######## rega_multizona ########
### The metal 1 layer, rega_multizona

Scale: 2 px per µm.
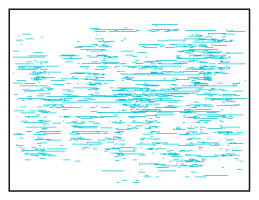

--- config.mk ---
export PLATFORM = sky130hd
export DESIGN_NAME = rega_multizona
export DESIGN_NICKNAME = d
export VERILOG_FILES = /design/src/rtl/rega_pkg.sv /design/src/rtl/rega_multizona_debounce_sync.sv /design/src/rtl/rega_multizona.sv
export SDC_FILE = /design/constraint.sdc
export NUM_CORES = 1
export LEC_CHECK = 0
export CORE_ASPECT_RATIO = 0.75
export CORE_UTILIZATION = 45
export DETAILED_ROUTE_END_ITERATION = 10
export PLACE_DENSITY = 0.73
export RECOVER_POWER = 100
export SLEW_MARGIN = 20
export SYNTH_ARGS = -nofsm -noshare
export SYNTH_HDL_FRONTEND = slang
export SYNTH_SLANG_ARGS = --single-unit
--- constraint.sdc ---
create_clock -name clock -period 4.5 [get_ports clock]
set_input_delay 0.9 -clock clock [delete_from_list [all_inputs] [get_ports clock]]
set_output_delay 0.9 -clock clock [all_outputs]
set_load 0.02 [all_outputs]
--- src/rtl/rega_pkg.sv ---
// Shared types and helpers for the multi-zone irrigation controller.
package rega_pkg;

  typedef enum logic [1:0] {CRIT = 2'd0, BAIXO = 2'd1, MEDIO = 2'd2, ALTO = 2'd3} level_t;
  typedef enum logic [1:0] {IDLE, OPEN, WATER, CLOSE} state_t;
  typedef enum logic {ASPERSAO = 1'b0, GOTEJAMENTO = 1'b1} mode_t;

  typedef struct packed {
    logic   valid;
    level_t lvl;
  } level_dec_t;

  // Thermometer code {H,M,L}; anything non-thermometer is a sensor fault.
  function automatic level_dec_t decode_hml(input logic [2:0] hml);
    level_dec_t d;
    d.valid = 1'b1;
    d.lvl   = CRIT;
    case (hml)
      3'b000:  d.lvl = CRIT;
      3'b001:  d.lvl = BAIXO;
      3'b011:  d.lvl = MEDIO;
      3'b111:  d.lvl = ALTO;
      default: d.valid = 1'b0;
    endcase
    return d;
  endfunction

  function automatic logic level_ok(input level_t lv, input logic drip);
    return drip ? (lv >= BAIXO) : (lv >= MEDIO);
  endfunction

endpackage

--- src/rtl/rega_multizona_debounce_sync.sv ---
// Two-flop synchroniser followed by a stable-count debouncer for one input bit.
module debounce_sync #(
  parameter int DEB_CYCLES = 16
) (
  input  logic clock,
  input  logic reset_n,
  input  logic din,
  output logic dout
);

  localparam int CW = $clog2(DEB_CYCLES + 1);
  localparam logic [CW-1:0] CNT_LAST = CW'(DEB_CYCLES - 1);

  logic          s1, s2;
  logic [CW-1:0] cnt;

  always_ff @(posedge clock or negedge reset_n) begin
    if (!reset_n) begin
      s1 <= 1'b0;
      s2 <= 1'b0;
    end else begin
      s1 <= din;
      s2 <= s1;
    end
  end

  // Any cycle where the synchronised value agrees with the output restarts the count.
  always_ff @(posedge clock or negedge reset_n) begin
    if (!reset_n) begin
      cnt  <= '0;
      dout <= 1'b0;
    end else if (s2 == dout) begin
      cnt <= '0;
    end else if (cnt == CNT_LAST) begin
      dout <= s2;
      cnt  <= '0;
    end else begin
      cnt <= cnt + 1'b1;
    end
  end

endmodule

--- src/rtl/rega_multizona.sv ---
// Shared-tank irrigation controller: level decode, fill/alarm control and a
// round-robin zone sequencer (open settle, pump, close settle).
module rega_multizona
  import rega_pkg::*;
#(
  parameter int N_ZONES       = 4,
  parameter int DEB_CYCLES    = 16,
  parameter int SETTLE_CYCLES = 8,
  parameter int WATER_CYCLES  = 1000
) (
  input  logic                       clock,
  input  logic                       reset_n,
  input  logic                       H,
  input  logic                       M,
  input  logic                       L,
  input  logic [N_ZONES-1:0]         Us,
  input  logic [N_ZONES-1:0]         T,
  output logic                       Ve,
  output logic                       Al,
  output logic                       Bs,
  output logic                       Vs,
  output logic [N_ZONES-1:0]         zone_valve,
  output logic [$clog2(N_ZONES)-1:0] active_zone,
  output logic [1:0]                 level,
  output logic                       err,
  output logic                       busy
);

  localparam int ZW   = $clog2(N_ZONES);
  localparam int NB   = 3 + 2 * N_ZONES;
  localparam int CMAX = (SETTLE_CYCLES > WATER_CYCLES) ? SETTLE_CYCLES : WATER_CYCLES;
  localparam int CNTW = $clog2(CMAX + 1);
  localparam logic [CNTW-1:0] SETTLE_LAST = CNTW'(SETTLE_CYCLES - 1);
  localparam logic [CNTW-1:0] WATER_LAST  = CNTW'(WATER_CYCLES - 1);
  localparam logic [CNTW-1:0] CNT_MAX     = CNTW'(CMAX);

  // Reset asserts asynchronously but is released only after two clean clock edges.
  logic [1:0] rst_pipe;
  logic       rst_int_n;

  always_ff @(posedge clock or negedge reset_n) begin
    if (!reset_n) rst_pipe <= 2'b00;
    else          rst_pipe <= {rst_pipe[0], 1'b1};
  end

  assign rst_int_n = rst_pipe[1];

  logic [NB-1:0]      raw_bits, deb_bits;
  logic [2:0]         hml_db;
  logic [N_ZONES-1:0] us_db, t_db;

  assign raw_bits = {T, Us, H, M, L};

  for (genvar b = 0; b < NB; b++) begin : g_deb
    debounce_sync #(.DEB_CYCLES(DEB_CYCLES)) u_deb (
      .clock   (clock),
      .reset_n (rst_int_n),
      .din     (raw_bits[b]),
      .dout    (deb_bits[b])
    );
  end

  assign hml_db = deb_bits[2:0];
  assign us_db  = deb_bits[3 +: N_ZONES];
  assign t_db   = deb_bits[3 + N_ZONES +: N_ZONES];

  level_dec_t dec;
  level_t     level_q, level_nx;
  logic       err_q, ve_q, ve_nx, al_q;

  // A faulty code freezes the level; the fill valve only changes at the band edges.
  always_comb begin
    dec      = decode_hml(hml_db);
    level_nx = dec.valid ? dec.lvl : level_q;
    ve_nx    = ve_q;
    if (!dec.valid)             ve_nx = 1'b0;
    else if (dec.lvl <= BAIXO)  ve_nx = 1'b1;
    else if (dec.lvl == ALTO)   ve_nx = 1'b0;
  end

  always_ff @(posedge clock or negedge rst_int_n) begin
    if (!rst_int_n) begin
      level_q <= CRIT;
      err_q   <= 1'b0;
      ve_q    <= 1'b0;
      al_q    <= 1'b1;
    end else begin
      level_q <= level_nx;
      err_q   <= ~dec.valid;
      ve_q    <= ve_nx;
      al_q    <= (level_nx == CRIT) | ~dec.valid;
    end
  end

  state_t             state_q, state_nx;
  mode_t              mode_q, mode_nx;
  logic [ZW-1:0]      zone_q, zone_nx, last_q, last_nx, cand, pick;
  logic [CNTW-1:0]    cnt_q;
  logic [N_ZONES-1:0] eligible;
  logic               found, water_abort;

  always_comb begin
    for (int i = 0; i < N_ZONES; i++)
      eligible[i] = us_db[i] & ~err_q & level_ok(level_q, t_db[i]);
  end

  // Search starts just after the last served zone so every bed gets its turn.
  always_comb begin
    found = 1'b0;
    pick  = '0;
    cand  = '0;
    for (int k = 1; k <= N_ZONES; k++) begin
      cand = ZW'((int'(last_q) + k) % N_ZONES);
      if (!found && eligible[cand]) begin
        found = 1'b1;
        pick  = cand;
      end
    end
  end

  // The running visit judges the tank against the mode latched at its start.
  assign water_abort = ~us_db[zone_q] | err_q | ~level_ok(level_q, mode_q == GOTEJAMENTO);

  always_comb begin
    state_nx = state_q;
    zone_nx  = zone_q;
    mode_nx  = mode_q;
    last_nx  = last_q;
    case (state_q)
      IDLE: if (found) begin
        state_nx = OPEN;
        zone_nx  = pick;
        mode_nx  = t_db[pick] ? GOTEJAMENTO : ASPERSAO;
      end
      OPEN:  if (cnt_q == SETTLE_LAST) state_nx = WATER;
      WATER: if (cnt_q == WATER_LAST || water_abort) state_nx = CLOSE;
      CLOSE: if (cnt_q == SETTLE_LAST) begin
        state_nx = IDLE;
        last_nx  = zone_q;
      end
      default: state_nx = IDLE;
    endcase
  end

  always_ff @(posedge clock or negedge rst_int_n) begin
    if (!rst_int_n) begin
      state_q <= IDLE;
      zone_q  <= '0;
      mode_q  <= ASPERSAO;
      last_q  <= ZW'(N_ZONES - 1);
      cnt_q   <= '0;
    end else begin
      state_q <= state_nx;
      zone_q  <= zone_nx;
      mode_q  <= mode_nx;
      last_q  <= last_nx;
      if (state_nx != state_q)  cnt_q <= '0;
      else if (cnt_q != CNT_MAX) cnt_q <= cnt_q + 1'b1;
    end
  end

  always_comb begin
    busy       = (state_q != IDLE);
    zone_valve = '0;
    if (busy) zone_valve[zone_q] = 1'b1;
    active_zone = busy ? zone_q : '0;
    Bs          = (state_q == WATER) && (mode_q == ASPERSAO);
    Vs          = (state_q == WATER) && (mode_q == GOTEJAMENTO);
  end

  assign level = level_q;
  assign err   = err_q;
  assign Ve    = ve_q;
  assign Al    = al_q;

endmodule

######## pipe_stage_reg ########
File: config.mk
export PLATFORM = sky130hd
export DESIGN_NAME = pipe_stage_reg
export DESIGN_NICKNAME = d
export VERILOG_FILES = /design/src/rtl/pipe_pkg.sv /design/src/rtl/pipe_slot.sv /design/src/rtl/pipe_stage_reg.sv
export SDC_FILE = /design/constraint.sdc
export NUM_CORES = 1
export LEC_CHECK = 0
export CORE_AREA = 3 3 119 121
export DETAILED_ROUTE_END_ITERATION = 6
export DIE_AREA = 0 0 122 124
export DONT_BUFFER_PORTS = 1
export HOLD_SLACK_MARGIN = 0.1
export PLACE_DENSITY_LB_ADDON = 0.3
export REMOVE_ABC_BUFFERS = 1
export SLEW_MARGIN = 15
export SYNTH_ARGS = -nofsm -noshare
export SYNTH_HDL_FRONTEND = slang
export SYNTH_SLANG_ARGS = --single-unit
File: constraint.sdc
create_clock -name clk -period 2.89 [get_ports clk]
set_input_delay 0.867 -clock clk [delete_from_list [all_inputs] [get_ports clk]]
set_output_delay 0.867 -clock clk [all_outputs]
set_load 0.02 [all_outputs]
File: src/rtl/pipe_pkg.sv
// Shared definitions for pipeline stage registers: default field widths,
// control-bundle bit positions and the per-slot operation encoding.
package pipe_pkg;

  localparam int DATA_W = 32;
  localparam int RD_W   = 5;
  localparam int CTRL_W = 4;

  // Control bundle bit positions (all active-high enables)
  localparam int CTRL_MEMWR   = 0;
  localparam int CTRL_MEMRD   = 1;
  localparam int CTRL_REGWR   = 2;
  localparam int CTRL_MEM2REG = 3;

  // What a storage slot does at the next edge
  typedef enum logic [1:0] {
    OP_HOLD  = 2'd0,
    OP_LOAD  = 2'd1,
    OP_CLEAR = 2'd2
  } slot_op_e;

  // A beat moves across a valid/ready boundary
  function automatic logic xfer(input logic valid, input logic ready);
    return valid & ready;
  endfunction

endpackage

File: src/rtl/pipe_slot.sv
// One valid+payload register. CLEAR turns the slot into a bubble: valid,
// rd and ctrl go to zero so downstream hazard logic sees no write enables;
// alu/wdata keep their old (don't-care) value.
module pipe_slot #(
  parameter int DATA_W = 32,
  parameter int RD_W   = 5,
  parameter int CTRL_W = 4
) (
  input  logic              clk,
  input  logic              rst_n,
  input  logic [1:0]        op,
  input  logic [DATA_W-1:0] d_alu,
  input  logic [DATA_W-1:0] d_wdata,
  input  logic [RD_W-1:0]   d_rd,
  input  logic [CTRL_W-1:0] d_ctrl,
  output logic              q_valid,
  output logic [DATA_W-1:0] q_alu,
  output logic [DATA_W-1:0] q_wdata,
  output logic [RD_W-1:0]   q_rd,
  output logic [CTRL_W-1:0] q_ctrl
);
  import pipe_pkg::*;

  logic              valid_q, valid_d;
  logic [DATA_W-1:0] alu_q, alu_d;
  logic [DATA_W-1:0] wdata_q, wdata_d;
  logic [RD_W-1:0]   rd_q, rd_d;
  logic [CTRL_W-1:0] ctrl_q, ctrl_d;

  // Next-state: clear wins over load; hold otherwise
  always_comb begin
    valid_d = valid_q;
    alu_d   = alu_q;
    wdata_d = wdata_q;
    rd_d    = rd_q;
    ctrl_d  = ctrl_q;
    if (op == OP_CLEAR) begin
      valid_d = 1'b0;
      rd_d    = '0;
      ctrl_d  = '0;
    end else if (op == OP_LOAD) begin
      valid_d = 1'b1;
      alu_d   = d_alu;
      wdata_d = d_wdata;
      rd_d    = d_rd;
      ctrl_d  = d_ctrl;
    end
  end

  // Slot storage, everything zero on reset
  always_ff @(posedge clk or negedge rst_n) begin
    if (!rst_n) begin
      valid_q <= 1'b0;
      alu_q   <= '0;
      wdata_q <= '0;
      rd_q    <= '0;
      ctrl_q  <= '0;
    end else begin
      valid_q <= valid_d;
      alu_q   <= alu_d;
      wdata_q <= wdata_d;
      rd_q    <= rd_d;
      ctrl_q  <= ctrl_d;
    end
  end

  assign q_valid = valid_q;
  assign q_alu   = alu_q;
  assign q_wdata = wdata_q;
  assign q_rd    = rd_q;
  assign q_ctrl  = ctrl_q;

endmodule

File: src/rtl/pipe_stage_reg.sv
// Inter-stage pipeline register with valid/ready handshake, synchronous
// flush and an optional one-entry skid buffer. The main slot drives the
// outputs directly, so out_* are pure flop outputs. With SKID=1 in_ready
// comes from the skid valid flop, breaking the ready path through the stage.
module pipe_stage_reg #(
  parameter int DATA_W = pipe_pkg::DATA_W,
  parameter int RD_W   = pipe_pkg::RD_W,
  parameter int CTRL_W = pipe_pkg::CTRL_W,
  parameter int SKID   = 1
) (
  input  logic              clk,
  input  logic              rst_n,
  input  logic              flush,
  input  logic              in_valid,
  output logic              in_ready,
  input  logic [DATA_W-1:0] in_alu,
  input  logic [DATA_W-1:0] in_wdata,
  input  logic [RD_W-1:0]   in_rd,
  input  logic [CTRL_W-1:0] in_ctrl,
  output logic              out_valid,
  input  logic              out_ready,
  output logic [DATA_W-1:0] out_alu,
  output logic [DATA_W-1:0] out_wdata,
  output logic [RD_W-1:0]   out_rd,
  output logic [CTRL_W-1:0] out_ctrl
);
  import pipe_pkg::*;

  logic              main_v, skid_v;
  logic [DATA_W-1:0] skid_alu, skid_wdata;
  logic [RD_W-1:0]   skid_rd;
  logic [CTRL_W-1:0] skid_ctrl;

  logic              in_xfer, out_xfer;
  slot_op_e          main_op, skid_op;
  logic              main_from_skid;

  logic [DATA_W-1:0] main_d_alu, main_d_wdata;
  logic [RD_W-1:0]   main_d_rd;
  logic [CTRL_W-1:0] main_d_ctrl;

  // Steering: decide what each slot does at the next edge
  always_comb begin
    in_xfer        = xfer(in_valid, in_ready);
    out_xfer       = xfer(main_v, out_ready);
    main_op        = OP_HOLD;
    skid_op        = OP_HOLD;
    main_from_skid = 1'b0;
    if (flush) begin
      // Kill both slots and ignore the concurrent input beat
      main_op = OP_CLEAR;
      skid_op = OP_CLEAR;
    end else if (SKID != 0) begin
      if (!main_v || out_xfer) begin
        if (skid_v) begin
          // Older skid beat advances first to keep order
          main_op        = OP_LOAD;
          main_from_skid = 1'b1;
          skid_op        = in_xfer ? OP_LOAD : OP_CLEAR;
        end else if (in_xfer) begin
          main_op = OP_LOAD;
        end else if (out_xfer) begin
          main_op = OP_CLEAR;
        end
      end else if (in_xfer) begin
        // Main is stuck: park the beat in the skid slot
        skid_op = OP_LOAD;
      end
    end else begin
      if (in_xfer) begin
        main_op = OP_LOAD;
      end else if (out_xfer) begin
        main_op = OP_CLEAR;
      end
    end
  end

  // Main slot source select: skid entry or fresh input
  always_comb begin
    main_d_alu   = in_alu;
    main_d_wdata = in_wdata;
    main_d_rd    = in_rd;
    main_d_ctrl  = in_ctrl;
    if (main_from_skid) begin
      main_d_alu   = skid_alu;
      main_d_wdata = skid_wdata;
      main_d_rd    = skid_rd;
      main_d_ctrl  = skid_ctrl;
    end
  end

  pipe_slot #(.DATA_W(DATA_W), .RD_W(RD_W), .CTRL_W(CTRL_W)) u_main (
    .clk     (clk),
    .rst_n   (rst_n),
    .op      (main_op),
    .d_alu   (main_d_alu),
    .d_wdata (main_d_wdata),
    .d_rd    (main_d_rd),
    .d_ctrl  (main_d_ctrl),
    .q_valid (main_v),
    .q_alu   (out_alu),
    .q_wdata (out_wdata),
    .q_rd    (out_rd),
    .q_ctrl  (out_ctrl)
  );

  generate
    if (SKID != 0) begin : g_skid
      pipe_slot #(.DATA_W(DATA_W), .RD_W(RD_W), .CTRL_W(CTRL_W)) u_skid (
        .clk     (clk),
        .rst_n   (rst_n),
        .op      (skid_op),
        .d_alu   (in_alu),
        .d_wdata (in_wdata),
        .d_rd    (in_rd),
        .d_ctrl  (in_ctrl),
        .q_valid (skid_v),
        .q_alu   (skid_alu),
        .q_wdata (skid_wdata),
        .q_rd    (skid_rd),
        .q_ctrl  (skid_ctrl)
      );
      // Registered ready: only the skid valid flop feeds it
      assign in_ready = !skid_v;
    end else begin : g_noskid
      logic unused_skid_op;
      assign unused_skid_op = (skid_op == OP_LOAD);
      assign skid_v         = 1'b0;
      assign skid_alu       = '0;
      assign skid_wdata     = '0;
      assign skid_rd        = '0;
      assign skid_ctrl      = '0;
      // Combinational ready: accept when main is empty or draining
      assign in_ready = !main_v || out_ready;
    end
  endgenerate

  assign out_valid = main_v;

endmodule
######## key_debounce ########
$ cat src/rtl/key_debounce_pkg.sv
// rtl/key_debounce_pkg.sv - shared types and constants for the key debouncer
//
// Purpose: per-key FSM state encoding and the default debounce length.
// Ports:   none (package).
package key_debounce_pkg;

  typedef enum logic {
    ST_STABLE = 1'b0,
    ST_CHECK  = 1'b1
  } state_e;

  // 10 ms at 50 MHz
  localparam int DEFAULT_DEBOUNCE_CYCLES = 500000;

endpackage

$ cat src/rtl/key_debounce_chan.sv
// rtl/key_debounce_chan.sv - one key channel: synchroniser, polarity fix, debounce FSM, pulses
//
// Purpose: turns one raw asynchronous button pin into a clean pressed level
//          plus one-cycle press/release pulses.
// Ports:
//   clk         in   system clock
//   rst         in   asynchronous active-high reset
//   key_raw     in   raw button pin
//   key_down    out  debounced level, 1 = pressed
//   key_press   out  one-cycle pulse on accepted press
//   key_release out  one-cycle pulse on accepted release
module key_debounce_chan
  import key_debounce_pkg::*;
#(
  parameter int DEBOUNCE_CYCLES = DEFAULT_DEBOUNCE_CYCLES,
  parameter bit KEY_ACTIVE_LOW  = 1'b1
) (
  input  logic clk,
  input  logic rst,
  input  logic key_raw,
  output logic key_down,
  output logic key_press,
  output logic key_release
);

  localparam int              CW       = $clog2(DEBOUNCE_CYCLES + 1);
  localparam logic [CW-1:0]   CNT_LAST = CW'(DEBOUNCE_CYCLES - 1);
  // Synchroniser idles at the pin level of a released key.
  localparam logic            REL_LVL  = KEY_ACTIVE_LOW;

  logic          sync1_q, sync2_q;
  logic          pressed;
  state_e        state_q, state_d;
  logic [CW-1:0] cnt_q, cnt_d;
  logic          down_q, down_d;
  logic          press_q, press_d;
  logic          rel_q, rel_d;

  // Internal sense after the synchroniser: 1 = pressed.
  assign pressed = sync2_q ^ KEY_ACTIVE_LOW;

  always_ff @(posedge clk or posedge rst) begin
    if (rst) begin
      sync1_q <= REL_LVL;
      sync2_q <= REL_LVL;
    end else begin
      sync1_q <= key_raw;
      sync2_q <= sync1_q;
    end
  end

  always_comb begin
    state_d = state_q;
    cnt_d   = cnt_q;
    down_d  = down_q;
    press_d = 1'b0;
    rel_d   = 1'b0;
    case (state_q)
      ST_STABLE: begin
        if (pressed != down_q) begin
          state_d = ST_CHECK;
          cnt_d   = CW'(1);
        end else begin
          cnt_d = '0;
        end
      end
      ST_CHECK: begin
        if (pressed == down_q) begin
          // Bounce back to the accepted level: drop the candidate silently.
          state_d = ST_STABLE;
          cnt_d   = '0;
        end else if (cnt_q == CNT_LAST) begin
          down_d  = ~down_q;
          press_d = ~down_q;
          rel_d   = down_q;
          state_d = ST_STABLE;
          cnt_d   = '0;
        end else begin
          cnt_d = cnt_q + CW'(1);
        end
      end
    endcase
  end

  always_ff @(posedge clk or posedge rst) begin
    if (rst) begin
      state_q <= ST_STABLE;
      cnt_q   <= '0;
      down_q  <= 1'b0;
      press_q <= 1'b0;
      rel_q   <= 1'b0;
    end else begin
      state_q <= state_d;
      cnt_q   <= cnt_d;
      down_q  <= down_d;
      press_q <= press_d;
      rel_q   <= rel_d;
    end
  end

  assign key_down    = down_q;
  assign key_press   = press_q;
  assign key_release = rel_q;

endmodule

$ cat src/rtl/key_debounce.sv
// rtl/key_debounce.sv - debounced push-button bank with key-0 press counter
//
// Purpose: NUM_KEYS independent debounce channels; counts accepted key 0
//          presses, key 1 presses clear the count.
// Ports:
//   CLOCK_50    in   system clock
//   RESET       in   asynchronous active-high reset
//   KEY         in   raw button pins [NUM_KEYS]
//   key_down    out  debounced levels, 1 = pressed
//   key_press   out  one-cycle accepted-press pulses
//   key_release out  one-cycle accepted-release pulses
//   press_count out  8-bit key 0 press count (drives LEDG)
module key_debounce
  import key_debounce_pkg::*;
#(
  parameter int NUM_KEYS        = 4,
  parameter int DEBOUNCE_CYCLES = DEFAULT_DEBOUNCE_CYCLES,
  parameter bit KEY_ACTIVE_LOW  = 1'b1
) (
  input  logic                CLOCK_50,
  input  logic                RESET,
  input  logic [NUM_KEYS-1:0] KEY,
  output logic [NUM_KEYS-1:0] key_down,
  output logic [NUM_KEYS-1:0] key_press,
  output logic [NUM_KEYS-1:0] key_release,
  output logic [7:0]          press_count
);

  logic       clr;
  logic [7:0] press_count_q, press_count_d;

  for (genvar g = 0; g < NUM_KEYS; g++) begin : g_chan
    key_debounce_chan #(
      .DEBOUNCE_CYCLES(DEBOUNCE_CYCLES),
      .KEY_ACTIVE_LOW (KEY_ACTIVE_LOW)
    ) u_chan (
      .clk        (CLOCK_50),
      .rst        (RESET),
      .key_raw    (KEY[g]),
      .key_down   (key_down[g]),
      .key_press  (key_press[g]),
      .key_release(key_release[g])
    );
  end

  if (NUM_KEYS >= 2) begin : g_clr
    assign clr = key_press[1];
  end else begin : g_no_clr
    assign clr = 1'b0;
  end

  // Clear has priority over a same-cycle increment; increment wraps at 8 bits.
  always_comb begin
    press_count_d = press_count_q;
    if (clr) begin
      press_count_d = 8'd0;
    end else if (key_press[0]) begin
      press_count_d = press_count_q + 8'd1;
    end
  end

  always_ff @(posedge CLOCK_50 or posedge RESET) begin
    if (RESET) begin
      press_count_q <= 8'd0;
    end else begin
      press_count_q <= press_count_d;
    end
  end

  assign press_count = press_count_q;

endmodule

$ cat config.mk
export PLATFORM = sky130hd
export DESIGN_NAME = key_debounce
export DESIGN_NICKNAME = d
export VERILOG_FILES = /design/src/rtl/key_debounce_pkg.sv /design/src/rtl/key_debounce_chan.sv /design/src/rtl/key_debounce.sv
export SDC_FILE = /design/constraint.sdc
export NUM_CORES = 1
export LEC_CHECK = 0
export CAP_MARGIN = 40
export CORE_UTILIZATION = 55
export DETAILED_ROUTE_END_ITERATION = 7
export GPL_ROUTABILITY_DRIVEN = 0
export PLACE_DENSITY = 0.79
export SLEW_MARGIN = 20
export SYNTH_ARGS = -nofsm -noshare
export SYNTH_HDL_FRONTEND = slang
export SYNTH_SLANG_ARGS = --single-unit
$ cat constraint.sdc
create_clock -name CLOCK_50 -period 4.43 [get_ports CLOCK_50]
set_clock_uncertainty 0.15 [all_clocks]
set_input_delay 0.886 -clock CLOCK_50 [delete_from_list [all_inputs] [get_ports CLOCK_50]]
set_output_delay 0.886 -clock CLOCK_50 [all_outputs]
set_load 0.01 [all_outputs]
######## control_unit ########
## config.mk

```make
export PLATFORM = sky130hd
export DESIGN_NAME = control_unit
export DESIGN_NICKNAME = d
export VERILOG_FILES = /design/src/rtl/control_unit.sv
export SDC_FILE = /design/constraint.sdc
export NUM_CORES = 1
export LEC_CHECK = 0
export ABC_AREA = 0
export CORE_ASPECT_RATIO = 1.1
export CORE_MARGIN = 2
export CORE_UTILIZATION = 47
export DETAILED_ROUTE_END_ITERATION = 10
export GPL_TIMING_DRIVEN = 1
export PLACE_DENSITY = 0.94
export SYNTH_ARGS = -nofsm -noshare
export SYNTH_HDL_FRONTEND = slang
export SYNTH_SLANG_ARGS = --single-unit
export TNS_END_PERCENT = 5
```

## constraint.sdc

```tcl
create_clock -name clock -period 3.96 [get_ports clock]
set_input_delay 0.99 -clock clock [delete_from_list [all_inputs] [get_ports clock]]
set_output_delay 0.99 -clock clock [all_outputs]
set_load 0.05 [all_outputs]
```

## src/rtl/control_unit.sv

```systemverilog
// Multicycle Moore control FSM for the CPU datapath; BEQ's pcWrite is the one Mealy term (on eq).
// Build option: define INVALID_OPCODE_TRAP_EN to send unknown opcode/funct to the exception path.
module control_unit #(
    parameter int unsigned MEM_WAIT = 2
) (
    input  logic       clock,
    input  logic       reset,
    input  logic [5:0] opcode,
    input  logic [5:0] funct,
    input  logic       overflow,
    input  logic       eq,
    output logic       pcWrite,
    output logic [1:0] iorD,
    output logic       memCtrl,
    output logic       irWrite,
    output logic       regWrite,
    output logic       regDst,
    output logic       memToReg,
    output logic       regA,
    output logic       regB,
    output logic       aluSrcA,
    output logic [1:0] aluSrcB,
    output logic [2:0] aluCtrl,
    output logic       aluOutWrite,
    output logic [1:0] pcSource,
    output logic       epcWrite
);

    typedef enum logic [3:0] {
        S_RST    = 4'd0,
        S_FETCH  = 4'd1,
        S_DECODE = 4'd2,
        S_EXR    = 4'd3,
        S_WBR    = 4'd4,
        S_EXI    = 4'd5,
        S_WBI    = 4'd6,
        S_ADDR   = 4'd7,
        S_MRD    = 4'd8,
        S_WBL    = 4'd9,
        S_MWR    = 4'd10,
        S_BEQ    = 4'd11,
        S_JMP    = 4'd12,
        S_EXC    = 4'd13,
        S_EXL    = 4'd14
    } state_t;

    localparam logic [5:0] OP_RTYPE = 6'h00;
    localparam logic [5:0] OP_ADDI  = 6'h08;
    localparam logic [5:0] OP_LW    = 6'h23;
    localparam logic [5:0] OP_SW    = 6'h2B;
    localparam logic [5:0] OP_BEQ   = 6'h04;
    localparam logic [5:0] OP_J     = 6'h02;
    localparam logic [5:0] FN_ADD   = 6'h20;
    localparam logic [5:0] FN_SUB   = 6'h22;
    localparam logic [5:0] FN_AND   = 6'h24;

    localparam logic [2:0] ALU_ADD  = 3'b001;
    localparam logic [2:0] ALU_SUB  = 3'b010;
    localparam logic [2:0] ALU_AND  = 3'b011;

    localparam logic [2:0] WAIT_LAST = 3'(MEM_WAIT);

`ifdef INVALID_OPCODE_TRAP_EN
    localparam state_t UNKNOWN_NEXT = S_EXC;
`else
    localparam state_t UNKNOWN_NEXT = S_FETCH;
`endif

    state_t     state_q, state_d;
    logic [2:0] cnt_q, cnt_d;
    logic       hold_done_s;

    assign hold_done_s = (cnt_q == WAIT_LAST);

    // State and wait-counter registers
    always_ff @(posedge clock or posedge reset) begin
        if (reset) begin
            state_q <= S_RST;
            cnt_q   <= 3'd0;
        end else begin
            state_q <= state_d;
            cnt_q   <= cnt_d;
        end
    end

    // Counter restarts on every state change so each held state sees 0..MEM_WAIT
    always_comb begin
        cnt_d = cnt_q;
        if (state_d != state_q) begin
            cnt_d = 3'd0;
        end else if (cnt_q != 3'd7) begin
            cnt_d = cnt_q + 3'd1;
        end else begin
            cnt_d = cnt_q;
        end
    end

    // Next-state logic
    always_comb begin
        state_d = state_q;
        case (state_q)
            S_RST:    state_d = S_FETCH;
            S_FETCH: begin
                if (hold_done_s) begin
                    state_d = S_DECODE;
                end else begin
                    state_d = S_FETCH;
                end
            end
            S_DECODE: begin
                case (opcode)
                    OP_RTYPE: begin
                        if ((funct == FN_ADD) || (funct == FN_SUB) || (funct == FN_AND)) begin
                            state_d = S_EXR;
                        end else begin
                            state_d = UNKNOWN_NEXT;
                        end
                    end
                    OP_ADDI:      state_d = S_EXI;
                    OP_LW, OP_SW: state_d = S_ADDR;
                    OP_BEQ:       state_d = S_BEQ;
                    OP_J:         state_d = S_JMP;
                    default:      state_d = UNKNOWN_NEXT;
                endcase
            end
            S_EXR: begin
                // AND cannot overflow, so its flag is ignored
                if (overflow && (funct != FN_AND)) begin
                    state_d = S_EXC;
                end else begin
                    state_d = S_WBR;
                end
            end
            S_EXI: begin
                if (overflow) begin
                    state_d = S_EXC;
                end else begin
                    state_d = S_WBI;
                end
            end
            S_ADDR: begin
                case (opcode)
                    OP_LW:   state_d = S_MRD;
                    OP_SW:   state_d = S_MWR;
                    default: state_d = S_FETCH;
                endcase
            end
            S_MRD: begin
                if (hold_done_s) begin
                    state_d = S_WBL;
                end else begin
                    state_d = S_MRD;
                end
            end
            S_EXC: begin
                if (hold_done_s) begin
                    state_d = S_EXL;
                end else begin
                    state_d = S_EXC;
                end
            end
            S_WBR, S_WBI, S_WBL, S_MWR, S_BEQ, S_JMP, S_EXL: state_d = S_FETCH;
            default:  state_d = S_RST;
        endcase
    end

    // Control word decode from the current state
    always_comb begin
        pcWrite     = 1'b0;
        iorD        = 2'd0;
        memCtrl     = 1'b0;
        irWrite     = 1'b0;
        regWrite    = 1'b0;
        regDst      = 1'b0;
        memToReg    = 1'b0;
        regA        = 1'b0;
        regB        = 1'b0;
        aluSrcA     = 1'b0;
        aluSrcB     = 2'd0;
        aluCtrl     = 3'b000;
        aluOutWrite = 1'b0;
        pcSource    = 2'd0;
        epcWrite    = 1'b0;
        case (state_q)
            S_FETCH: begin
                iorD = 2'd0;
                if (hold_done_s) begin
                    irWrite  = 1'b1;
                    pcWrite  = 1'b1;
                    aluSrcB  = 2'd1;
                    aluCtrl  = ALU_ADD;
                    pcSource = 2'd0;
                end else begin
                    irWrite  = 1'b0;
                end
            end
            S_DECODE: begin
                regA        = 1'b1;
                regB        = 1'b1;
                aluSrcB     = 2'd3;
                aluCtrl     = ALU_ADD;
                aluOutWrite = 1'b1;
            end
            S_EXR: begin
                aluSrcA     = 1'b1;
                aluOutWrite = 1'b1;
                case (funct)
                    FN_SUB:  aluCtrl = ALU_SUB;
                    FN_AND:  aluCtrl = ALU_AND;
                    default: aluCtrl = ALU_ADD;
                endcase
            end
            S_WBR: begin
                regWrite = 1'b1;
                regDst   = 1'b1;
            end
            S_EXI, S_ADDR: begin
                aluSrcA     = 1'b1;
                aluSrcB     = 2'd2;
                aluCtrl     = ALU_ADD;
                aluOutWrite = 1'b1;
            end
            S_WBI:    regWrite = 1'b1;
            S_MRD:    iorD = 2'd1;
            S_WBL: begin
                regWrite = 1'b1;
                memToReg = 1'b1;
            end
            S_MWR: begin
                iorD    = 2'd1;
                memCtrl = 1'b1;
            end
            S_BEQ: begin
                aluSrcA  = 1'b1;
                aluCtrl  = ALU_SUB;
                pcSource = 2'd1;
                pcWrite  = eq;
            end
            S_JMP: begin
                pcSource = 2'd2;
                pcWrite  = 1'b1;
            end
            S_EXC: begin
                // PC was already advanced in FETCH; EPC captures PC-4
                aluSrcB  = 2'd1;
                aluCtrl  = ALU_SUB;
                epcWrite = 1'b1;
                iorD     = 2'd3;
            end
            S_EXL: begin
                pcSource = 2'd3;
                pcWrite  = 1'b1;
            end
            default: pcWrite = 1'b0;
        endcase
    end

endmodule
```


==> screenshots <==
Routing congestion.
Plate I
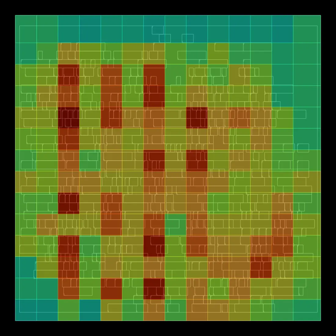
Plate II
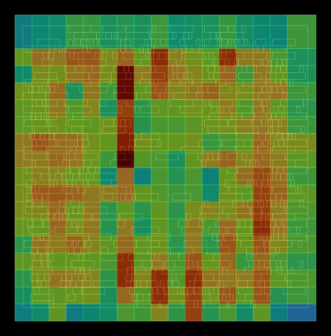
Plate III
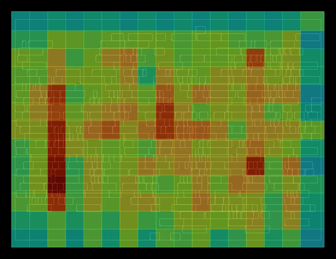
Plate IV
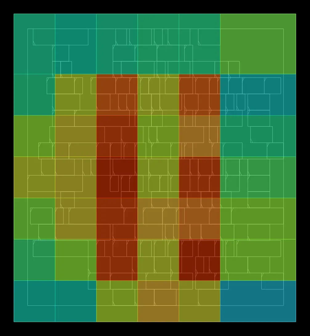
| from | picture |
|---|---|
| pipe_stage_reg | Plate II |
| control_unit | Plate IV |
| rega_multizona | Plate III |
| key_debounce | Plate I |

### Logic cells by family, key_debounce

Scale: 3 px per µm.
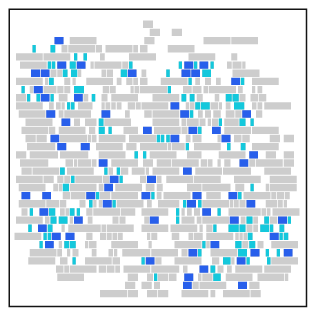
legend:
  cyan:
    family: nor cells
    cells: 108
    where: spread over the die
  blue:
    family: xor and xnor cells
    cells: 65
    where: spread over the die
logic share of the area: 39.12%
final cell count without fillers: 637
most used logic cell in the final layout: dfrtp_1

==> flow_metrics.env, key_debounce <==
# implementation run metrics
export IMPL_status="finished clean"
export IMPL_lay_top_cells="100 x dfrtp_1, 66 x nor2_1, 33 x nand3_1, 33 x xnor2_1, 32 x xor2_1"
export IMPL_syn_avg_cell_area_um2=10.10
export IMPL_synth_area_um2=5132
export IMPL_tns_ps=0
export IMPL_xor_area_share_pct=11.09
export IMPL_grt_pass1_vias=3786
export IMPL_slew_violations=0
export IMPL_vdd_drop_max_mv=0.1920
export IMPL_diodes=0
export IMPL_simple_gate_area_share_pct=24.65
export IMPL_ys_flop_type="dfrtp_1"
export IMPL_area_growth_pct=9.678
export IMPL_critPathMaxFanout=10
export IMPL_top_area_cell="dfrtp_1"
export IMPL_ios=26
export IMPL_setup_viol=0
export IMPL_p_leak_nw=2.170
export IMPL_logic_area_um2=2202
export IMPL_power_group_top="sequential cells"
export IMPL_dp_final_hpwl_mm=6.649
export IMPL_seq_cells=108
export IMPL_regToRegSetupSlack_ps=2150
export IMPL_aoi_share_pct=5.753
export IMPL_cp_start_kind="flop"
export IMPL_drtIter0Drc=146
export IMPL_cpPeakStageDelay_ps=600
export IMPL_hold_buffers=0
export IMPL_rsz0062_at_grt="false"
export IMPL_critical_path_class="reg -> out"
export IMPL_antenna_found_initial=0
export IMPL_synth_cell_types=41
### Sequential cells grouped by signal name, pipe_stage_reg

Scale: 4 px per µm. Other sequential cells in the stronger gray, the rest of the logic in the fainter gray.
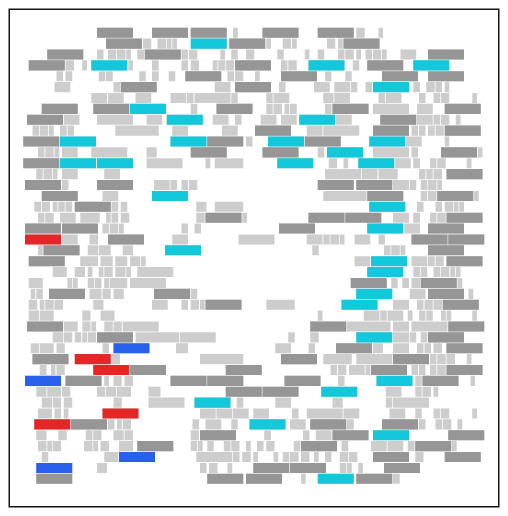
legend:
  blue:
    name_in_the_netlist: `u_main.q_ctrl`
    placed_flops: 4
    where: south-west
  cyan:
    name_in_the_netlist: `g_skid.u_skid.q_wdata`
    placed_flops: 32
  red:
    name_in_the_netlist: `g_skid.u_skid.q_rd`
    placed_flops: 5
not colored: 107
sequential share of cell area: 50.57%
Post-Route Utilization: 55.52%
Seq. pwr: 4.34 mW

==> flow_metrics.env, pipe_stage_reg <==
# implementation run metrics
export IMPL_p_per_area_nw_per_um2=1170
export IMPL_path_cells="inv_1 > nor2_1 > a31o_2 > ha_1 > nand2b_1 > nor4_1 > a221o_1"
export IMPL_postCtsSetupRepairBufs=0
export IMPL_dp_final_hpwl_mm=9.531
export IMPL_grt_use_met2_pct=32.56
export IMPL_num_vias=4642
export IMPL_coreArea_um2=13190
export IMPL_area_growth_pct=11.27
export IMPL_ios=153
export IMPL_placed_area_um2=6675
export IMPL_netlist_instances=615
export IMPL_top_logic_kind="simple AND/OR/NAND/NOR gates"
export IMPL_p_leak_nw=3.005
export IMPL_dieHeight_um=124
export IMPL_overflow=0
export IMPL_layout_setup_ws_ps=649.1
export IMPL_cpPeakStageDelay_ps=540
export IMPL_grt_max_degree=149
export IMPL_r2r_end="u_main.q_ctrl[1]"
export IMPL_crit_start="u_main.q_valid"
export IMPL_synth_cell_types=26
export IMPL_syn_avg_cell_area_um2=10.70
export IMPL_wl_per_cell_um=19.60
export IMPL_fmax_mhz=446.3
export IMPL_finalCriticalPeriod_ps=2241
export IMPL_status="finished clean"
export IMPL_slew_violations=0
export IMPL_p_clk_share_pct=28.0
export IMPL_fillers=1149
export IMPL_rsz0062_at_grt="false"
export IMPL_grt_pass1_wl_mm=24.50
export IMPL_dp_slack_ps=458.5
export IMPL_logic_area_um2=2600
export IMPL_h_tree_depth=4
export IMPL_worst_pin_slew_ps=725.5
export IMPL_nets=668
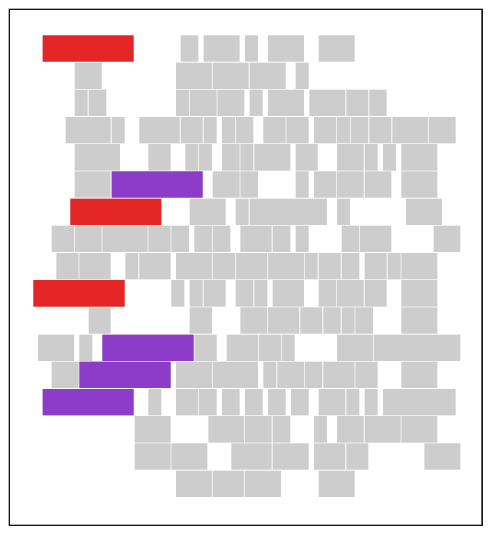
*Sequential cells grouped by signal name, control_unit*
Scale: 10 px per µm. Other cells in gray.
legend:
  purple:
    name_in_the_netlist: `state_q`
    placed_flops: 4
  red:
    name_in_the_netlist: `cnt_q`
    placed_flops: 3

==> flow_metrics.env, control_unit <==
# implementation run metrics
export IMPL_cap_violations=0
export IMPL_fmax_mhz=278.9
export IMPL_layout_setup_ws_ps=374.0
export IMPL_vias_per_cell=5.787
export IMPL_power_clock_uw=64.3
export IMPL_path_delay_family="simple AND/OR/NAND/NOR gates"
export IMPL_postCtsSetupRepairBufs=0
export IMPL_area_growth_pct=37.06
export IMPL_status="finished clean"
export IMPL_nets=180
export IMPL_busiest_layer="met2"
export IMPL_synth_top_cell_area_share_pct=18.21
export IMPL_top_register="state_q"
export IMPL_holdPathStages=2
export IMPL_hold_buffers=0
export IMPL_cp_start_kind="input port"
export IMPL_holdCritPathClass="reg -> reg"
export IMPL_mux_share_pct=1.040
export IMPL_edf_count=0
export IMPL_dp_slack_ps=391.8
export IMPL_cpPeakStageDelay_ps=440
export IMPL_p_comb_uw=624
export IMPL_regToRegSetupSlack_ps=1770
export IMPL_slew_violations=0
export IMPL_dieHeight_um=51.46
export IMPL_p_leak_nw=0.5253
export IMPL_portBuffers=34
export IMPL_die_area_um2=2426
export IMPL_global_route_usage_met1_pct=28.32
export IMPL_grt_util_met3_pct=3.180
export IMPL_overflow=0
export IMPL_aoi_share_pct=26.92
export IMPL_most_common_cell="nor2_1"
### Zoomed window, rega_multizona

Region (77, 55) to (102, 80) µm. Cells in gray, sequential cells in the stronger gray; small squares are vias.
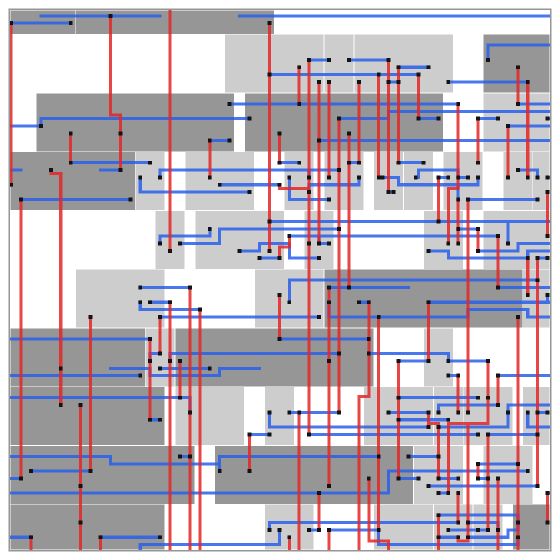
legend:
  red:
    layer: M2
  blue:
    layer: M1
cells with their middle in the window: 44
sequential cells in the window: 10
most frequent: nor2_1 (8), dfrtp_1 (8), nand2_1 (4)
netlist names of flops here include: `cnt_q` (4), `g_deb.u_deb.cnt` (2), `last_q` (2)

About 'The metal 1 layer' of rega_multizona:
wire length on this layer: 3680 µm
nets with wire on the layer: 427
routed via count: 2868
WL final: 7.549 mm
met1 GRT Util: 21.80%

==> flow_metrics.env, rega_multizona <==
# implementation run metrics
export IMPL_crit_slowest_cell="dlygate4sd3_1"
export IMPL_status="finished, violations left"
export IMPL_critical_path_class="reg -> out"
export IMPL_slew_violations=65
export IMPL_dp_slack_ps=1881
export IMPL_failed_checks="max-capacitance violations, max-slew violations"
export IMPL_core_rowCount=31
export IMPL_synth_cell_types=48
export IMPL_hold_buffers=0
export IMPL_end_kind="primary output"
export IMPL_path_depth=5
export IMPL_die_width_um=119.4
export IMPL_seq_cells=112
export IMPL_worstHoldStart="g_deb[6].u_deb.s1"
export IMPL_wl_per_cell_um=13.22
export IMPL_antenna_found_initial=0
export IMPL_ys_area_um2=4653
export IMPL_endpoint="zone_valve[1]"
export IMPL_ios=27
export IMPL_bufAreaShareNonClock_pct=5.002
export IMPL_cap_violations=1
export IMPL_cts_resized=0
export IMPL_grt_pass1_wl_mm=13.53

######## tempsens_meas_seq ########
### Zoomed window, tempsens_meas_seq

Region (37, 38) to (62, 63) µm. Cells in gray, sequential cells in the stronger gray; small squares are vias.
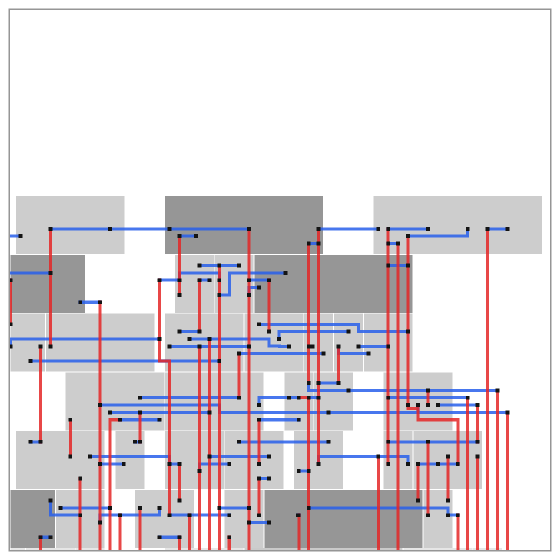

<file path="src/rtl/tempsens_pkg.sv">
// Shared types and constants for the ring-oscillator temperature sensor sequencer.
package tempsens_pkg;

    typedef enum logic [2:0] {
        IDLE   = 3'd0,
        SETTLE = 3'd1,
        GATE   = 3'd2,
        LATCH  = 3'd3,
        TX_HI  = 3'd4,
        TX_LO  = 3'd5
    } state_t;

    localparam logic [7:0]  CMD_SINGLE = 8'h00;
    localparam logic [7:0]  CMD_CONT   = 8'h01;
    localparam logic [7:0]  CMD_STOP   = 8'h02;

    localparam logic [15:0] SAT_VALUE  = 16'hFFFF;

endpackage

</file>
<file path="src/rtl/tempsens_window_timer.sv">
// Loadable down-counter shared by the settle and gate phases; done while the count sits at zero.
module tempsens_window_timer #(
    parameter int unsigned W = 4
) (
    input  logic         clk,
    input  logic         reset,
    input  logic         clr,
    input  logic         load,
    input  logic [W-1:0] load_value,
    output logic         done
);
    import tempsens_pkg::*;

    localparam logic [W-1:0] ONE = W'(1);

    logic [W-1:0] count;

    // Reload on phase entry, otherwise count down and park at zero so it never wraps.
    always_ff @(posedge clk) begin
        if (!reset || clr) begin
            count <= '0;
        end else if (load) begin
            count <= load_value;
        end else if (count != '0) begin
            count <= count - ONE;
        end
    end

    assign done = (count == '0);

endmodule

</file>
<file path="src/rtl/tempsens_meas_seq.sv">
// Measurement sequencer: command decode, RO settle/gate timing, result latch and 2-byte UART return.
module tempsens_meas_seq #(
    parameter int unsigned SETTLE_CYCLES = 16,
    parameter int unsigned WINDOW_CYCLES = 1024,
    parameter int unsigned CNT_W         = 16
) (
    input  logic             clk,
    input  logic             reset,
    input  logic             en,
    input  logic             cmd_valid,
    input  logic [7:0]       cmd_data,
    output logic             ro_en,
    output logic             cnt_clr,
    output logic             cnt_en,
    input  logic [CNT_W-1:0] cnt_value,
    input  logic             cnt_ovf,
    output logic             tx_valid,
    output logic [7:0]       tx_data,
    input  logic             tx_ready,
    output logic             busy,
    output logic             cont_mode,
    output logic             cmd_drop
);
    import tempsens_pkg::*;

    // Timer is loaded with N-1 so that a phase lasts exactly N cycles ending on count zero.
    localparam int unsigned MAX_CYC     = (SETTLE_CYCLES > WINDOW_CYCLES) ? SETTLE_CYCLES : WINDOW_CYCLES;
    localparam int unsigned TMR_W       = $clog2(MAX_CYC) + 1;
    localparam logic [TMR_W-1:0] SETTLE_LOAD = TMR_W'(SETTLE_CYCLES - 1);
    localparam logic [TMR_W-1:0] WINDOW_LOAD = TMR_W'(WINDOW_CYCLES - 1);

    state_t             state;
    state_t             next_state;
    logic               stop_flag;
    logic               tx_gap;
    logic [CNT_W-1:0]   result;
    logic               tmr_load;
    logic [TMR_W-1:0]   tmr_value;
    logic               tmr_done;
    logic               tx_hs;
    logic               is_start_cmd;
    logic               cmd_accept;
    logic               cmd_stop_busy;
    logic               cmd_reject;
    logic               frame_end_idle;

    tempsens_window_timer #(
        .W (TMR_W)
    ) u_timer (
        .clk        (clk),
        .reset      (reset),
        .clr        (!en),
        .load       (tmr_load),
        .load_value (tmr_value),
        .done       (tmr_done)
    );

    assign tx_hs          = tx_valid && tx_ready;
    assign is_start_cmd   = (cmd_data == CMD_SINGLE) || (cmd_data == CMD_CONT);
    assign cmd_accept     = cmd_valid && (state == IDLE) && is_start_cmd;
    assign cmd_stop_busy  = cmd_valid && (state != IDLE) && (cmd_data == CMD_STOP);
    assign cmd_reject     = cmd_valid && !cmd_accept && (cmd_data != CMD_STOP);
    assign frame_end_idle = (state == TX_LO) && tx_hs && !(cont_mode && !stop_flag);

    // State register; reset and en-low both force IDLE.
    always_ff @(posedge clk) begin
        if (!reset || !en) begin
            state <= IDLE;
        end else begin
            state <= next_state;
        end
    end

    // Next-state decode and timer reload on entry to SETTLE and GATE.
    always_comb begin
        next_state = state;
        tmr_load   = 1'b0;
        tmr_value  = SETTLE_LOAD;
        case (state)
            IDLE: begin
                if (cmd_accept) begin
                    next_state = SETTLE;
                    tmr_load   = 1'b1;
                    tmr_value  = SETTLE_LOAD;
                end
            end
            SETTLE: begin
                if (tmr_done) begin
                    next_state = GATE;
                    tmr_load   = 1'b1;
                    tmr_value  = WINDOW_LOAD;
                end
            end
            GATE: begin
                if (tmr_done) begin
                    next_state = LATCH;
                end
            end
            LATCH: begin
                next_state = TX_HI;
            end
            TX_HI: begin
                if (tx_hs) begin
                    next_state = TX_LO;
                end
            end
            TX_LO: begin
                if (tx_hs) begin
                    if (cont_mode && !stop_flag) begin
                        next_state = SETTLE;
                        tmr_load   = 1'b1;
                        tmr_value  = SETTLE_LOAD;
                    end else begin
                        next_state = IDLE;
                    end
                end
            end
            default: begin
                next_state = IDLE;
            end
        endcase
    end

    // Output decode; tx_gap holds tx_valid low for one cycle between the two bytes.
    always_comb begin
        ro_en    = 1'b0;
        cnt_clr  = 1'b0;
        cnt_en   = 1'b0;
        tx_valid = 1'b0;
        tx_data  = 8'h00;
        busy     = (state != IDLE);
        case (state)
            SETTLE: begin
                ro_en   = 1'b1;
                cnt_clr = 1'b1;
            end
            GATE: begin
                ro_en  = 1'b1;
                cnt_en = 1'b1;
            end
            TX_HI: begin
                tx_valid = 1'b1;
                tx_data  = result[15:8];
            end
            TX_LO: begin
                tx_valid = !tx_gap;
                tx_data  = result[7:0];
            end
            default: begin
                tx_valid = 1'b0;
            end
        endcase
    end

    // Result latch, mode/stop flags and the registered drop pulse.
    always_ff @(posedge clk) begin
        if (!reset || !en) begin
            result    <= '0;
            cont_mode <= 1'b0;
            stop_flag <= 1'b0;
            tx_gap    <= 1'b0;
            cmd_drop  <= 1'b0;
        end else begin
            cmd_drop <= cmd_reject;
            tx_gap   <= (state == TX_HI) && tx_hs;
            if (state == LATCH) begin
                result <= cnt_ovf ? SAT_VALUE : cnt_value;
            end
            if (cmd_accept) begin
                cont_mode <= (cmd_data == CMD_CONT);
            end else if (frame_end_idle) begin
                cont_mode <= 1'b0;
                stop_flag <= 1'b0;
            end else if (cmd_stop_busy) begin
                stop_flag <= 1'b1;
            end
        end
    end

endmodule

</file>
<file path="config.mk">
export PLATFORM = sky130hd
export DESIGN_NAME = tempsens_meas_seq
export DESIGN_NICKNAME = d
export VERILOG_FILES = /design/src/rtl/tempsens_pkg.sv /design/src/rtl/tempsens_window_timer.sv /design/src/rtl/tempsens_meas_seq.sv
export SDC_FILE = /design/constraint.sdc
export NUM_CORES = 1
export LEC_CHECK = 0
export CAP_MARGIN = 20
export CORE_AREA = 2 2 64 66
export DETAILED_ROUTE_END_ITERATION = 16
export DIE_AREA = 0 0 66 68
export PLACE_DENSITY = 0.78
export SETUP_SLACK_MARGIN = 0.02
export SLEW_MARGIN = 0
export SYNTH_ARGS = -nofsm -noshare
export SYNTH_HDL_FRONTEND = slang
export SYNTH_SLANG_ARGS = --single-unit
</file>
<file path="constraint.sdc">
create_clock -name clk -period 1.85 [get_ports clk]
set_clock_uncertainty 0.05 [all_clocks]
set_input_delay 0.37 -clock clk [delete_from_list [all_inputs] [get_ports clk]]
set_output_delay 0.37 -clock clk [all_outputs]
set_load 0.02 [all_outputs]
</file>
######## safe_eval_seq ########
## src/rtl/safe_eval_seq.sv

```systemverilog
// ---------------------------------------------------------------------------
// safe_eval_seq
// Sequential safe-cracker controller. Holds a secret code of N_POS symbols,
// accepts one guess at a time and evaluates it over N_POS+1 cycles. The
// controller reports per-position exact and misplaced flags with their
// counts, counts failed attempts, and either opens or locks out.
//
// Ports
//   clk           rising-edge clock
//   reset_n       asynchronous active-low reset
//   load_secret   pulse: capture secret, restart the game (highest priority)
//   secret        secret code, position i = bits [i*SYM_W +: SYM_W]
//   guess_valid   guess offered
//   guess         guess code, same packing as secret
//   guess_ready   high only in ARMED
//   result_valid  evaluation result available (held until result_ready)
//   result_ready  result consumed
//   c_vec         exact-match flag per position
//   m_vec         misplaced flag per guess position
//   exact_cnt     popcount(c_vec)
//   misp_cnt      popcount(m_vec)
//   tries_used    failed guesses since the controller was armed
//   unlocked      high in OPEN
//   locked_out    high in LOCK
//   dbg_state     current FSM state encoding
//
// Handshakes: a transfer happens on a rising edge where valid and ready are
// both high. The sender holds valid (and data) until that edge; ready never
// depends on valid. The guess port is ready only in ARMED. result_valid stays
// high with stable data until the edge where result_ready is seen.
// ---------------------------------------------------------------------------
module safe_eval_seq #(
   parameter int N_POS       = 4,
   parameter int SYM_W       = 2,
   parameter int MAX_TRIES   = 8,
   parameter int LOCKOUT_CYC = 16
) (
   input  logic                             clk,
   input  logic                             reset_n,
   input  logic                             load_secret,
   input  logic [N_POS*SYM_W-1:0]           secret,
   input  logic                             guess_valid,
   input  logic [N_POS*SYM_W-1:0]           guess,
   output logic                             guess_ready,
   output logic                             result_valid,
   input  logic                             result_ready,
   output logic [N_POS-1:0]                 c_vec,
   output logic [N_POS-1:0]                 m_vec,
   output logic [$clog2(N_POS+1)-1:0]       exact_cnt,
   output logic [$clog2(N_POS+1)-1:0]       misp_cnt,
   output logic [$clog2(MAX_TRIES+1)-1:0]   tries_used,
   output logic                             unlocked,
   output logic                             locked_out,
   output logic [2:0]                       dbg_state
);

   localparam int CNT_W = $clog2(N_POS+1);
   localparam int TRY_W = $clog2(MAX_TRIES+1);
   localparam int PW    = (N_POS > 1) ? $clog2(N_POS) : 1;
   localparam int LW    = (LOCKOUT_CYC > 1) ? $clog2(LOCKOUT_CYC) : 1;

   localparam logic [2:0] S_IDLE   = 3'd0;
   localparam logic [2:0] S_ARMED  = 3'd1;
   localparam logic [2:0] S_CMP    = 3'd2;
   localparam logic [2:0] S_SCAN   = 3'd3;
   localparam logic [2:0] S_RESULT = 3'd4;
   localparam logic [2:0] S_OPEN   = 3'd5;
   localparam logic [2:0] S_LOCK   = 3'd6;

   logic [2:0]             state;
   logic [N_POS*SYM_W-1:0] secret_q;
   logic [N_POS*SYM_W-1:0] guess_q;
   logic [PW-1:0]          scan_idx;
   logic [LW-1:0]          lock_cnt;

   logic [N_POS-1:0]       cmp_vec;
   logic [CNT_W-1:0]       cmp_cnt;
   logic                   scan_bit;
   logic [TRY_W-1:0]       tries_next;

   assign guess_ready  = (state == S_ARMED);
   assign result_valid = (state == S_RESULT);
   assign unlocked     = (state == S_OPEN);
   assign locked_out   = (state == S_LOCK);
   assign dbg_state    = state;
   assign tries_next   = tries_used + TRY_W'(1);

   // Exact comparison of every position and its population count.
   always_comb begin
      cmp_vec = '0;
      cmp_cnt = '0;
      for (int i = 0; i < N_POS; i++) begin
         cmp_vec[i] = (guess_q[i*SYM_W +: SYM_W] == secret_q[i*SYM_W +: SYM_W]);
         cmp_cnt    = cmp_cnt + CNT_W'(cmp_vec[i]);
      end
   end

   // Misplaced flag for guess position scan_idx. Each guess position is
   // judged independently against all non-exact secret positions, so
   // duplicated guess symbols may all be flagged against a single secret
   // symbol (no one-to-one pairing).
   always_comb begin
      scan_bit = 1'b0;
      for (int j = 0; j < N_POS; j++) begin
         if ((j != int'(scan_idx)) && !c_vec[j] &&
             (guess_q[int'(scan_idx)*SYM_W +: SYM_W] == secret_q[j*SYM_W +: SYM_W]))
            scan_bit = 1'b1;
      end
      scan_bit = scan_bit & ~c_vec[scan_idx];
   end

   always_ff @(posedge clk or negedge reset_n) begin
      if (!reset_n) begin
         state      <= S_IDLE;
         secret_q   <= '0;
         guess_q    <= '0;
         scan_idx   <= '0;
         lock_cnt   <= '0;
         c_vec      <= '0;
         m_vec      <= '0;
         exact_cnt  <= '0;
         misp_cnt   <= '0;
         tries_used <= '0;
      end else if (load_secret) begin
         // Restart from any state; an evaluation in flight is discarded.
         state      <= S_ARMED;
         secret_q   <= secret;
         scan_idx   <= '0;
         c_vec      <= '0;
         m_vec      <= '0;
         exact_cnt  <= '0;
         misp_cnt   <= '0;
         tries_used <= '0;
      end else begin
         case (state)
            S_ARMED: begin
               if (guess_valid) begin
                  guess_q <= guess;
                  state   <= S_CMP;
               end
            end
            S_CMP: begin
               c_vec     <= cmp_vec;
               exact_cnt <= cmp_cnt;
               m_vec     <= '0;
               misp_cnt  <= '0;
               scan_idx  <= '0;
               state     <= S_SCAN;
            end
            S_SCAN: begin
               m_vec[scan_idx] <= scan_bit;
               misp_cnt        <= misp_cnt + CNT_W'(scan_bit);
               if (scan_idx == PW'(N_POS-1)) state <= S_RESULT;
               else                          scan_idx <= scan_idx + PW'(1);
            end
            S_RESULT: begin
               if (result_ready) begin
                  if (exact_cnt == CNT_W'(N_POS)) begin
                     state <= S_OPEN;
                  end else begin
                     tries_used <= tries_next;
                     if (tries_next == TRY_W'(MAX_TRIES)) begin
                        state    <= S_LOCK;
                        lock_cnt <= LW'(LOCKOUT_CYC-1);
                     end else begin
                        state <= S_ARMED;
                     end
                  end
               end
            end
            S_LOCK: begin
               if (lock_cnt == '0) begin
                  state      <= S_ARMED;
                  tries_used <= '0;
               end else begin
                  lock_cnt <= lock_cnt - LW'(1);
               end
            end
            S_IDLE, S_OPEN: ;
            default: state <= S_IDLE;
         endcase
      end
   end

endmodule

```

## config.mk

```make
export PLATFORM = sky130hd
export DESIGN_NAME = safe_eval_seq
export DESIGN_NICKNAME = d
export VERILOG_FILES = /design/src/rtl/safe_eval_seq.sv
export SDC_FILE = /design/constraint.sdc
export NUM_CORES = 1
export LEC_CHECK = 0
export CORE_ASPECT_RATIO = 0.8
export CORE_MARGIN = 2
export CORE_UTILIZATION = 47
export CTS_BUF_LIST = sky130_fd_sc_hd__clkbuf_16
export DETAILED_ROUTE_END_ITERATION = 8
export PLACE_DENSITY = 0.76
export SKIP_CTS_REPAIR_TIMING = 1
export SYNTH_ARGS = -nofsm -noshare
export SYNTH_HDL_FRONTEND = slang
export SYNTH_SLANG_ARGS = --single-unit
```

## constraint.sdc

```tcl
create_clock -name clk -period 2.4 [get_ports clk]
set_input_delay 0.72 -clock clk [delete_from_list [all_inputs] [get_ports clk]]
set_output_delay 0.72 -clock clk [all_outputs]
set_load 0.005 [all_outputs]
```

######## fetch_prefetch_unit ########
<file path="src/rtl/cpu_pkg.sv">
// Shared CPU front-end types: prefetch queue entry, in-flight fetch tag and fetch FSM states.
package cpu_pkg;

    localparam logic [31:0] NOP_INSTR = 32'h0000_0013;

    typedef struct packed {
        logic [31:0] pc;
        logic [31:0] instr;
    } fetch_entry_t;

    typedef struct packed {
        logic [31:0] addr;
        logic        epoch;
    } fetch_tag_t;

    typedef enum logic {
        RUN,
        DRAIN
    } fetch_state_e;

endpackage

</file>
<file path="src/rtl/sync_fifo.sv">
// Small synchronous FIFO with occupancy count and a flush that drops all contents in one cycle.
module sync_fifo #(
    parameter int WIDTH = 8,
    parameter int DEPTH = 4,
    localparam int CW = $clog2(DEPTH + 1)
) (
    input  logic             clk,
    input  logic             rst,
    input  logic             push,
    input  logic             pop,
    input  logic             flush,
    input  logic [WIDTH-1:0] pushData,
    output logic [WIDTH-1:0] popData,
    output logic [CW-1:0]    count,
    output logic             full,
    output logic             empty
);
    localparam int PW = (DEPTH > 1) ? $clog2(DEPTH) : 1;

    logic [WIDTH-1:0] mem [DEPTH];
    logic [PW-1:0]    rdPtr, wrPtr;
    logic             doPush, doPop;

    // Explicit wrap so non-power-of-2 depths work.
    function automatic logic [PW-1:0] nextPtr(input logic [PW-1:0] p);
        return (p == PW'(DEPTH - 1)) ? '0 : p + 1'b1;
    endfunction

    assign full    = (count == CW'(DEPTH));
    assign empty   = (count == '0);
    assign doPop   = pop && !empty;
    assign doPush  = push && (!full || doPop);
    assign popData = mem[rdPtr];

    always_ff @(posedge clk or posedge rst) begin
        if (rst) begin
            rdPtr <= '0;
            wrPtr <= '0;
            count <= '0;
        end else if (flush) begin
            rdPtr <= '0;
            wrPtr <= '0;
            count <= '0;
        end else begin
            if (doPush) wrPtr <= nextPtr(wrPtr);
            if (doPop)  rdPtr <= nextPtr(rdPtr);
            if (doPush && !doPop)      count <= count + 1'b1;
            else if (doPop && !doPush) count <= count - 1'b1;
        end
    end

    always_ff @(posedge clk) begin
        if (doPush && !flush) mem[wrPtr] <= pushData;
    end

endmodule

</file>
<file path="src/rtl/fetch_prefetch_unit.sv">
// Instruction-fetch front end: PC, credit-limited fetch requests, epoch-tagged responses, prefetch queue to IF/ID.
module fetch_prefetch_unit
    import cpu_pkg::*;
#(
    parameter logic [31:0] RESET_PC = 32'h0000_0000,
    parameter int          DEPTH    = 4,
    parameter int          MAX_OUT  = 2
) (
    input  logic        clk,
    input  logic        rst,
    input  logic        redirect,
    input  logic [31:0] redirect_pc,
    output logic        imem_req_valid,
    input  logic        imem_req_ready,
    output logic [31:0] imem_req_addr,
    input  logic        imem_rsp_valid,
    input  logic [31:0] imem_rsp_data,
    output logic        id_valid,
    input  logic        id_ready,
    output logic [31:0] id_instr,
    output logic [31:0] id_pc
);
    localparam int CW = $clog2(DEPTH + 1);
    localparam int OW = $clog2(MAX_OUT + 1);

    fetch_state_e  state, stateNext;
    logic [31:0]   fetchPc;
    logic          epoch;
    logic [OW-1:0] outstanding, staleCnt;
    fetch_entry_t  qIn, qOut;
    fetch_tag_t    tagIn, tagOut;
    logic [CW-1:0] qCount;
    logic          qFull, qEmpty, tagFull, tagEmpty;
    logic          credit, reqFire, rspFire, qPush, qPop;

    // Outstanding requests are exactly the tags awaiting a response; tagFull means outstanding == MAX_OUT.
    assign credit         = (32'(qCount) + 32'(outstanding)) < 32'(DEPTH);
    assign imem_req_valid = !rst && (state == RUN) && !redirect && !tagFull && credit;
    assign imem_req_addr  = fetchPc;
    assign reqFire        = imem_req_valid && imem_req_ready;
    assign rspFire        = imem_rsp_valid && !tagEmpty;

    // Everything still in flight during DRAIN predates the latest redirect, whatever its epoch bit says.
    assign qPush    = rspFire && (state == RUN) && (tagOut.epoch == epoch) && !redirect && (!qFull || qPop);
    assign qPop     = id_valid && id_ready;
    assign qIn      = '{pc: tagOut.addr, instr: imem_rsp_data};
    assign tagIn    = '{addr: fetchPc, epoch: epoch};
    assign id_valid = !qEmpty;
    assign id_instr = qEmpty ? NOP_INSTR : qOut.instr;
    assign id_pc    = qEmpty ? 32'h0 : qOut.pc;

    sync_fifo #(.WIDTH($bits(fetch_entry_t)), .DEPTH(DEPTH)) prefetchQ (
        .clk(clk), .rst(rst), .push(qPush), .pop(qPop), .flush(redirect),
        .pushData(qIn), .popData(qOut), .count(qCount), .full(qFull), .empty(qEmpty)
    );

    sync_fifo #(.WIDTH($bits(fetch_tag_t)), .DEPTH(MAX_OUT)) tagQ (
        .clk(clk), .rst(rst), .push(reqFire), .pop(rspFire), .flush(1'b0),
        .pushData(tagIn), .popData(tagOut), .count(outstanding), .full(tagFull), .empty(tagEmpty)
    );

    // A second redirect while older-epoch fetches are still in flight would make the 1-bit epoch alias,
    // so that case drains as well as the outstanding==MAX_OUT case.
    always_comb begin
        stateNext = state;
        case (state)
            RUN:     if (redirect && (tagFull || staleCnt != '0)) stateNext = DRAIN;
            DRAIN:   if (outstanding == '0) stateNext = RUN;
            default: stateNext = RUN;
        endcase
    end

    always_ff @(posedge clk or posedge rst) begin
        if (rst) begin
            state    <= RUN;
            fetchPc  <= RESET_PC;
            epoch    <= 1'b0;
            staleCnt <= '0;
        end else begin
            state <= stateNext;
            if (redirect) begin
                fetchPc  <= redirect_pc;
                epoch    <= ~epoch;
                staleCnt <= outstanding - OW'(rspFire);
            end else begin
                if (reqFire) fetchPc <= fetchPc + 32'd4;
                if (rspFire && staleCnt != '0) staleCnt <= staleCnt - 1'b1;
            end
        end
    end

endmodule

</file>
<file path="config.mk">
export PLATFORM = sky130hd
export DESIGN_NAME = fetch_prefetch_unit
export DESIGN_NICKNAME = d
export VERILOG_FILES = /design/src/rtl/cpu_pkg.sv /design/src/rtl/sync_fifo.sv /design/src/rtl/fetch_prefetch_unit.sv
export SDC_FILE = /design/constraint.sdc
export NUM_CORES = 1
export LEC_CHECK = 0
export ABC_AREA = 0
export CORE_MARGIN = 3
export CORE_UTILIZATION = 51
export DETAILED_ROUTE_END_ITERATION = 8
export PLACE_DENSITY = 0.82
export SLEW_MARGIN = 20
export SYNTH_ARGS = -nofsm -noshare
export SYNTH_HDL_FRONTEND = slang
export SYNTH_SLANG_ARGS = --single-unit
</file>
<file path="constraint.sdc">
create_clock -name clk -period 3.6 [get_ports clk]
set_input_delay 0.54 -clock clk [delete_from_list [all_inputs] [get_ports clk]]
set_output_delay 0.54 -clock clk [all_outputs]
set_load 0.005 [all_outputs]
</file>

==> gallery <==
Routing congestion.
picture 1
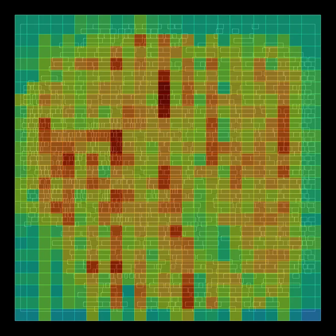
picture 2
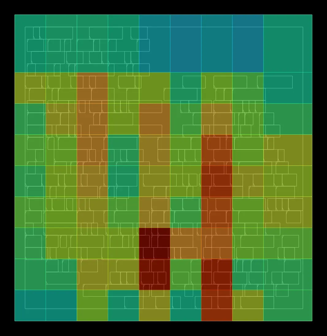
picture 3
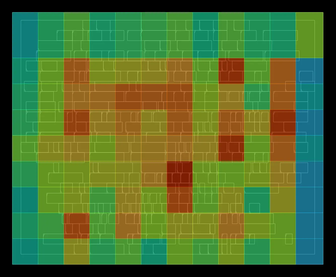
For safe_eval_seq, see picture 3.
For fetch_prefetch_unit, see picture 1.
For tempsens_meas_seq, see picture 2.
Of these, most wire per cell: picture 1
Of these, least wire per cell: picture 2

### Logic cells by family, tempsens_meas_seq

Scale: 4 px per µm.
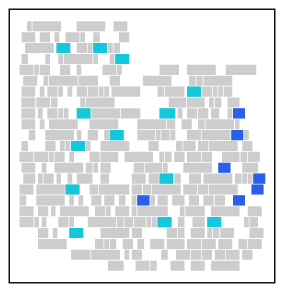
legend:
  blue:
    family: xor and xnor cells
    cells: 7
  cyan:
    family: mux cells
    cells: 13

About 'Zoomed window' of tempsens_meas_seq:
legend:
  blue:
    layer: M1
  red:
    layer: M2
netlist names of flops here include: `u_timer.count` (3)
cells with their middle in the window: 30
sequential cells in the window: 3
most frequent: a21oi_1 (4), nand2_1 (3), dfxtp_1 (3)

==> flow_metrics.env, tempsens_meas_seq <==
# implementation run metrics
export IMPL_top_layer_used="met4"
export IMPL_status="finished clean"
export IMPL_lay_top_count="nor2_1"
export IMPL_bufAreaShareNonClock_pct=23.70
export IMPL_mux_share_pct=7.473
export IMPL_top_cells_by_count="46 x nor2_1, 34 x dfxtp_1, 17 x a211oi_1"
export IMPL_floorplan_nets=240
export IMPL_path_cells="buf_4 > nor3b_2 > dlygate4sd2_1"
export IMPL_simple_gate_area_share_pct=28.26
export IMPL_crit_start="state[1]"
export IMPL_area_growth_pct=38.72
export IMPL_warning_count=27
export IMPL_nets=299
export IMPL_detail_route_wirelength_mm=3.844
export IMPL_finalCriticalPeriod_ps=1771
export IMPL_stdcell_count=318
export IMPL_pg_seq_uw=976
export IMPL_num_tap_cells=50
export IMPL_root_buffer="clkbuf_8"
export IMPL_yosysWarnings=0
export IMPL_critical_path_arrival_ps=1350
export IMPL_switching_power_mw=1.146
export IMPL_finalHoldViolCount=0
export IMPL_post_route_util_pct=63.24
export IMPL_adder_share_pct=1.423
export IMPL_finalWeightedCongestion=0.7959
export IMPL_yosysSeqAreaShare_pct=38.72
export IMPL_endpoint="cnt_clr"
export IMPL_global_route_usage_met1_pct=21.21
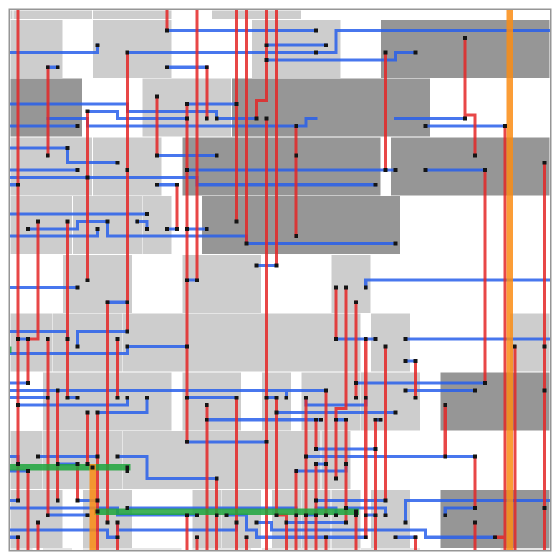
*Zoomed window, safe_eval_seq*
Region (50, 38) to (75, 63) µm. Cells in gray, sequential cells in the stronger gray; small squares are vias.
legend:
  red:
    layer: M2
  blue:
    layer: M1
  green:
    layer: M3
  orange:
    layer: M4
sequential cells in the window: 7
cells with their middle in the window: 40
most frequent: dfrtp_1 (7), xor2_1 (6), nor2_1 (5)
netlist names of flops here include: `m_vec` (4), `secret_q` (3)

### The metal 1 layer, safe_eval_seq

Scale: 3 px per µm.
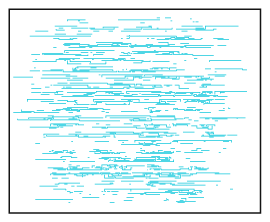
nets with wire on the layer: 290
main direction: horizontal

==> flow_metrics.env, safe_eval_seq <==
# implementation run metrics
export IMPL_r2r_end="misp_cnt[1]"
export IMPL_cap_violations=0
export IMPL_crit_slowest_cell="mux4_2"
export IMPL_bufAreaShareNonClock_pct=19.36
export IMPL_dr_wl_met3_um=232
export IMPL_fin_area_um2=3232
export IMPL_diodes=0
export IMPL_finalCriticalPeriod_ps=2514
export IMPL_path_cells="mux4_2 > xor2_1 > or4_1 > o41ai_2 > nor3_2 > nor2_1 > ha_2 > ha_4 > a22o_1"
export IMPL_global_route_usage_met1_pct=28.38
export IMPL_grt_max_degree=23
export IMPL_path_buffers=0
export IMPL_core_rowCount=23
export IMPL_setup_viol=3
export IMPL_rsz0062_at_grt="true"
export IMPL_critical_path_arrival_ps=2690
export IMPL_seqPwrFrac_pct=33.0
export IMPL_most_common_cell="dfrtp_1"
export IMPL_fmax_mhz=397.8
export IMPL_intPower_mw=1.975
export IMPL_wl_per_cell_um=15.41
export IMPL_period_used_pct=104.7
export IMPL_sh_comb_area_pct=39.18
export IMPL_failed_checks="negative setup slack"
export IMPL_ys_ff=43
export IMPL_rr_startpoint="scan_idx[0]"
export IMPL_drtIter0Drc=111
export IMPL_clk_pin_slew_ps=60
export IMPL_status="finished, violations left"
export IMPL_finalHoldViolCount=0
export IMPL_vdd_drop_max_mv=0.5732
export IMPL_cts_tree="yes"
export IMPL_cp_start_kind="flop"
export IMPL_floorplan_nets=256
export IMPL_synth_area_um2=2361
export IMPL_worst_pin_slew_ps=519.4
export IMPL_dominant_cells="multi-input combinational cells"
export IMPL_layout_setup_ws_ps=-113.8
export IMPL_dp_final_hpwl_mm=4.116
export IMPL_top_layer_used="met4"
### Sequential cells grouped by signal name, fetch_prefetch_unit

Scale: 3 px per µm. Other sequential cells in the stronger gray, the rest of the logic in the fainter gray.
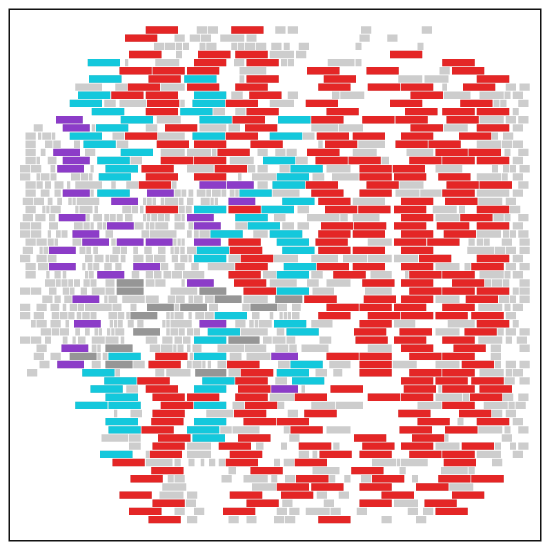
legend:
  cyan:
    name_in_the_netlist: `tagQ.mem`
    placed_flops: 66
  red:
    name_in_the_netlist: `prefetchQ.mem`
    placed_flops: 256
  purple:
    name_in_the_netlist: `imem_req_addr`
    placed_flops: 32
not colored: 15

==> flow_metrics.env, fetch_prefetch_unit <==
# implementation run metrics
export IMPL_worstHoldStart="state"
export IMPL_fillers=1934
export IMPL_cap_violations=0
export IMPL_setup_viol=0
export IMPL_ys_area_um2=14850
export IMPL_clk_pin_slew_ps=60
export IMPL_ys_async_sr_fraction_pct=12.74
export IMPL_met2WireLength_mm=15.81
export IMPL_grt_max_degree=59
export IMPL_post_route_util_pct=64.74
export IMPL_power_clock_mw=3.64
export IMPL_whs_endpoint="state"
export IMPL_m1WireLength_mm=12.38
export IMPL_non_clock_inverter_count=20
export IMPL_switching_power_mw=3.046
export IMPL_most_common_cell="edfxtp_1"
export IMPL_top_logic_kind="multiplexers"
export IMPL_wl_per_cell_um=21.68
export IMPL_firstDrtPassIters=5
export IMPL_dominant_cells="registers"
export IMPL_dr_wl_met3_mm=2.126
export IMPL_insertion_delay_ps=520
export IMPL_sh_comb_area_pct=20.74
export IMPL_crit_start="prefetchQ.rdPtr[0]"
export IMPL_clock_cell_area_share_pct=6.276
export IMPL_yosysWarnings=0
export IMPL_r2r_end="prefetchQ.count[2]"
export IMPL_fp_utilization_pct=52.60
export IMPL_global_route_usage_met1_pct=27.04
export IMPL_ys_flop_type="edfxtp_1"
export IMPL_fmax_mhz=292.6
export IMPL_postRouteAntennaNets=0
export IMPL_cts_resized=0
export IMPL_holdPathStages=1
export IMPL_pwr_share_comb_pct=24.9
export IMPL_logic_gates=394
export IMPL_status="finished clean"
export IMPL_p_comb_mw=2.96
export IMPL_worst_pin_slew_ps=796.2
export IMPL_coreArea_um2=28240
export IMPL_endpoint="id_pc[17]"
export IMPL_regArea_um2=10850

######## wb_noc_bridge ########
### The metal 1 layer, wb_noc_bridge

Scale: 1 px per µm.
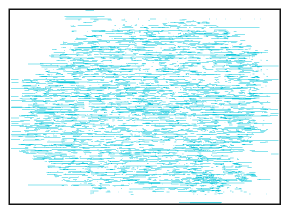

===== src/rtl/wb_noc_bridge.sv =====
// -----------------------------------------------------------------------------
// wb_noc_bridge
//
// Wishbone B4 classic slave that buffers 32-bit host writes in a small FIFO and
// replays them, one entry per slot, onto the flat broadcast bus feeding the
// bus_repeater stage. Between replayed entries the bus carries IDLE_ADR, which
// lies outside every repeater window, so repeaters ignore idle cycles. Reads
// never touch the FIFO; they return a status word {fifo_full, count}.
//
// Ports:
//   clk, rst_n            clock, asynchronous active-low reset
//   wb_cyc_i, wb_stb_i    Wishbone cycle / strobe
//   wb_we_i               1 = write (buffered), 0 = read (status)
//   wb_adr_i, wb_dat_i    write address / data, stored together per entry
//   wb_ack_o              registered single-cycle acknowledge
//   wb_dat_o              status word on read acks, zero otherwise
//   bus_adr, bus_dat      broadcast address / data (IDLE_ADR / 0 when idle)
//   bus_vld               high on cycles carrying a replayed entry
//   fifo_full             registered full flag
// -----------------------------------------------------------------------------
module wb_noc_bridge #(
  parameter int unsigned        WB_WID    = 32,
  parameter int unsigned        DEPTH     = 8,
  parameter int unsigned        DRAIN_GAP = 0,
  parameter logic [WB_WID-1:0]  IDLE_ADR  = 32'hFFFF_FFFF
) (
  input  logic              clk,
  input  logic              rst_n,
  input  logic              wb_cyc_i,
  input  logic              wb_stb_i,
  input  logic              wb_we_i,
  input  logic [WB_WID-1:0] wb_adr_i,
  input  logic [WB_WID-1:0] wb_dat_i,
  output logic              wb_ack_o,
  output logic [WB_WID-1:0] wb_dat_o,
  output logic [WB_WID-1:0] bus_dat,
  output logic [WB_WID-1:0] bus_adr,
  output logic              bus_vld,
  output logic              fifo_full
);

  localparam int unsigned      PTR_W   = $clog2(DEPTH);
  localparam int unsigned      CNT_W   = PTR_W + 1;
  localparam logic [CNT_W-1:0] DEPTH_C = CNT_W'(DEPTH);
  localparam logic [7:0]       GAP_C   = 8'(DRAIN_GAP);
  localparam logic             GAP_EN  = (DRAIN_GAP != 0);

  typedef enum logic [0:0] {
    ST_IDLE = 1'b0,
    ST_GAP  = 1'b1
  } state_e;

  // ---------------------------------------------------------------------------
  // State
  // ---------------------------------------------------------------------------
  state_e             state_q, state_d;
  logic [7:0]         gap_q, gap_d;
  logic [CNT_W-1:0]   count_q, count_d;
  logic [PTR_W-1:0]   wr_ptr_q, wr_ptr_d;
  logic [PTR_W-1:0]   rd_ptr_q, rd_ptr_d;
  logic               fifo_full_q, fifo_full_d;
  logic               wb_ack_q, wb_ack_d;
  logic [WB_WID-1:0]  wb_dat_q, wb_dat_d;
  logic [WB_WID-1:0]  bus_adr_q, bus_adr_d;
  logic [WB_WID-1:0]  bus_dat_q, bus_dat_d;
  logic               bus_vld_q, bus_vld_d;

  // Entry storage: no reset, contents are only meaningful between the pointers.
  logic [WB_WID-1:0]  mem_adr_q [DEPTH];
  logic [WB_WID-1:0]  mem_dat_q [DEPTH];

  logic               req;
  logic               wr_req;
  logic               rd_req;
  logic               push;
  logic               pop;
  logic [7:0]         cnt8;
  logic [WB_WID-1:0]  status;
  logic [WB_WID-1:0]  head_adr;
  logic [WB_WID-1:0]  head_dat;

  // A request is masked while its ack is on the bus, which also guarantees
  // that two acks can never be back to back.
  assign req    = wb_cyc_i & wb_stb_i & ~wb_ack_q;
  assign wr_req = req & wb_we_i;
  assign rd_req = req & ~wb_we_i;

  // Space check uses the registered count only: an entry leaving this cycle
  // does not make room for a write arriving in the same cycle.
  assign push   = wr_req & (count_q != DEPTH_C);

  assign cnt8     = 8'(count_q);
  assign status   = WB_WID'({fifo_full_q, cnt8});
  assign head_adr = mem_adr_q[rd_ptr_q];
  assign head_dat = mem_dat_q[rd_ptr_q];

  // ---------------------------------------------------------------------------
  // Drain FSM, FIFO bookkeeping and Wishbone response
  // ---------------------------------------------------------------------------
  always_comb begin
    state_d   = state_q;
    gap_d     = gap_q;
    pop       = 1'b0;
    bus_vld_d = 1'b0;
    bus_adr_d = IDLE_ADR;
    bus_dat_d = '0;

    case (state_q)
      ST_IDLE: begin
        if (count_q != '0) begin
          pop       = 1'b1;
          bus_vld_d = 1'b1;
          bus_adr_d = head_adr;
          bus_dat_d = head_dat;
          if (GAP_EN) begin
            state_d = ST_GAP;
            gap_d   = GAP_C;
          end
        end
      end
      ST_GAP: begin
        // Counter is loaded with DRAIN_GAP on the pop, so exactly DRAIN_GAP
        // cycles are spent here before IDLE may pop again.
        if (gap_q <= 8'd1) begin
          state_d = ST_IDLE;
          gap_d   = '0;
        end else begin
          gap_d = gap_q - 8'd1;
        end
      end
      default: begin
        state_d = ST_IDLE;
        gap_d   = '0;
      end
    endcase

    count_d = count_q;
    case ({push, pop})
      2'b10:   count_d = count_q + 1'b1;
      2'b01:   count_d = count_q - 1'b1;
      default: count_d = count_q;
    endcase

    // Power-of-two depth: pointer wrap is the natural overflow.
    wr_ptr_d    = push ? wr_ptr_q + 1'b1 : wr_ptr_q;
    rd_ptr_d    = pop  ? rd_ptr_q + 1'b1 : rd_ptr_q;
    fifo_full_d = (count_d == DEPTH_C);

    wb_ack_d = rd_req | push;
    wb_dat_d = rd_req ? status : '0;
  end

  always_ff @(posedge clk or negedge rst_n) begin
    if (!rst_n) begin
      state_q     <= ST_IDLE;
      gap_q       <= '0;
      count_q     <= '0;
      wr_ptr_q    <= '0;
      rd_ptr_q    <= '0;
      fifo_full_q <= 1'b0;
      wb_ack_q    <= 1'b0;
      wb_dat_q    <= '0;
      bus_adr_q   <= IDLE_ADR;
      bus_dat_q   <= '0;
      bus_vld_q   <= 1'b0;
    end else begin
      state_q     <= state_d;
      gap_q       <= gap_d;
      count_q     <= count_d;
      wr_ptr_q    <= wr_ptr_d;
      rd_ptr_q    <= rd_ptr_d;
      fifo_full_q <= fifo_full_d;
      wb_ack_q    <= wb_ack_d;
      wb_dat_q    <= wb_dat_d;
      bus_adr_q   <= bus_adr_d;
      bus_dat_q   <= bus_dat_d;
      bus_vld_q   <= bus_vld_d;
    end
  end

  always_ff @(posedge clk) begin
    if (push) begin
      mem_adr_q[wr_ptr_q] <= wb_adr_i;
      mem_dat_q[wr_ptr_q] <= wb_dat_i;
    end
  end

  assign wb_ack_o  = wb_ack_q;
  assign wb_dat_o  = wb_dat_q;
  assign bus_adr   = bus_adr_q;
  assign bus_dat   = bus_dat_q;
  assign bus_vld   = bus_vld_q;
  assign fifo_full = fifo_full_q;

endmodule


===== config.mk =====
export PLATFORM = sky130hd
export DESIGN_NAME = wb_noc_bridge
export DESIGN_NICKNAME = d
export VERILOG_FILES = /design/src/rtl/wb_noc_bridge.sv
export SDC_FILE = /design/constraint.sdc
export NUM_CORES = 1
export LEC_CHECK = 0
export CORE_ASPECT_RATIO = 0.7
export CORE_MARGIN = 8
export CORE_UTILIZATION = 50
export CTS_CLUSTER_SIZE = 12
export DETAILED_ROUTE_END_ITERATION = 8
export PLACE_DENSITY = 0.7
export SLEW_MARGIN = 20
export SYNTH_ARGS = -nofsm -noshare
export SYNTH_HDL_FRONTEND = slang
export SYNTH_SLANG_ARGS = --single-unit

===== constraint.sdc =====
create_clock -name clk -period 9 [get_ports clk]
set_input_delay 2.25 -clock clk [delete_from_list [all_inputs] [get_ports clk]]
set_output_delay 2.25 -clock clk [all_outputs]
set_load 0.01 [all_outputs]

######## mul_div_unit ########
[src/rtl/mcu51_pkg.sv]
// Shared definitions for the MCU51 multiply/divide unit.
// Holds the operation encoding, the engine state enum and the datapath sizes.
package mcu51_pkg;

    // Operation select encoding
    localparam logic OP_MUL = 1'b0;
    localparam logic OP_DIV = 1'b1;

    // Iterations per operation (one operand bit per cycle)
    localparam int unsigned MDU_ITER  = 8;
    localparam int unsigned MDU_W     = 8;
    localparam int unsigned MDU_CNT_W = 4;

    // Engine states
    typedef enum logic [1:0] {
        IDLE = 2'd0,
        CALC = 2'd1,
        DONE = 2'd2
    } mdu_state_e;

endpackage

[src/rtl/mul_div_unit.sv]
// Iterative 8-bit MUL AB / DIV AB engine (8051 style).
// An accepted start latches the operands, then 8 CALC cycles process one operand
// bit each (shift-and-add multiply or restoring divide), then DONE publishes the
// results. busy/done/results are registered one cycle behind the state register,
// so busy is high for the 8 cycles after the first CALC edge and done pulses one
// cycle after DONE.
//
// Ports:
//   clk, rst            clock, asynchronous active-high reset
//   start, op           request strobe, operation (0 = MUL, 1 = DIV)
//   a_data, b_data      operands (only sampled when start is accepted)
//   busy, done          operation in progress, one-cycle result-valid pulse
//   a_out, b_out        MUL: product low/high byte; DIV: quotient/remainder
//   ov_out, cy_out      PSW.OV and PSW.CY results (CY is always 0)
//
// Configuration: define MCU51_MDU_DIV_EN to build the divider datapath. Without
// it, op=1 still completes with normal timing and returns A=0, B=0, OV=1.
module mul_div_unit
    import mcu51_pkg::*;
(
    input  logic                 clk,
    input  logic                 rst,
    input  logic                 start,
    input  logic                 op,
    input  logic [MDU_W-1:0]     a_data,
    input  logic [MDU_W-1:0]     b_data,
    output logic                 busy,
    output logic                 done,
    output logic [MDU_W-1:0]     a_out,
    output logic [MDU_W-1:0]     b_out,
    output logic                 ov_out,
    output logic                 cy_out
);

    localparam int unsigned W  = MDU_W;
    localparam int unsigned AW = 2 * MDU_W;

    mdu_state_e             state_q, state_d;
    logic [MDU_CNT_W-1:0]   cnt_q,   cnt_d;
    logic [AW-1:0]          acc_q,   acc_d;
    logic [W-1:0]           opb_q,   opb_d;
    logic                   op_q,    op_d;
    logic                   busy_q,  busy_d;
    logic                   done_q,  done_d;
    logic [W-1:0]           a_q,     a_d;
    logic [W-1:0]           b_q,     b_d;
    logic                   ov_q,    ov_d;

    logic                   accept_c;
    logic [AW-1:0]          mul_step_c;
    logic [W:0]             mul_sum_c;

`ifdef MCU51_MDU_DIV_EN
    logic [AW-1:0]          div_step_c;
    logic [W:0]             rem_shift_c;
    logic [W:0]             rem_diff_c;
`endif

    // Start is honoured only outside CALC; requests during CALC are dropped
    assign accept_c = start && (state_q != CALC);

    // One shift-and-add step: acc = {partial_high, multiplier}, shifted right
    // with the add carry entering at the top
    always_comb begin
        mul_sum_c  = {1'b0, acc_q[AW-1:W]};
        if (acc_q[0]) begin
            mul_sum_c = {1'b0, acc_q[AW-1:W]} + {1'b0, opb_q};
        end
        mul_step_c = {mul_sum_c, acc_q[W-1:1]};
    end

`ifdef MCU51_MDU_DIV_EN
    // One restoring-division step: acc = {remainder, dividend/quotient};
    // a zero divisor naturally yields quotient 0xFF and remainder = dividend
    always_comb begin
        rem_shift_c = {acc_q[AW-1:W], acc_q[W-1]};
        rem_diff_c  = rem_shift_c - {1'b0, opb_q};
        if (rem_diff_c[W]) begin
            div_step_c = {rem_shift_c[W-1:0], acc_q[W-2:0], 1'b0};
        end else begin
            div_step_c = {rem_diff_c[W-1:0], acc_q[W-2:0], 1'b1};
        end
    end
`endif

    // Next-state, datapath and registered-output logic
    always_comb begin
        state_d = state_q;
        cnt_d   = cnt_q;
        acc_d   = acc_q;
        opb_d   = opb_q;
        op_d    = op_q;
        busy_d  = (state_q == CALC);
        done_d  = (state_q == DONE);
        a_d     = a_q;
        b_d     = b_q;
        ov_d    = ov_q;

        case (state_q)
            IDLE: begin
                if (accept_c) begin
                    state_d = CALC;
                    cnt_d   = '0;
                    acc_d   = {{W{1'b0}}, a_data};
                    opb_d   = b_data;
                    op_d    = op;
                end
            end

            CALC: begin
                if (op_q == OP_MUL) begin
                    acc_d = mul_step_c;
                end else begin
`ifdef MCU51_MDU_DIV_EN
                    acc_d = div_step_c;
`else
                    acc_d = acc_q;
`endif
                end
                cnt_d = cnt_q + MDU_CNT_W'(1);
                if (cnt_q == MDU_CNT_W'(MDU_ITER - 1)) begin
                    state_d = DONE;
                    cnt_d   = '0;
                end
            end

            DONE: begin
                // Publish results; they surface together with the done pulse
                if (op_q == OP_MUL) begin
                    a_d  = acc_q[W-1:0];
                    b_d  = acc_q[AW-1:W];
                    ov_d = |acc_q[AW-1:W];
                end else begin
`ifdef MCU51_MDU_DIV_EN
                    a_d  = acc_q[W-1:0];
                    b_d  = acc_q[AW-1:W];
                    ov_d = (opb_q == '0);
`else
                    a_d  = '0;
                    b_d  = '0;
                    ov_d = 1'b1;
`endif
                end
                state_d = IDLE;
                if (accept_c) begin
                    state_d = CALC;
                    cnt_d   = '0;
                    acc_d   = {{W{1'b0}}, a_data};
                    opb_d   = b_data;
                    op_d    = op;
                end
            end

            default: begin
                state_d = IDLE;
            end
        endcase
    end

    // State and datapath registers
    always_ff @(posedge clk or posedge rst) begin
        if (rst) begin
            state_q <= IDLE;
            cnt_q   <= '0;
            acc_q   <= '0;
            opb_q   <= '0;
            op_q    <= 1'b0;
            busy_q  <= 1'b0;
            done_q  <= 1'b0;
            a_q     <= '0;
            b_q     <= '0;
            ov_q    <= 1'b0;
        end else begin
            state_q <= state_d;
            cnt_q   <= cnt_d;
            acc_q   <= acc_d;
            opb_q   <= opb_d;
            op_q    <= op_d;
            busy_q  <= busy_d;
            done_q  <= done_d;
            a_q     <= a_d;
            b_q     <= b_d;
            ov_q    <= ov_d;
        end
    end

    assign busy   = busy_q;
    assign done   = done_q;
    assign a_out  = a_q;
    assign b_out  = b_q;
    assign ov_out = ov_q;
    // MUL AB and DIV AB always clear CY
    assign cy_out = 1'b0;

endmodule

[config.mk]
export PLATFORM = sky130hd
export DESIGN_NAME = mul_div_unit
export DESIGN_NICKNAME = d
export VERILOG_FILES = /design/src/rtl/mcu51_pkg.sv /design/src/rtl/mul_div_unit.sv
export SDC_FILE = /design/constraint.sdc
export NUM_CORES = 1
export LEC_CHECK = 0
export CAP_MARGIN = 40
export CORE_ASPECT_RATIO = 1.5
export CORE_MARGIN = 8
export CORE_UTILIZATION = 53
export DETAILED_ROUTE_END_ITERATION = 10
export PLACE_DENSITY = 0.79
export SETUP_SLACK_MARGIN = 0.1
export SYNTH_ARGS = -nofsm -noshare
export SYNTH_HDL_FRONTEND = slang
export SYNTH_SLANG_ARGS = --single-unit
[constraint.sdc]
create_clock -name clk -period 2.1 [get_ports clk]
set_input_delay 0.525 -clock clk [delete_from_list [all_inputs] [get_ports clk]]
set_output_delay 0.525 -clock clk [all_outputs]
set_load 0.005 [all_outputs]
######## tt_sweep ########
$ cat config.mk
export PLATFORM = sky130hd
export DESIGN_NAME = tt_sweep
export DESIGN_NICKNAME = d
export VERILOG_FILES = /design/src/rtl/tt_sweep.sv
export SDC_FILE = /design/constraint.sdc
export NUM_CORES = 1
export LEC_CHECK = 0
export CORE_UTILIZATION = 49
export CTS_CLUSTER_DIAMETER = 120
export CTS_CLUSTER_SIZE = 12
export DETAILED_ROUTE_END_ITERATION = 6
export MAX_ROUTING_LAYER = met4
export PLACE_DENSITY = 0.79
export SYNTH_ARGS = -nofsm -noshare
export SYNTH_HDL_FRONTEND = slang
export SYNTH_SLANG_ARGS = --single-unit
export TNS_END_PERCENT = 50
$ cat constraint.sdc
create_clock -name clk -period 2.5 [get_ports clk]
set_clock_uncertainty 0.2 [all_clocks]
set_input_delay 0.5 -clock clk [delete_from_list [all_inputs] [get_ports clk]]
set_output_delay 0.5 -clock clk [all_outputs]
set_load 0.01 [all_outputs]
$ cat src/rtl/tt_sweep.sv
// tt_sweep: walks all 128 input vectors of a 7-input function under test,
// gathers the returned output bits into a truth table and counts the onset.
// Results are held under a valid/ready handshake until the consumer takes them.
module tt_sweep #(
  parameter int LAT = 0
) (
  input  logic         clk,
  input  logic         rst,
  input  logic         start,
  output logic         busy,
  output logic [6:0]   x_out,
  output logic         x_valid,
  input  logic         f_in,
  output logic [127:0] tt,
  output logic [7:0]   ones,
  output logic         tt_valid,
  input  logic         tt_ready
);

  typedef enum logic [1:0] {IDLE, SWEEP, DRAIN, DONE} state_t;

  state_t         state_q;
  logic           busy_q;
  logic [6:0]     x_out_q;
  logic           x_valid_q;
  logic [127:0]   tt_q;
  logic [7:0]     ones_q;
  logic           tt_valid_q;
  logic [2:0]     drain_q;

  logic [6:0]     x_out_d;
  logic [7:0]     ones_d;
  logic           cap_vld;
  logic [6:0]     cap_idx;

  // Next vector index and the onset count after a possible capture.
  always_comb begin
    x_out_d = x_out_q + 7'd1;
    ones_d  = ones_q + {7'd0, f_in};
  end

  generate
    if (LAT == 0) begin : g_direct
      // With no latency the function answers in the cycle its vector is shown.
      assign cap_vld = x_valid_q;
      assign cap_idx = x_out_q;
    end else begin : g_dly
      logic       vld_q [LAT];
      logic [6:0] idx_q [LAT];

      // Tag delay line: carries each issued index until its answer is due.
      always_ff @(posedge clk) begin
        if (rst) begin
          for (int i = 0; i < LAT; i++) vld_q[i] <= 1'b0;
        end else begin
          vld_q[0] <= x_valid_q;
          for (int i = 1; i < LAT; i++) vld_q[i] <= vld_q[i-1];
        end
        idx_q[0] <= x_out_q;
        for (int i = 1; i < LAT; i++) idx_q[i] <= idx_q[i-1];
      end

      assign cap_vld = vld_q[LAT-1];
      assign cap_idx = idx_q[LAT-1];
    end
  endgenerate

  // Control FSM with registered outputs; captures land whenever a tag is due.
  always_ff @(posedge clk) begin
    if (rst) begin
      state_q    <= IDLE;
      busy_q     <= 1'b0;
      x_out_q    <= 7'd0;
      x_valid_q  <= 1'b0;
      tt_q       <= '0;
      ones_q     <= 8'd0;
      tt_valid_q <= 1'b0;
      drain_q    <= 3'd0;
    end else begin
      if (cap_vld) begin
        tt_q[cap_idx] <= f_in;
        ones_q        <= ones_d;
      end
      case (state_q)
        IDLE: begin
          if (start) begin
            state_q   <= SWEEP;
            busy_q    <= 1'b1;
            x_out_q   <= 7'd0;
            x_valid_q <= 1'b1;
            tt_q      <= '0;
            ones_q    <= 8'd0;
          end
        end
        SWEEP: begin
          if (x_out_q == 7'd127) begin
            x_out_q   <= 7'd0;
            x_valid_q <= 1'b0;
            drain_q   <= 3'd0;
            if (LAT == 0) begin
              state_q    <= DONE;
              busy_q     <= 1'b0;
              tt_valid_q <= 1'b1;
            end else begin
              state_q <= DRAIN;
            end
          end else begin
            x_out_q <= x_out_d;
          end
        end
        DRAIN: begin
          // The last tag is captured on the same edge that enters DONE.
          if (drain_q == 3'(LAT - 1)) begin
            state_q    <= DONE;
            busy_q     <= 1'b0;
            tt_valid_q <= 1'b1;
          end else begin
            drain_q <= drain_q + 3'd1;
          end
        end
        DONE: begin
          if (tt_ready) begin
            state_q    <= IDLE;
            tt_valid_q <= 1'b0;
          end
        end
        default: state_q <= IDLE;
      endcase
    end
  end

  assign busy     = busy_q;
  assign x_out    = x_out_q;
  assign x_valid  = x_valid_q;
  assign tt       = tt_q;
  assign ones     = ones_q;
  assign tt_valid = tt_valid_q;

endmodule


==> notes/layouts.md <==
Pictures saved along the way, in no particular order.

Routing congestion.
(a)
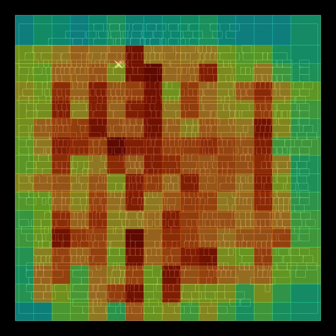
(b)
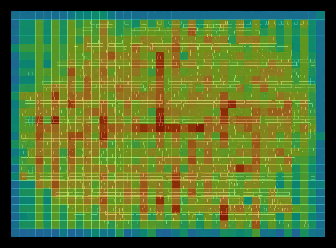
(c)
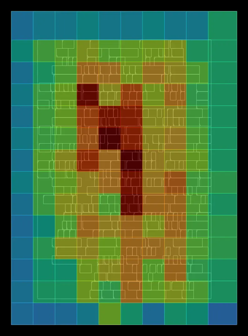
- wb_noc_bridge = (b)
- tt_sweep = (a)
- mul_div_unit = (c)
The one with the highest track usage is (a).
The one with the most wire per cell is (b).

### Sequential cells grouped by signal name, tt_sweep

Scale: 4 px per µm. Other sequential cells in the stronger gray, the rest of the logic in the fainter gray.
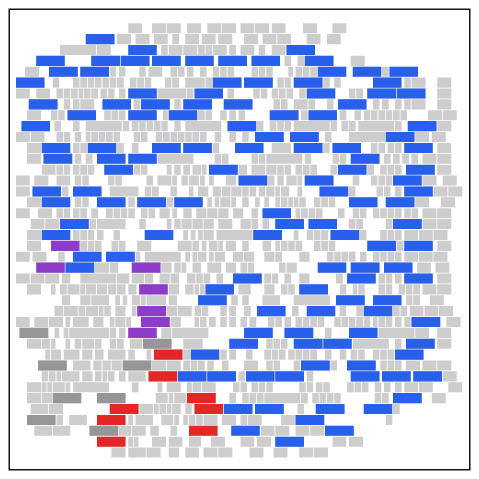
legend:
  red:
    name_in_the_netlist: `ones`
    placed_flops: 8
  blue:
    name_in_the_netlist: `tt`
    placed_flops: 128
    where: spread over the die
  purple:
    name_in_the_netlist: `x_out`
    placed_flops: 7
sequential share of cell area: 35.26%
Post-Route Utilization: 70.20%
Flop area: 3023 µm²

==> flow_metrics.env, tt_sweep <==
# implementation run metrics
export IMPL_power_clock_mw=2.30
export IMPL_adder_share_pct=2.211
export IMPL_critical_path_arrival_ps=1700
export IMPL_num_tap_cells=168
export IMPL_lay_top_count="dfxtp_1"
export IMPL_bufAreaShareNonClock_pct=21.51
export IMPL_most_common_cell="dfxtp_1"
export IMPL_failed_checks="design-rule violations"
export IMPL_vias_per_cell=6.092
export IMPL_drc=16
export IMPL_slew_violations=0
export IMPL_whs_endpoint="tt[40]"
export IMPL_largest_reg_flops=128
export IMPL_path_depth=2
export IMPL_yosysWarnings=0
export IMPL_clk_pin_slew_ps=60
export IMPL_status="finished, violations left"
export IMPL_seq_cells=151
export IMPL_p_comb_mw=1.03
export IMPL_dp_final_hpwl_mm=13.71
export IMPL_firstDrtPassIters=7
export IMPL_grt_pass1_wl_mm=32.49
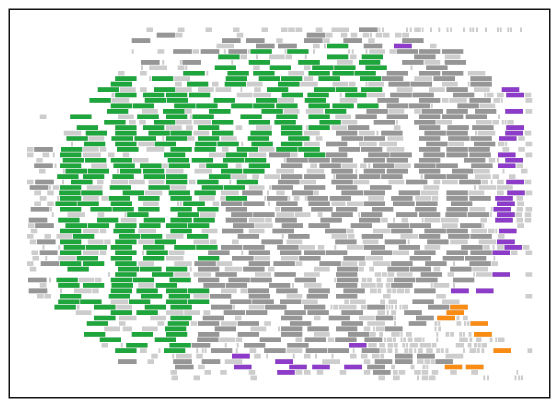
*Sequential cells grouped by signal name, wb_noc_bridge*
Scale: 2 px per µm. Other sequential cells in the stronger gray, the rest of the logic in the fainter gray.
legend:
  green:
    name_in_the_netlist: `mem_adr_q`
    placed_flops: 256
  purple:
    name_in_the_netlist: `bus_dat`
    placed_flops: 32
  orange:
    name_in_the_netlist: `gap_q`
    placed_flops: 8
    where: south-east
not colored: 307
Post-Route Utilization: 58.77%
sequential share of cell area: 67.35%
Flop area: 17700 µm²

### Zoomed window, wb_noc_bridge

Region (190, 133) to (215, 158) µm. Cells in gray, sequential cells in the stronger gray; small squares are vias.
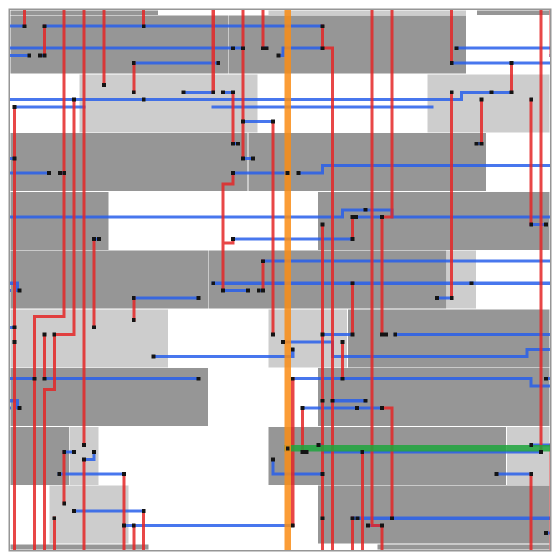
legend:
  red:
    layer: M2
  green:
    layer: M3
  blue:
    layer: M1
  orange:
    layer: M4
most frequent: edfxtp_1 (12), mux4_2 (3), mux2i_1 (2)
sequential cells in the window: 12
cells with their middle in the window: 19
netlist names of flops here include: `mem_dat_q` (12)

## Picture notes: 'The metal 1 layer' of wb_noc_bridge
nets with wire on the layer: 1187
longest straight run: 67.2 µm
wire length on this layer: 19000 µm
routed via count: 10100
WL final: 42.64 mm
met1 GRT Util: 22.86%

==> flow_metrics.env, wb_noc_bridge <==
# implementation run metrics
export IMPL_worstRegToRegCells=4
export IMPL_r2r_end="bus_dat[11]"
export IMPL_status="finished clean"
export IMPL_dp_final_hpwl_mm=23.53
export IMPL_mux_share_pct=15.71
export IMPL_met2WireLength_mm=20.52
export IMPL_xor_area_share_pct=0.4283
export IMPL_crit_start="wb_we_i"
export IMPL_cts_max_path_buffers=3
export IMPL_seqPwrFrac_pct=46.3
export IMPL_m1WireLength_mm=18.99
export IMPL_endpoint="mem_adr_q[6][6]"
export IMPL_fin_area_um2=26290
export IMPL_logic_gates=377
export IMPL_clk_pin_slew_ps=60
export IMPL_grt_util_met3_pct=3.906
export IMPL_tns_ps=0
export IMPL_grt_pass1_wl_mm=66.37
export IMPL_lay_top_cells="512 x edfxtp_1, 139 x clkdlybuf4s50_1, 128 x mux4_2"
export IMPL_crit_slowest_cell="buf_4"
export IMPL_fmax_mhz=218.8
export IMPL_aoi_share_pct=0.6397
export IMPL_h_tree_depth=2
export IMPL_yosysWarnings=0
export IMPL_hold_ws_ps=500.4
export IMPL_finalPower_mw=7.711
export IMPL_placed_area_um2=24560
export IMPL_fp_utilization_pct=50.29
### Zoomed window, mul_div_unit

Region (41, 62) to (66, 87) µm. Cells in gray, sequential cells in the stronger gray; small squares are vias.
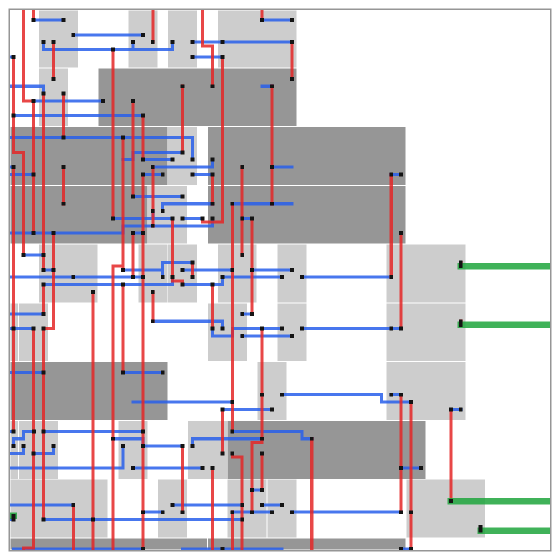
legend:
  green:
    layer: M3
  blue:
    layer: M1
  red:
    layer: M2
most frequent: nand2_1 (12), dfrtp_1 (7), o21ai_1 (6)
cells with their middle in the window: 34
netlist names of flops here include: `b_out` (4), `acc_q` (3)
sequential cells in the window: 7

==> flow_metrics.env, mul_div_unit <==
# implementation run metrics
export IMPL_pg_seq_mw=1.65
export IMPL_postRouteAntennaNets=0
export IMPL_top_layer_used="met4"
export IMPL_buffers=46
export IMPL_post_route_util_pct=66.47
export IMPL_holdCritPathClass="reg -> reg"
export IMPL_simple_gate_area_share_pct=19.09
export IMPL_status="finished clean"
export IMPL_p_comb_mw=2.01
export IMPL_lay_top_count="nand2_1"
export IMPL_adder_share_pct=5.484
export IMPL_h_tree_depth=2
export IMPL_grt_max_degree=51
export IMPL_pwr_share_comb_pct=47.6
export IMPL_layout_setup_ws_ps=210.9
export IMPL_coreArea_um2=4467
export IMPL_regToRegSetupSlack_ps=210
export IMPL_top_register="acc_q"
export IMPL_power_group_top="combinational cells"

######## fp_series_add ########
### Sequential cells grouped by signal name, fp_series_add

Scale: 2 px per µm. Other sequential cells in the stronger gray, the rest of the logic in the fainter gray.
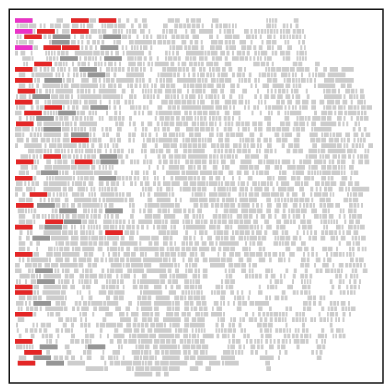

===== src/rtl/fp_series_add_pkg.sv =====
// Shared constants, field layout and helpers for the fp_series_add accumulator.
package fp_series_add_pkg;
  localparam int SIGN_BIT = 31;
  localparam int EXP_W    = 8;
  localparam int MANT_W   = 23;
  localparam int EXP_BIAS = 127;
  localparam int EXP_MAX  = 255;
  localparam logic [31:0] QNAN     = 32'h7FC0_0000;
  localparam logic [31:0] POS_ZERO = 32'h0000_0000;

  typedef struct packed {
    logic              sign;
    logic [EXP_W-1:0]  exp;
    logic [MANT_W-1:0] mant;
  } fp32_t;

  // Leading-zero count over a 28-bit magnitude; 28 means all zero.
  function automatic logic [4:0] lzc28(input logic [27:0] v);
    lzc28 = 5'd28;
    for (int i = 0; i < 28; i++)
      if (v[i]) lzc28 = 5'(27 - i);
  endfunction
endpackage


===== src/rtl/fp_series_add_fp_add32.sv =====
// Single-cycle combinational IEEE-754 single adder, flush-to-zero.
// Rounding is truncation unless FP_SERIES_ADD_RNE_EN selects round-to-nearest-even.
module fp_add32
  import fp_series_add_pkg::*;
(
  input  logic [31:0] a,
  input  logic [31:0] b,
  output logic [31:0] y
);
`ifdef FP_SERIES_ADD_RNE_EN
  localparam bit RNE = 1'b1;
`else
  localparam bit RNE = 1'b0;
`endif

  fp32_t fa, fb;
  logic a_nan, b_nan, a_inf, b_inf, a_zero, b_zero, sub, a_ge, big_sign, rnd_up;
  logic [EXP_W-1:0]  big_exp, sml_exp, d;
  logic [MANT_W-1:0] big_mant, sml_mant, mant;
  logic [49:0] sh;
  logic [26:0] m_big, m_sml, n;
  logic [27:0] sum;
  logic [4:0]  lz;
  logic [24:0] mr;
  logic signed [9:0] e, e_f;

  always_comb begin
    fa = a;
    fb = b;
    a_nan  = (fa.exp == 8'hFF) && (fa.mant != '0);
    b_nan  = (fb.exp == 8'hFF) && (fb.mant != '0);
    a_inf  = (fa.exp == 8'hFF) && (fa.mant == '0);
    b_inf  = (fb.exp == 8'hFF) && (fb.mant == '0);
    a_zero = (fa.exp == '0);
    b_zero = (fb.exp == '0);
    sub    = a[SIGN_BIT] ^ b[SIGN_BIT];

    a_ge     = {fa.exp, fa.mant} >= {fb.exp, fb.mant};
    big_sign = a_ge ? fa.sign : fb.sign;
    big_exp  = a_ge ? fa.exp  : fb.exp;
    big_mant = a_ge ? fa.mant : fb.mant;
    sml_exp  = a_ge ? fb.exp  : fa.exp;
    sml_mant = a_ge ? fb.mant : fa.mant;
    d        = big_exp - sml_exp;

    // 27-bit working format: hidden, 23 mantissa, guard, round, sticky
    m_big = {1'b1, big_mant, 3'b000};
    sh    = {1'b1, sml_mant, 26'd0} >> d;
    m_sml = {sh[49:24], (|sh[23:0]) | (d >= 8'd50)};
    sum   = sub ? ({1'b0, m_big} - {1'b0, m_sml}) : ({1'b0, m_big} + {1'b0, m_sml});

    lz = lzc28(sum);
    if (sum[27]) n = {sum[27:2], |sum[1:0]};
    else         n = sum[26:0] << (lz - 5'd1);
    e = $signed({2'b00, big_exp}) + 10'sd1 - $signed({5'b00000, lz});

    rnd_up = RNE && n[2] && (n[3] || n[1] || n[0]);
    mr     = {1'b0, n[26:3]} + 25'(rnd_up);
    mant   = mr[24] ? mr[23:1] : mr[22:0];
    e_f    = e + $signed({9'd0, mr[24]});

    if (a_nan || b_nan || (a_inf && b_inf && sub)) y = QNAN;
    else if (a_inf)                                y = a;
    else if (b_inf)                                y = b;
    else if (a_zero && b_zero)                     y = {fa.sign & fb.sign, 31'd0};
    else if (a_zero)                               y = b;
    else if (b_zero)                               y = a;
    else if (sum == '0)                            y = POS_ZERO;
    else if (e_f >= 10'(EXP_MAX))                  y = {big_sign, 8'hFF, 23'd0};
    else if (e_f <= 10'sd0)                        y = {big_sign, 31'd0};
    else                                           y = {big_sign, e_f[7:0], mant};
  end
endmodule


===== src/rtl/fp_series_add.sv =====
// Serial accumulator: sums every N consecutive float samples, result on sum_out.
// Optional FP_SERIES_ADD_RNE_EN switches the adder to round-to-nearest-even.
module fp_series_add
  import fp_series_add_pkg::*;
#(
  parameter int N = 8
) (
  input  logic        clk,
  input  logic        reset,
  input  logic [31:0] data,
  output logic [31:0] sum_out
);
  localparam int CW = (N > 1) ? $clog2(N) : 1;
  localparam logic [CW-1:0] LAST = CW'(N - 1);

  logic [CW-1:0] cnt;
  logic [31:0]   acc, acc_sum;

  fp_add32 u_add (.a(acc), .b(data), .y(acc_sum));

  // cnt==0 marks the first sample of a series; with N==1 every sample is first and last
  always_ff @(posedge clk or negedge reset) begin
    if (!reset) begin
      cnt     <= '0;
      acc     <= POS_ZERO;
      sum_out <= POS_ZERO;
    end else begin
      acc <= (cnt == '0) ? data : acc_sum;
      if (cnt == LAST) begin
        sum_out <= (cnt == '0) ? data : acc_sum;
        cnt     <= '0;
      end else begin
        cnt <= cnt + 1'b1;
      end
    end
  end
endmodule


===== config.mk =====
export PLATFORM = sky130hd
export DESIGN_NAME = fp_series_add
export DESIGN_NICKNAME = d
export VERILOG_FILES = /design/src/rtl/fp_series_add_pkg.sv /design/src/rtl/fp_series_add_fp_add32.sv /design/src/rtl/fp_series_add.sv
export SDC_FILE = /design/constraint.sdc
export NUM_CORES = 1
export LEC_CHECK = 0
export ABC_AREA = 1
export CAP_MARGIN = 20
export CORE_MARGIN = 2
export CORE_UTILIZATION = 40
export CTS_CLUSTER_DIAMETER = 50
export DETAILED_ROUTE_END_ITERATION = 6
export PLACE_DENSITY = 0.67
export SLEW_MARGIN = 20
export SYNTH_ARGS = -nofsm -noshare
export SYNTH_HDL_FRONTEND = slang
export SYNTH_HIERARCHICAL = 1
export SYNTH_SLANG_ARGS = --single-unit

===== constraint.sdc =====
create_clock -name clk -period 10.6 [get_ports clk]
set_input_delay 2.65 -clock clk [delete_from_list [all_inputs] [get_ports clk]]
set_output_delay 2.65 -clock clk [all_outputs]
set_load 0.02 [all_outputs]

######## ls1u_mem_arbiter ########
### src/rtl/ls1u_pkg.sv
// Shared definitions for the LS1u+ memory arbiter: FSM encoding, grant
// encoding and the default address width.
package ls1u_pkg;

   localparam int LS1U_AW = 24;

   typedef enum logic [2:0] {
      ST_IDLE  = 3'd0,
      ST_IF_HI = 3'd1,
      ST_IF_LO = 3'd2,
      ST_DATA  = 3'd3,
      ST_DMA   = 3'd4
   } state_t;

   // Remembers who won the last fetch-vs-DMA decision.
   localparam logic GNT_IF  = 1'b0;
   localparam logic GNT_DMA = 1'b1;

endpackage

### src/rtl/ls1u_ibuf.sv
// One-entry instruction buffer: assembles two fetched bytes into a word,
// reports hit/miss against the core PC, and drops itself on a write to its bytes.
module ls1u_ibuf
   import ls1u_pkg::*;
#(
   parameter int AW       = LS1U_AW,
   parameter bit HI_FIRST = 1'b1
) (
   input  logic          clk,
   input  logic          rst,
   input  logic [AW-1:0] iaddr,
   input  logic [AW-1:0] fill_addr,
   input  logic [7:0]    fill_byte,
   input  logic          fill_first,
   input  logic          fill_last,
   input  logic          wr_done,
   input  logic [AW-1:0] wr_addr,
   output logic [15:0]   instr,
   output logic          iwait
);

   logic [AW-1:0] ibuf_addr;
   logic [15:0]   ibuf_word;
   logic          ibuf_valid;
   logic [7:0]    even_byte;
   logic [15:0]   word_nx;
   logic          wr_hit;

   // Even byte arrives first; HI_FIRST decides which half it lands in.
   assign word_nx = HI_FIRST ? {even_byte, fill_byte} : {fill_byte, even_byte};
   assign wr_hit  = wr_done && (wr_addr[AW-1:1] == ibuf_addr[AW-2:0]);

   always_ff @(posedge clk or posedge rst) begin
      if (rst) begin
         ibuf_addr  <= '0;
         ibuf_word  <= 16'h0000;
         ibuf_valid <= 1'b0;
         even_byte  <= 8'h00;
      end else begin
         if (fill_first)
            even_byte <= fill_byte;
         if (fill_last) begin
            ibuf_word  <= word_nx;
            ibuf_addr  <= fill_addr;
            ibuf_valid <= 1'b1;
         end else if (wr_hit) begin
            ibuf_valid <= 1'b0;
         end
      end
   end

   assign instr = ibuf_word;
   assign iwait = !(ibuf_valid && (ibuf_addr == iaddr));

endmodule

### src/rtl/ls1u_mem_arbiter.sv
// Shares one 8-bit memory port between the LS1u+ instruction fetch (two byte
// reads per word), the core data port and a DMA master.
module ls1u_mem_arbiter
   import ls1u_pkg::*;
#(
   parameter int AW       = LS1U_AW,
   parameter bit HI_FIRST = 1'b1,
   parameter bit RR_EN    = 1'b1
) (
   input  logic          clk,
   input  logic          rst,
   input  logic [AW-1:0] cpu_iaddr,
   output logic [15:0]   cpu_instr,
   output logic          cpu_iwait,
   input  logic [AW-1:0] cpu_daddr,
   input  logic          cpu_dread,
   input  logic          cpu_dwrite,
   input  logic [7:0]    cpu_dwdata,
   output logic [7:0]    cpu_drdata,
   output logic          cpu_dwait,
   input  logic          dma_req,
   input  logic          dma_we,
   input  logic [AW-1:0] dma_addr,
   input  logic [7:0]    dma_wdata,
   output logic [7:0]    dma_rdata,
   output logic          dma_ack,
   output logic          mem_req,
   output logic          mem_we,
   output logic [AW-1:0] mem_addr,
   output logic [7:0]    mem_wdata,
   input  logic [7:0]    mem_rdata,
   input  logic          mem_ready
);

   state_t        state, state_nx;
   logic          last_grant;
   logic [AW-1:0] fetch_addr;
   logic          dreq;
   logic          grant_if, grant_dma;

   // Data requests made against a stale instruction are not real requests.
   assign dreq = (cpu_dread | cpu_dwrite) & ~cpu_iwait;

   always_comb begin
      grant_if  = 1'b0;
      grant_dma = 1'b0;
      if (state == ST_IDLE && !dreq) begin
         if (cpu_iwait && dma_req) begin
            if (RR_EN && last_grant == GNT_IF)
               grant_dma = 1'b1;
            else
               grant_if = 1'b1;
         end else if (cpu_iwait) begin
            grant_if = 1'b1;
         end else if (dma_req) begin
            grant_dma = 1'b1;
         end
      end
   end

   always_comb begin
      state_nx = state;
      case (state)
         ST_IDLE: begin
            if (dreq)           state_nx = ST_DATA;
            else if (grant_if)  state_nx = ST_IF_HI;
            else if (grant_dma) state_nx = ST_DMA;
         end
         ST_IF_HI: if (mem_ready) state_nx = ST_IF_LO;
         ST_IF_LO: if (mem_ready) state_nx = ST_IDLE;
         ST_DATA:  if (mem_ready) state_nx = ST_IDLE;
         ST_DMA:   if (mem_ready) state_nx = ST_IDLE;
         default:                 state_nx = ST_IDLE;
      endcase
   end

   always_ff @(posedge clk or posedge rst) begin
      if (rst) begin
         state      <= ST_IDLE;
         last_grant <= GNT_IF;
         fetch_addr <= '0;
      end else begin
         state <= state_nx;
         if (grant_if) begin
            last_grant <= GNT_IF;
            fetch_addr <= cpu_iaddr;
         end else if (grant_dma) begin
            last_grant <= GNT_DMA;
         end
      end
   end

   // Memory fields decode straight from state so reset kills mem_req at once.
   always_comb begin
      mem_req   = 1'b0;
      mem_we    = 1'b0;
      mem_addr  = '0;
      mem_wdata = 8'h00;
      case (state)
         ST_IF_HI: begin
            mem_req  = 1'b1;
            mem_addr = {fetch_addr[AW-2:0], 1'b0};
         end
         ST_IF_LO: begin
            mem_req  = 1'b1;
            mem_addr = {fetch_addr[AW-2:0], 1'b1};
         end
         ST_DATA: begin
            mem_req   = 1'b1;
            mem_we    = cpu_dwrite;
            mem_addr  = cpu_daddr;
            mem_wdata = cpu_dwdata;
         end
         ST_DMA: begin
            mem_req   = 1'b1;
            mem_we    = dma_we;
            mem_addr  = dma_addr;
            mem_wdata = dma_wdata;
         end
         default: ;
      endcase
   end

   assign cpu_dwait  = dreq & ~(state == ST_DATA && mem_ready);
   assign cpu_drdata = mem_rdata;
   assign dma_ack    = (state == ST_DMA) && mem_ready;
   assign dma_rdata  = dma_ack ? mem_rdata : 8'h00;

   ls1u_ibuf #(.AW(AW), .HI_FIRST(HI_FIRST)) u_ibuf (
      .clk        (clk),
      .rst        (rst),
      .iaddr      (cpu_iaddr),
      .fill_addr  (fetch_addr),
      .fill_byte  (mem_rdata),
      .fill_first (state == ST_IF_HI && mem_ready),
      .fill_last  (state == ST_IF_LO && mem_ready),
      .wr_done    (mem_req && mem_ready && mem_we),
      .wr_addr    (mem_addr),
      .instr      (cpu_instr),
      .iwait      (cpu_iwait)
   );

endmodule

### config.mk
export PLATFORM = sky130hd
export DESIGN_NAME = ls1u_mem_arbiter
export DESIGN_NICKNAME = d
export VERILOG_FILES = /design/src/rtl/ls1u_pkg.sv /design/src/rtl/ls1u_ibuf.sv /design/src/rtl/ls1u_mem_arbiter.sv
export SDC_FILE = /design/constraint.sdc
export NUM_CORES = 1
export LEC_CHECK = 0
export CORE_ASPECT_RATIO = 0.8
export CORE_UTILIZATION = 40
export DETAILED_ROUTE_END_ITERATION = 6
export PLACE_DENSITY = 0.77
export REMOVE_ABC_BUFFERS = 1
export SYNTH_ARGS = -nofsm -noshare
export SYNTH_HDL_FRONTEND = slang
export SYNTH_SLANG_ARGS = --single-unit
### constraint.sdc
create_clock -name clk -period 2.7 [get_ports clk]
set_clock_uncertainty 0.15 [all_clocks]
set_input_delay 0.54 -clock clk [delete_from_list [all_inputs] [get_ports clk]]
set_output_delay 0.54 -clock clk [all_outputs]
set_load 0.02 [all_outputs]
### Logic cells by family, fp_series_add

Scale: 1.5 px per µm.
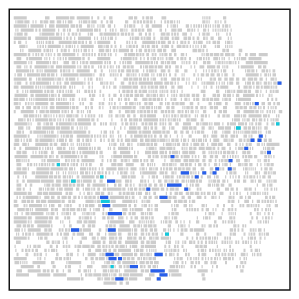
legend:
  cyan:
    family: non-inverting ao/oa cells
    cells: 8
  blue:
    family: xor and xnor cells
    cells: 34
final cell count without fillers: 3353
most used logic cell in the final layout: nand2_1
logic share of the area: 56.46%

About 'Sequential cells grouped by signal name' of fp_series_add:
legend:
  magenta:
    name_in_the_netlist: `cnt`
    placed_flops: 3
  red:
    name_in_the_netlist: `sum_out`
    placed_flops: 32
    where: a column on the left
not colored: 32

==> flow_metrics.env, fp_series_add <==
# implementation run metrics
export IMPL_status="finished, violations left"
export IMPL_failed_checks="negative setup slack"
export IMPL_synth_cell_types=66
export IMPL_met2WireLength_mm=27.99
export IMPL_synth_top_cell_area_share_pct=19.32
export IMPL_grt_use_met2_pct=56.88
export IMPL_top_cells_by_count="683 x nand2_1, 438 x nand3_1, 265 x inv_1"
export IMPL_cts_max_path_buffers=2
export IMPL_post_route_util_pct=64.33
export IMPL_end_kind="flop"
export IMPL_postRouteAntennaNets=0
export IMPL_finalWeightedCongestion=1.010
export IMPL_crit_top_cell="nand2_1"
export IMPL_path_depth=77
export IMPL_pg_seq_uw=363
export IMPL_insertion_delay_ps=340
export IMPL_adder_share_pct=9.450
export IMPL_layout_setup_ws_ps=-1587
export IMPL_setup_viol=62
export IMPL_postCtsSetupRepairBufs=70
export IMPL_crit_start="data[17]"
export IMPL_yosysSeqAreaShare_pct=12.64
export IMPL_period_used_pct=115.0
export IMPL_logic_area_um2=11850
export IMPL_clk_pin_slew_ps=60
export IMPL_logic_gates=1862
export IMPL_coreArea_um2=32620
export IMPL_cts_tree="yes"
export IMPL_drc=0
export IMPL_ys_flop_type="dfrtp_1"
export IMPL_non_clock_inverter_count=289
export IMPL_fp_utilization_pct=40.67
export IMPL_floorplan_nets=2469
export IMPL_nClkBuffers=9
export IMPL_power_clock_uw=309
export IMPL_endpoint="sum_out[16]"
export IMPL_clock_cell_area_share_pct=1.437
export IMPL_critical_path_arrival_ps=12460
export IMPL_vias_per_cell=5.506
export IMPL_drtIter0Drc=2038
export IMPL_worstRegToRegCells=75
### Routing congestion, ls1u_mem_arbiter

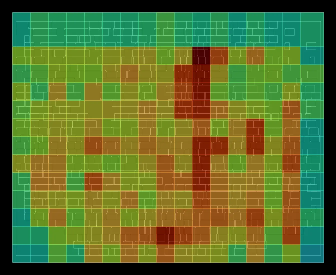
met2 GRT Util: 40.70%
GR Util met3: 5.391%
GRT Util Overall: 24.11%
Post-Route Utilization: 67.14%

==> flow_metrics.env, ls1u_mem_arbiter <==
# implementation run metrics
export IMPL_slew_limit_headroom_pct=67.74
export IMPL_nets=691
export IMPL_crit_start="cpu_iaddr[13]"
export IMPL_failed_checks="negative setup slack"
export IMPL_dr_wl_met3_um=755
export IMPL_holdCritPathClass="in -> reg"
export IMPL_h_tree_depth=3
export IMPL_path_buffers=2
export IMPL_switching_power_mw=3.245
export IMPL_dieHeight_um=95.88
export IMPL_xor_area_share_pct=9.540
export IMPL_buffers=237
export IMPL_r2r_end="u_ibuf.ibuf_valid"
export IMPL_worst_pin_slew_ps=483.9
export IMPL_m1WireLength_mm=6.069
export IMPL_nClkBuffers=11
export IMPL_layout_setup_ws_ps=-68.74
export IMPL_drtIter0Drc=188
export IMPL_ys_cells=371
export IMPL_fmax_mhz=361.2
export IMPL_placedCellCount=714
export IMPL_cap_violations=0
export IMPL_most_common_cell="dfrtp_1"
export IMPL_overflow=0
export IMPL_insertion_delay_ps=340
export IMPL_status="finished, violations left"
export IMPL_synth_top_cell_area_share_pct=43.73
export IMPL_setup_viol=1
export IMPL_slew_violations=0
export IMPL_drc=0
export IMPL_seq_cells=77
export IMPL_clk_pin_slew_ps=60


## Gallery

Zoomed window.
panel A
Region (120, 120) to (145, 145) µm. Cells in gray, sequential cells in the stronger gray; small squares are vias.
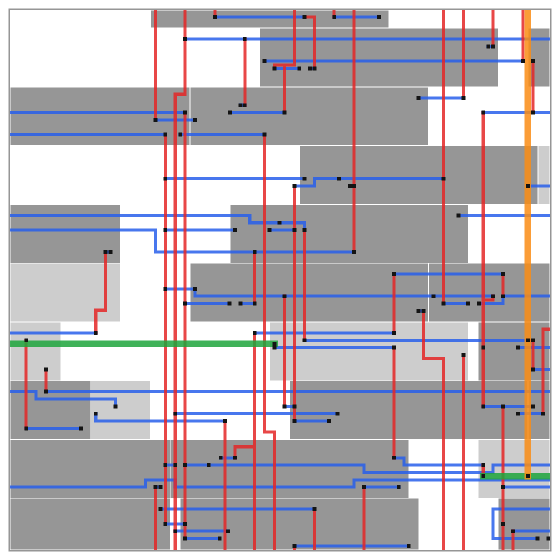
panel B
Region (61, 61) to (86, 86) µm. Cells in gray, sequential cells in the stronger gray; small squares are vias.
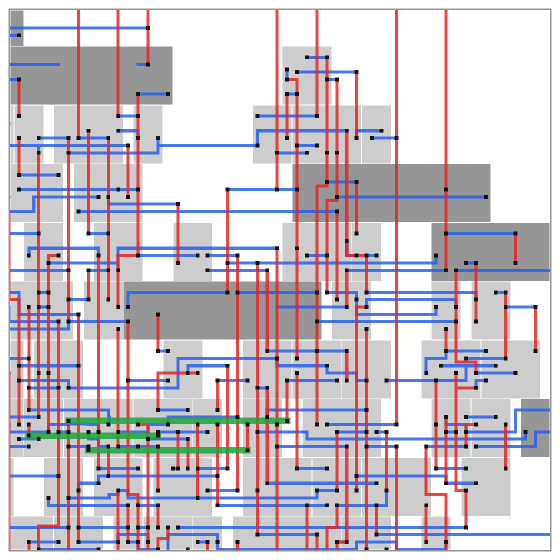
panel C
Region (127, 127) to (152, 152) µm. Cells in gray, sequential cells in the stronger gray; small squares are vias.
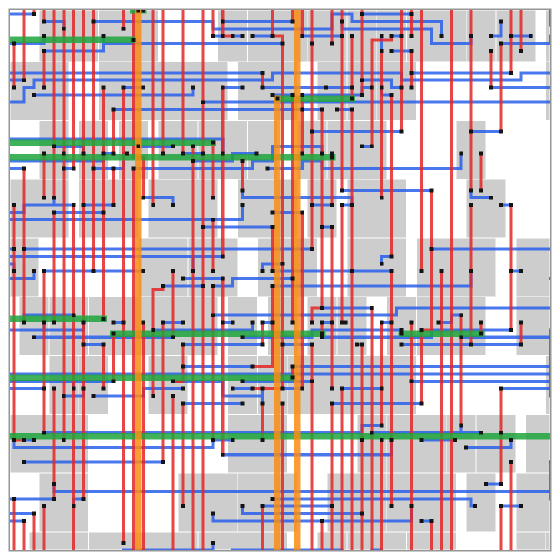
panel D
Region (74, 74) to (99, 99) µm. Cells in gray, sequential cells in the stronger gray; small squares are vias.
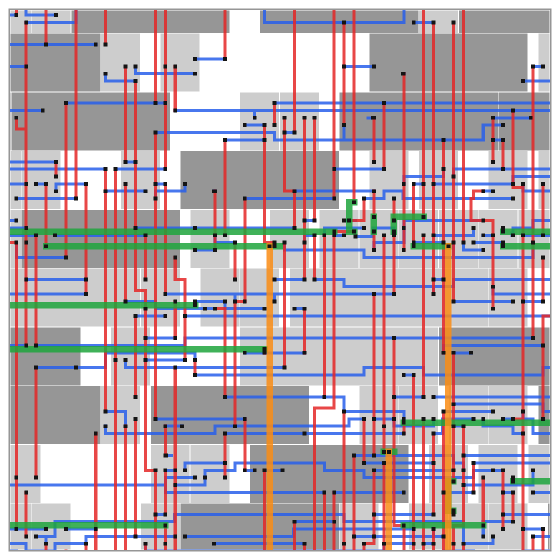
panel E
Region (77, 59) to (102, 84) µm. Cells in gray, sequential cells in the stronger gray; small squares are vias.
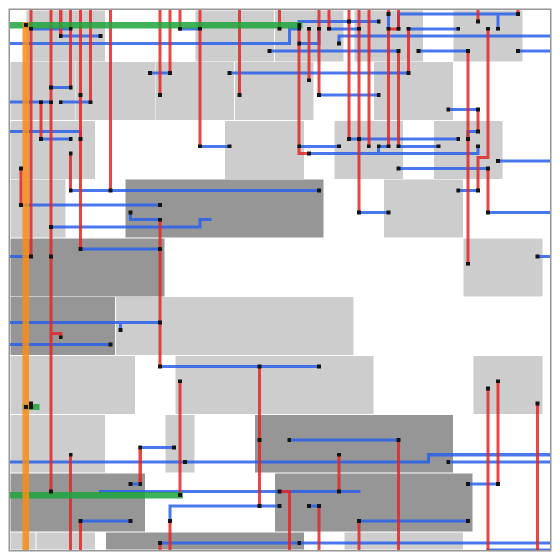
panel F
Region (79, 80) to (104, 105) µm. Cells in gray, sequential cells in the stronger gray; small squares are vias.
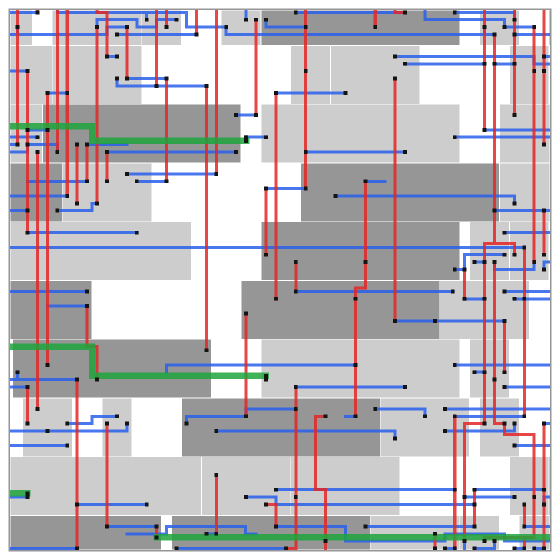
- panel C = fp_series_add
- panel A = fetch_prefetch_unit
- panel B = key_debounce
- panel F = pipe_stage_reg
- panel D = tt_sweep
- panel E = ls1u_mem_arbiter

Key to panel D:
legend:
  red:
    layer: M2
  blue:
    layer: M1
  orange:
    layer: M4
  green:
    layer: M3
netlist names of flops here include: `tt` (11)
most frequent: o21ai_0 (14), a21oi_1 (14), nand3_1 (12)
sequential cells in the window: 11
cells with their middle in the window: 54


==> notes/layouts.md <==
Pictures saved along the way, in no particular order.

The metal 1 layer.
image #1
Scale: 2 px per µm.
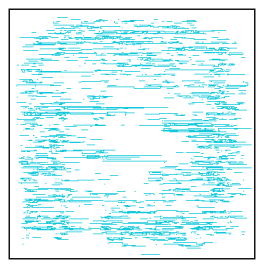
image #2
Scale: 3 px per µm.
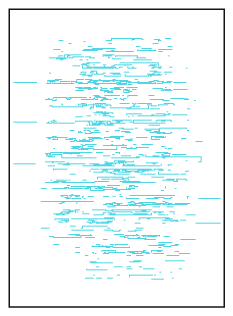
image #3
Scale: 2 px per µm.
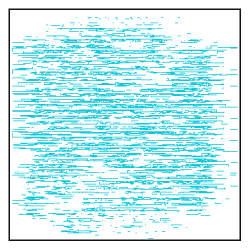
image #4
Scale: 1.5 px per µm.
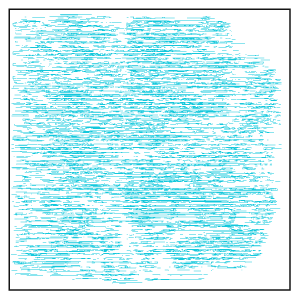
image #5
Scale: 3 px per µm.
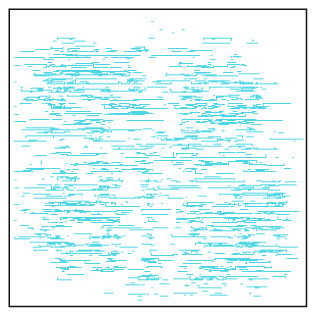
image #6
Scale: 1.5 px per µm.
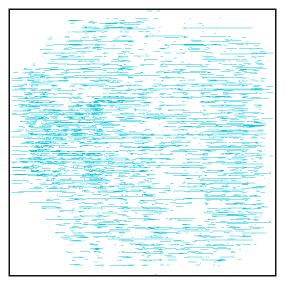
The one with the smallest die is image #2.
tt_sweep is image #3.
fp_series_add is image #4.
key_debounce is image #5.
pipe_stage_reg is image #1.
mul_div_unit is image #2.
fetch_prefetch_unit is image #6.

Key to image #1:
main direction: horizontal
wire length on this layer: 6190 µm

Power and IR drop assume default switching activity.
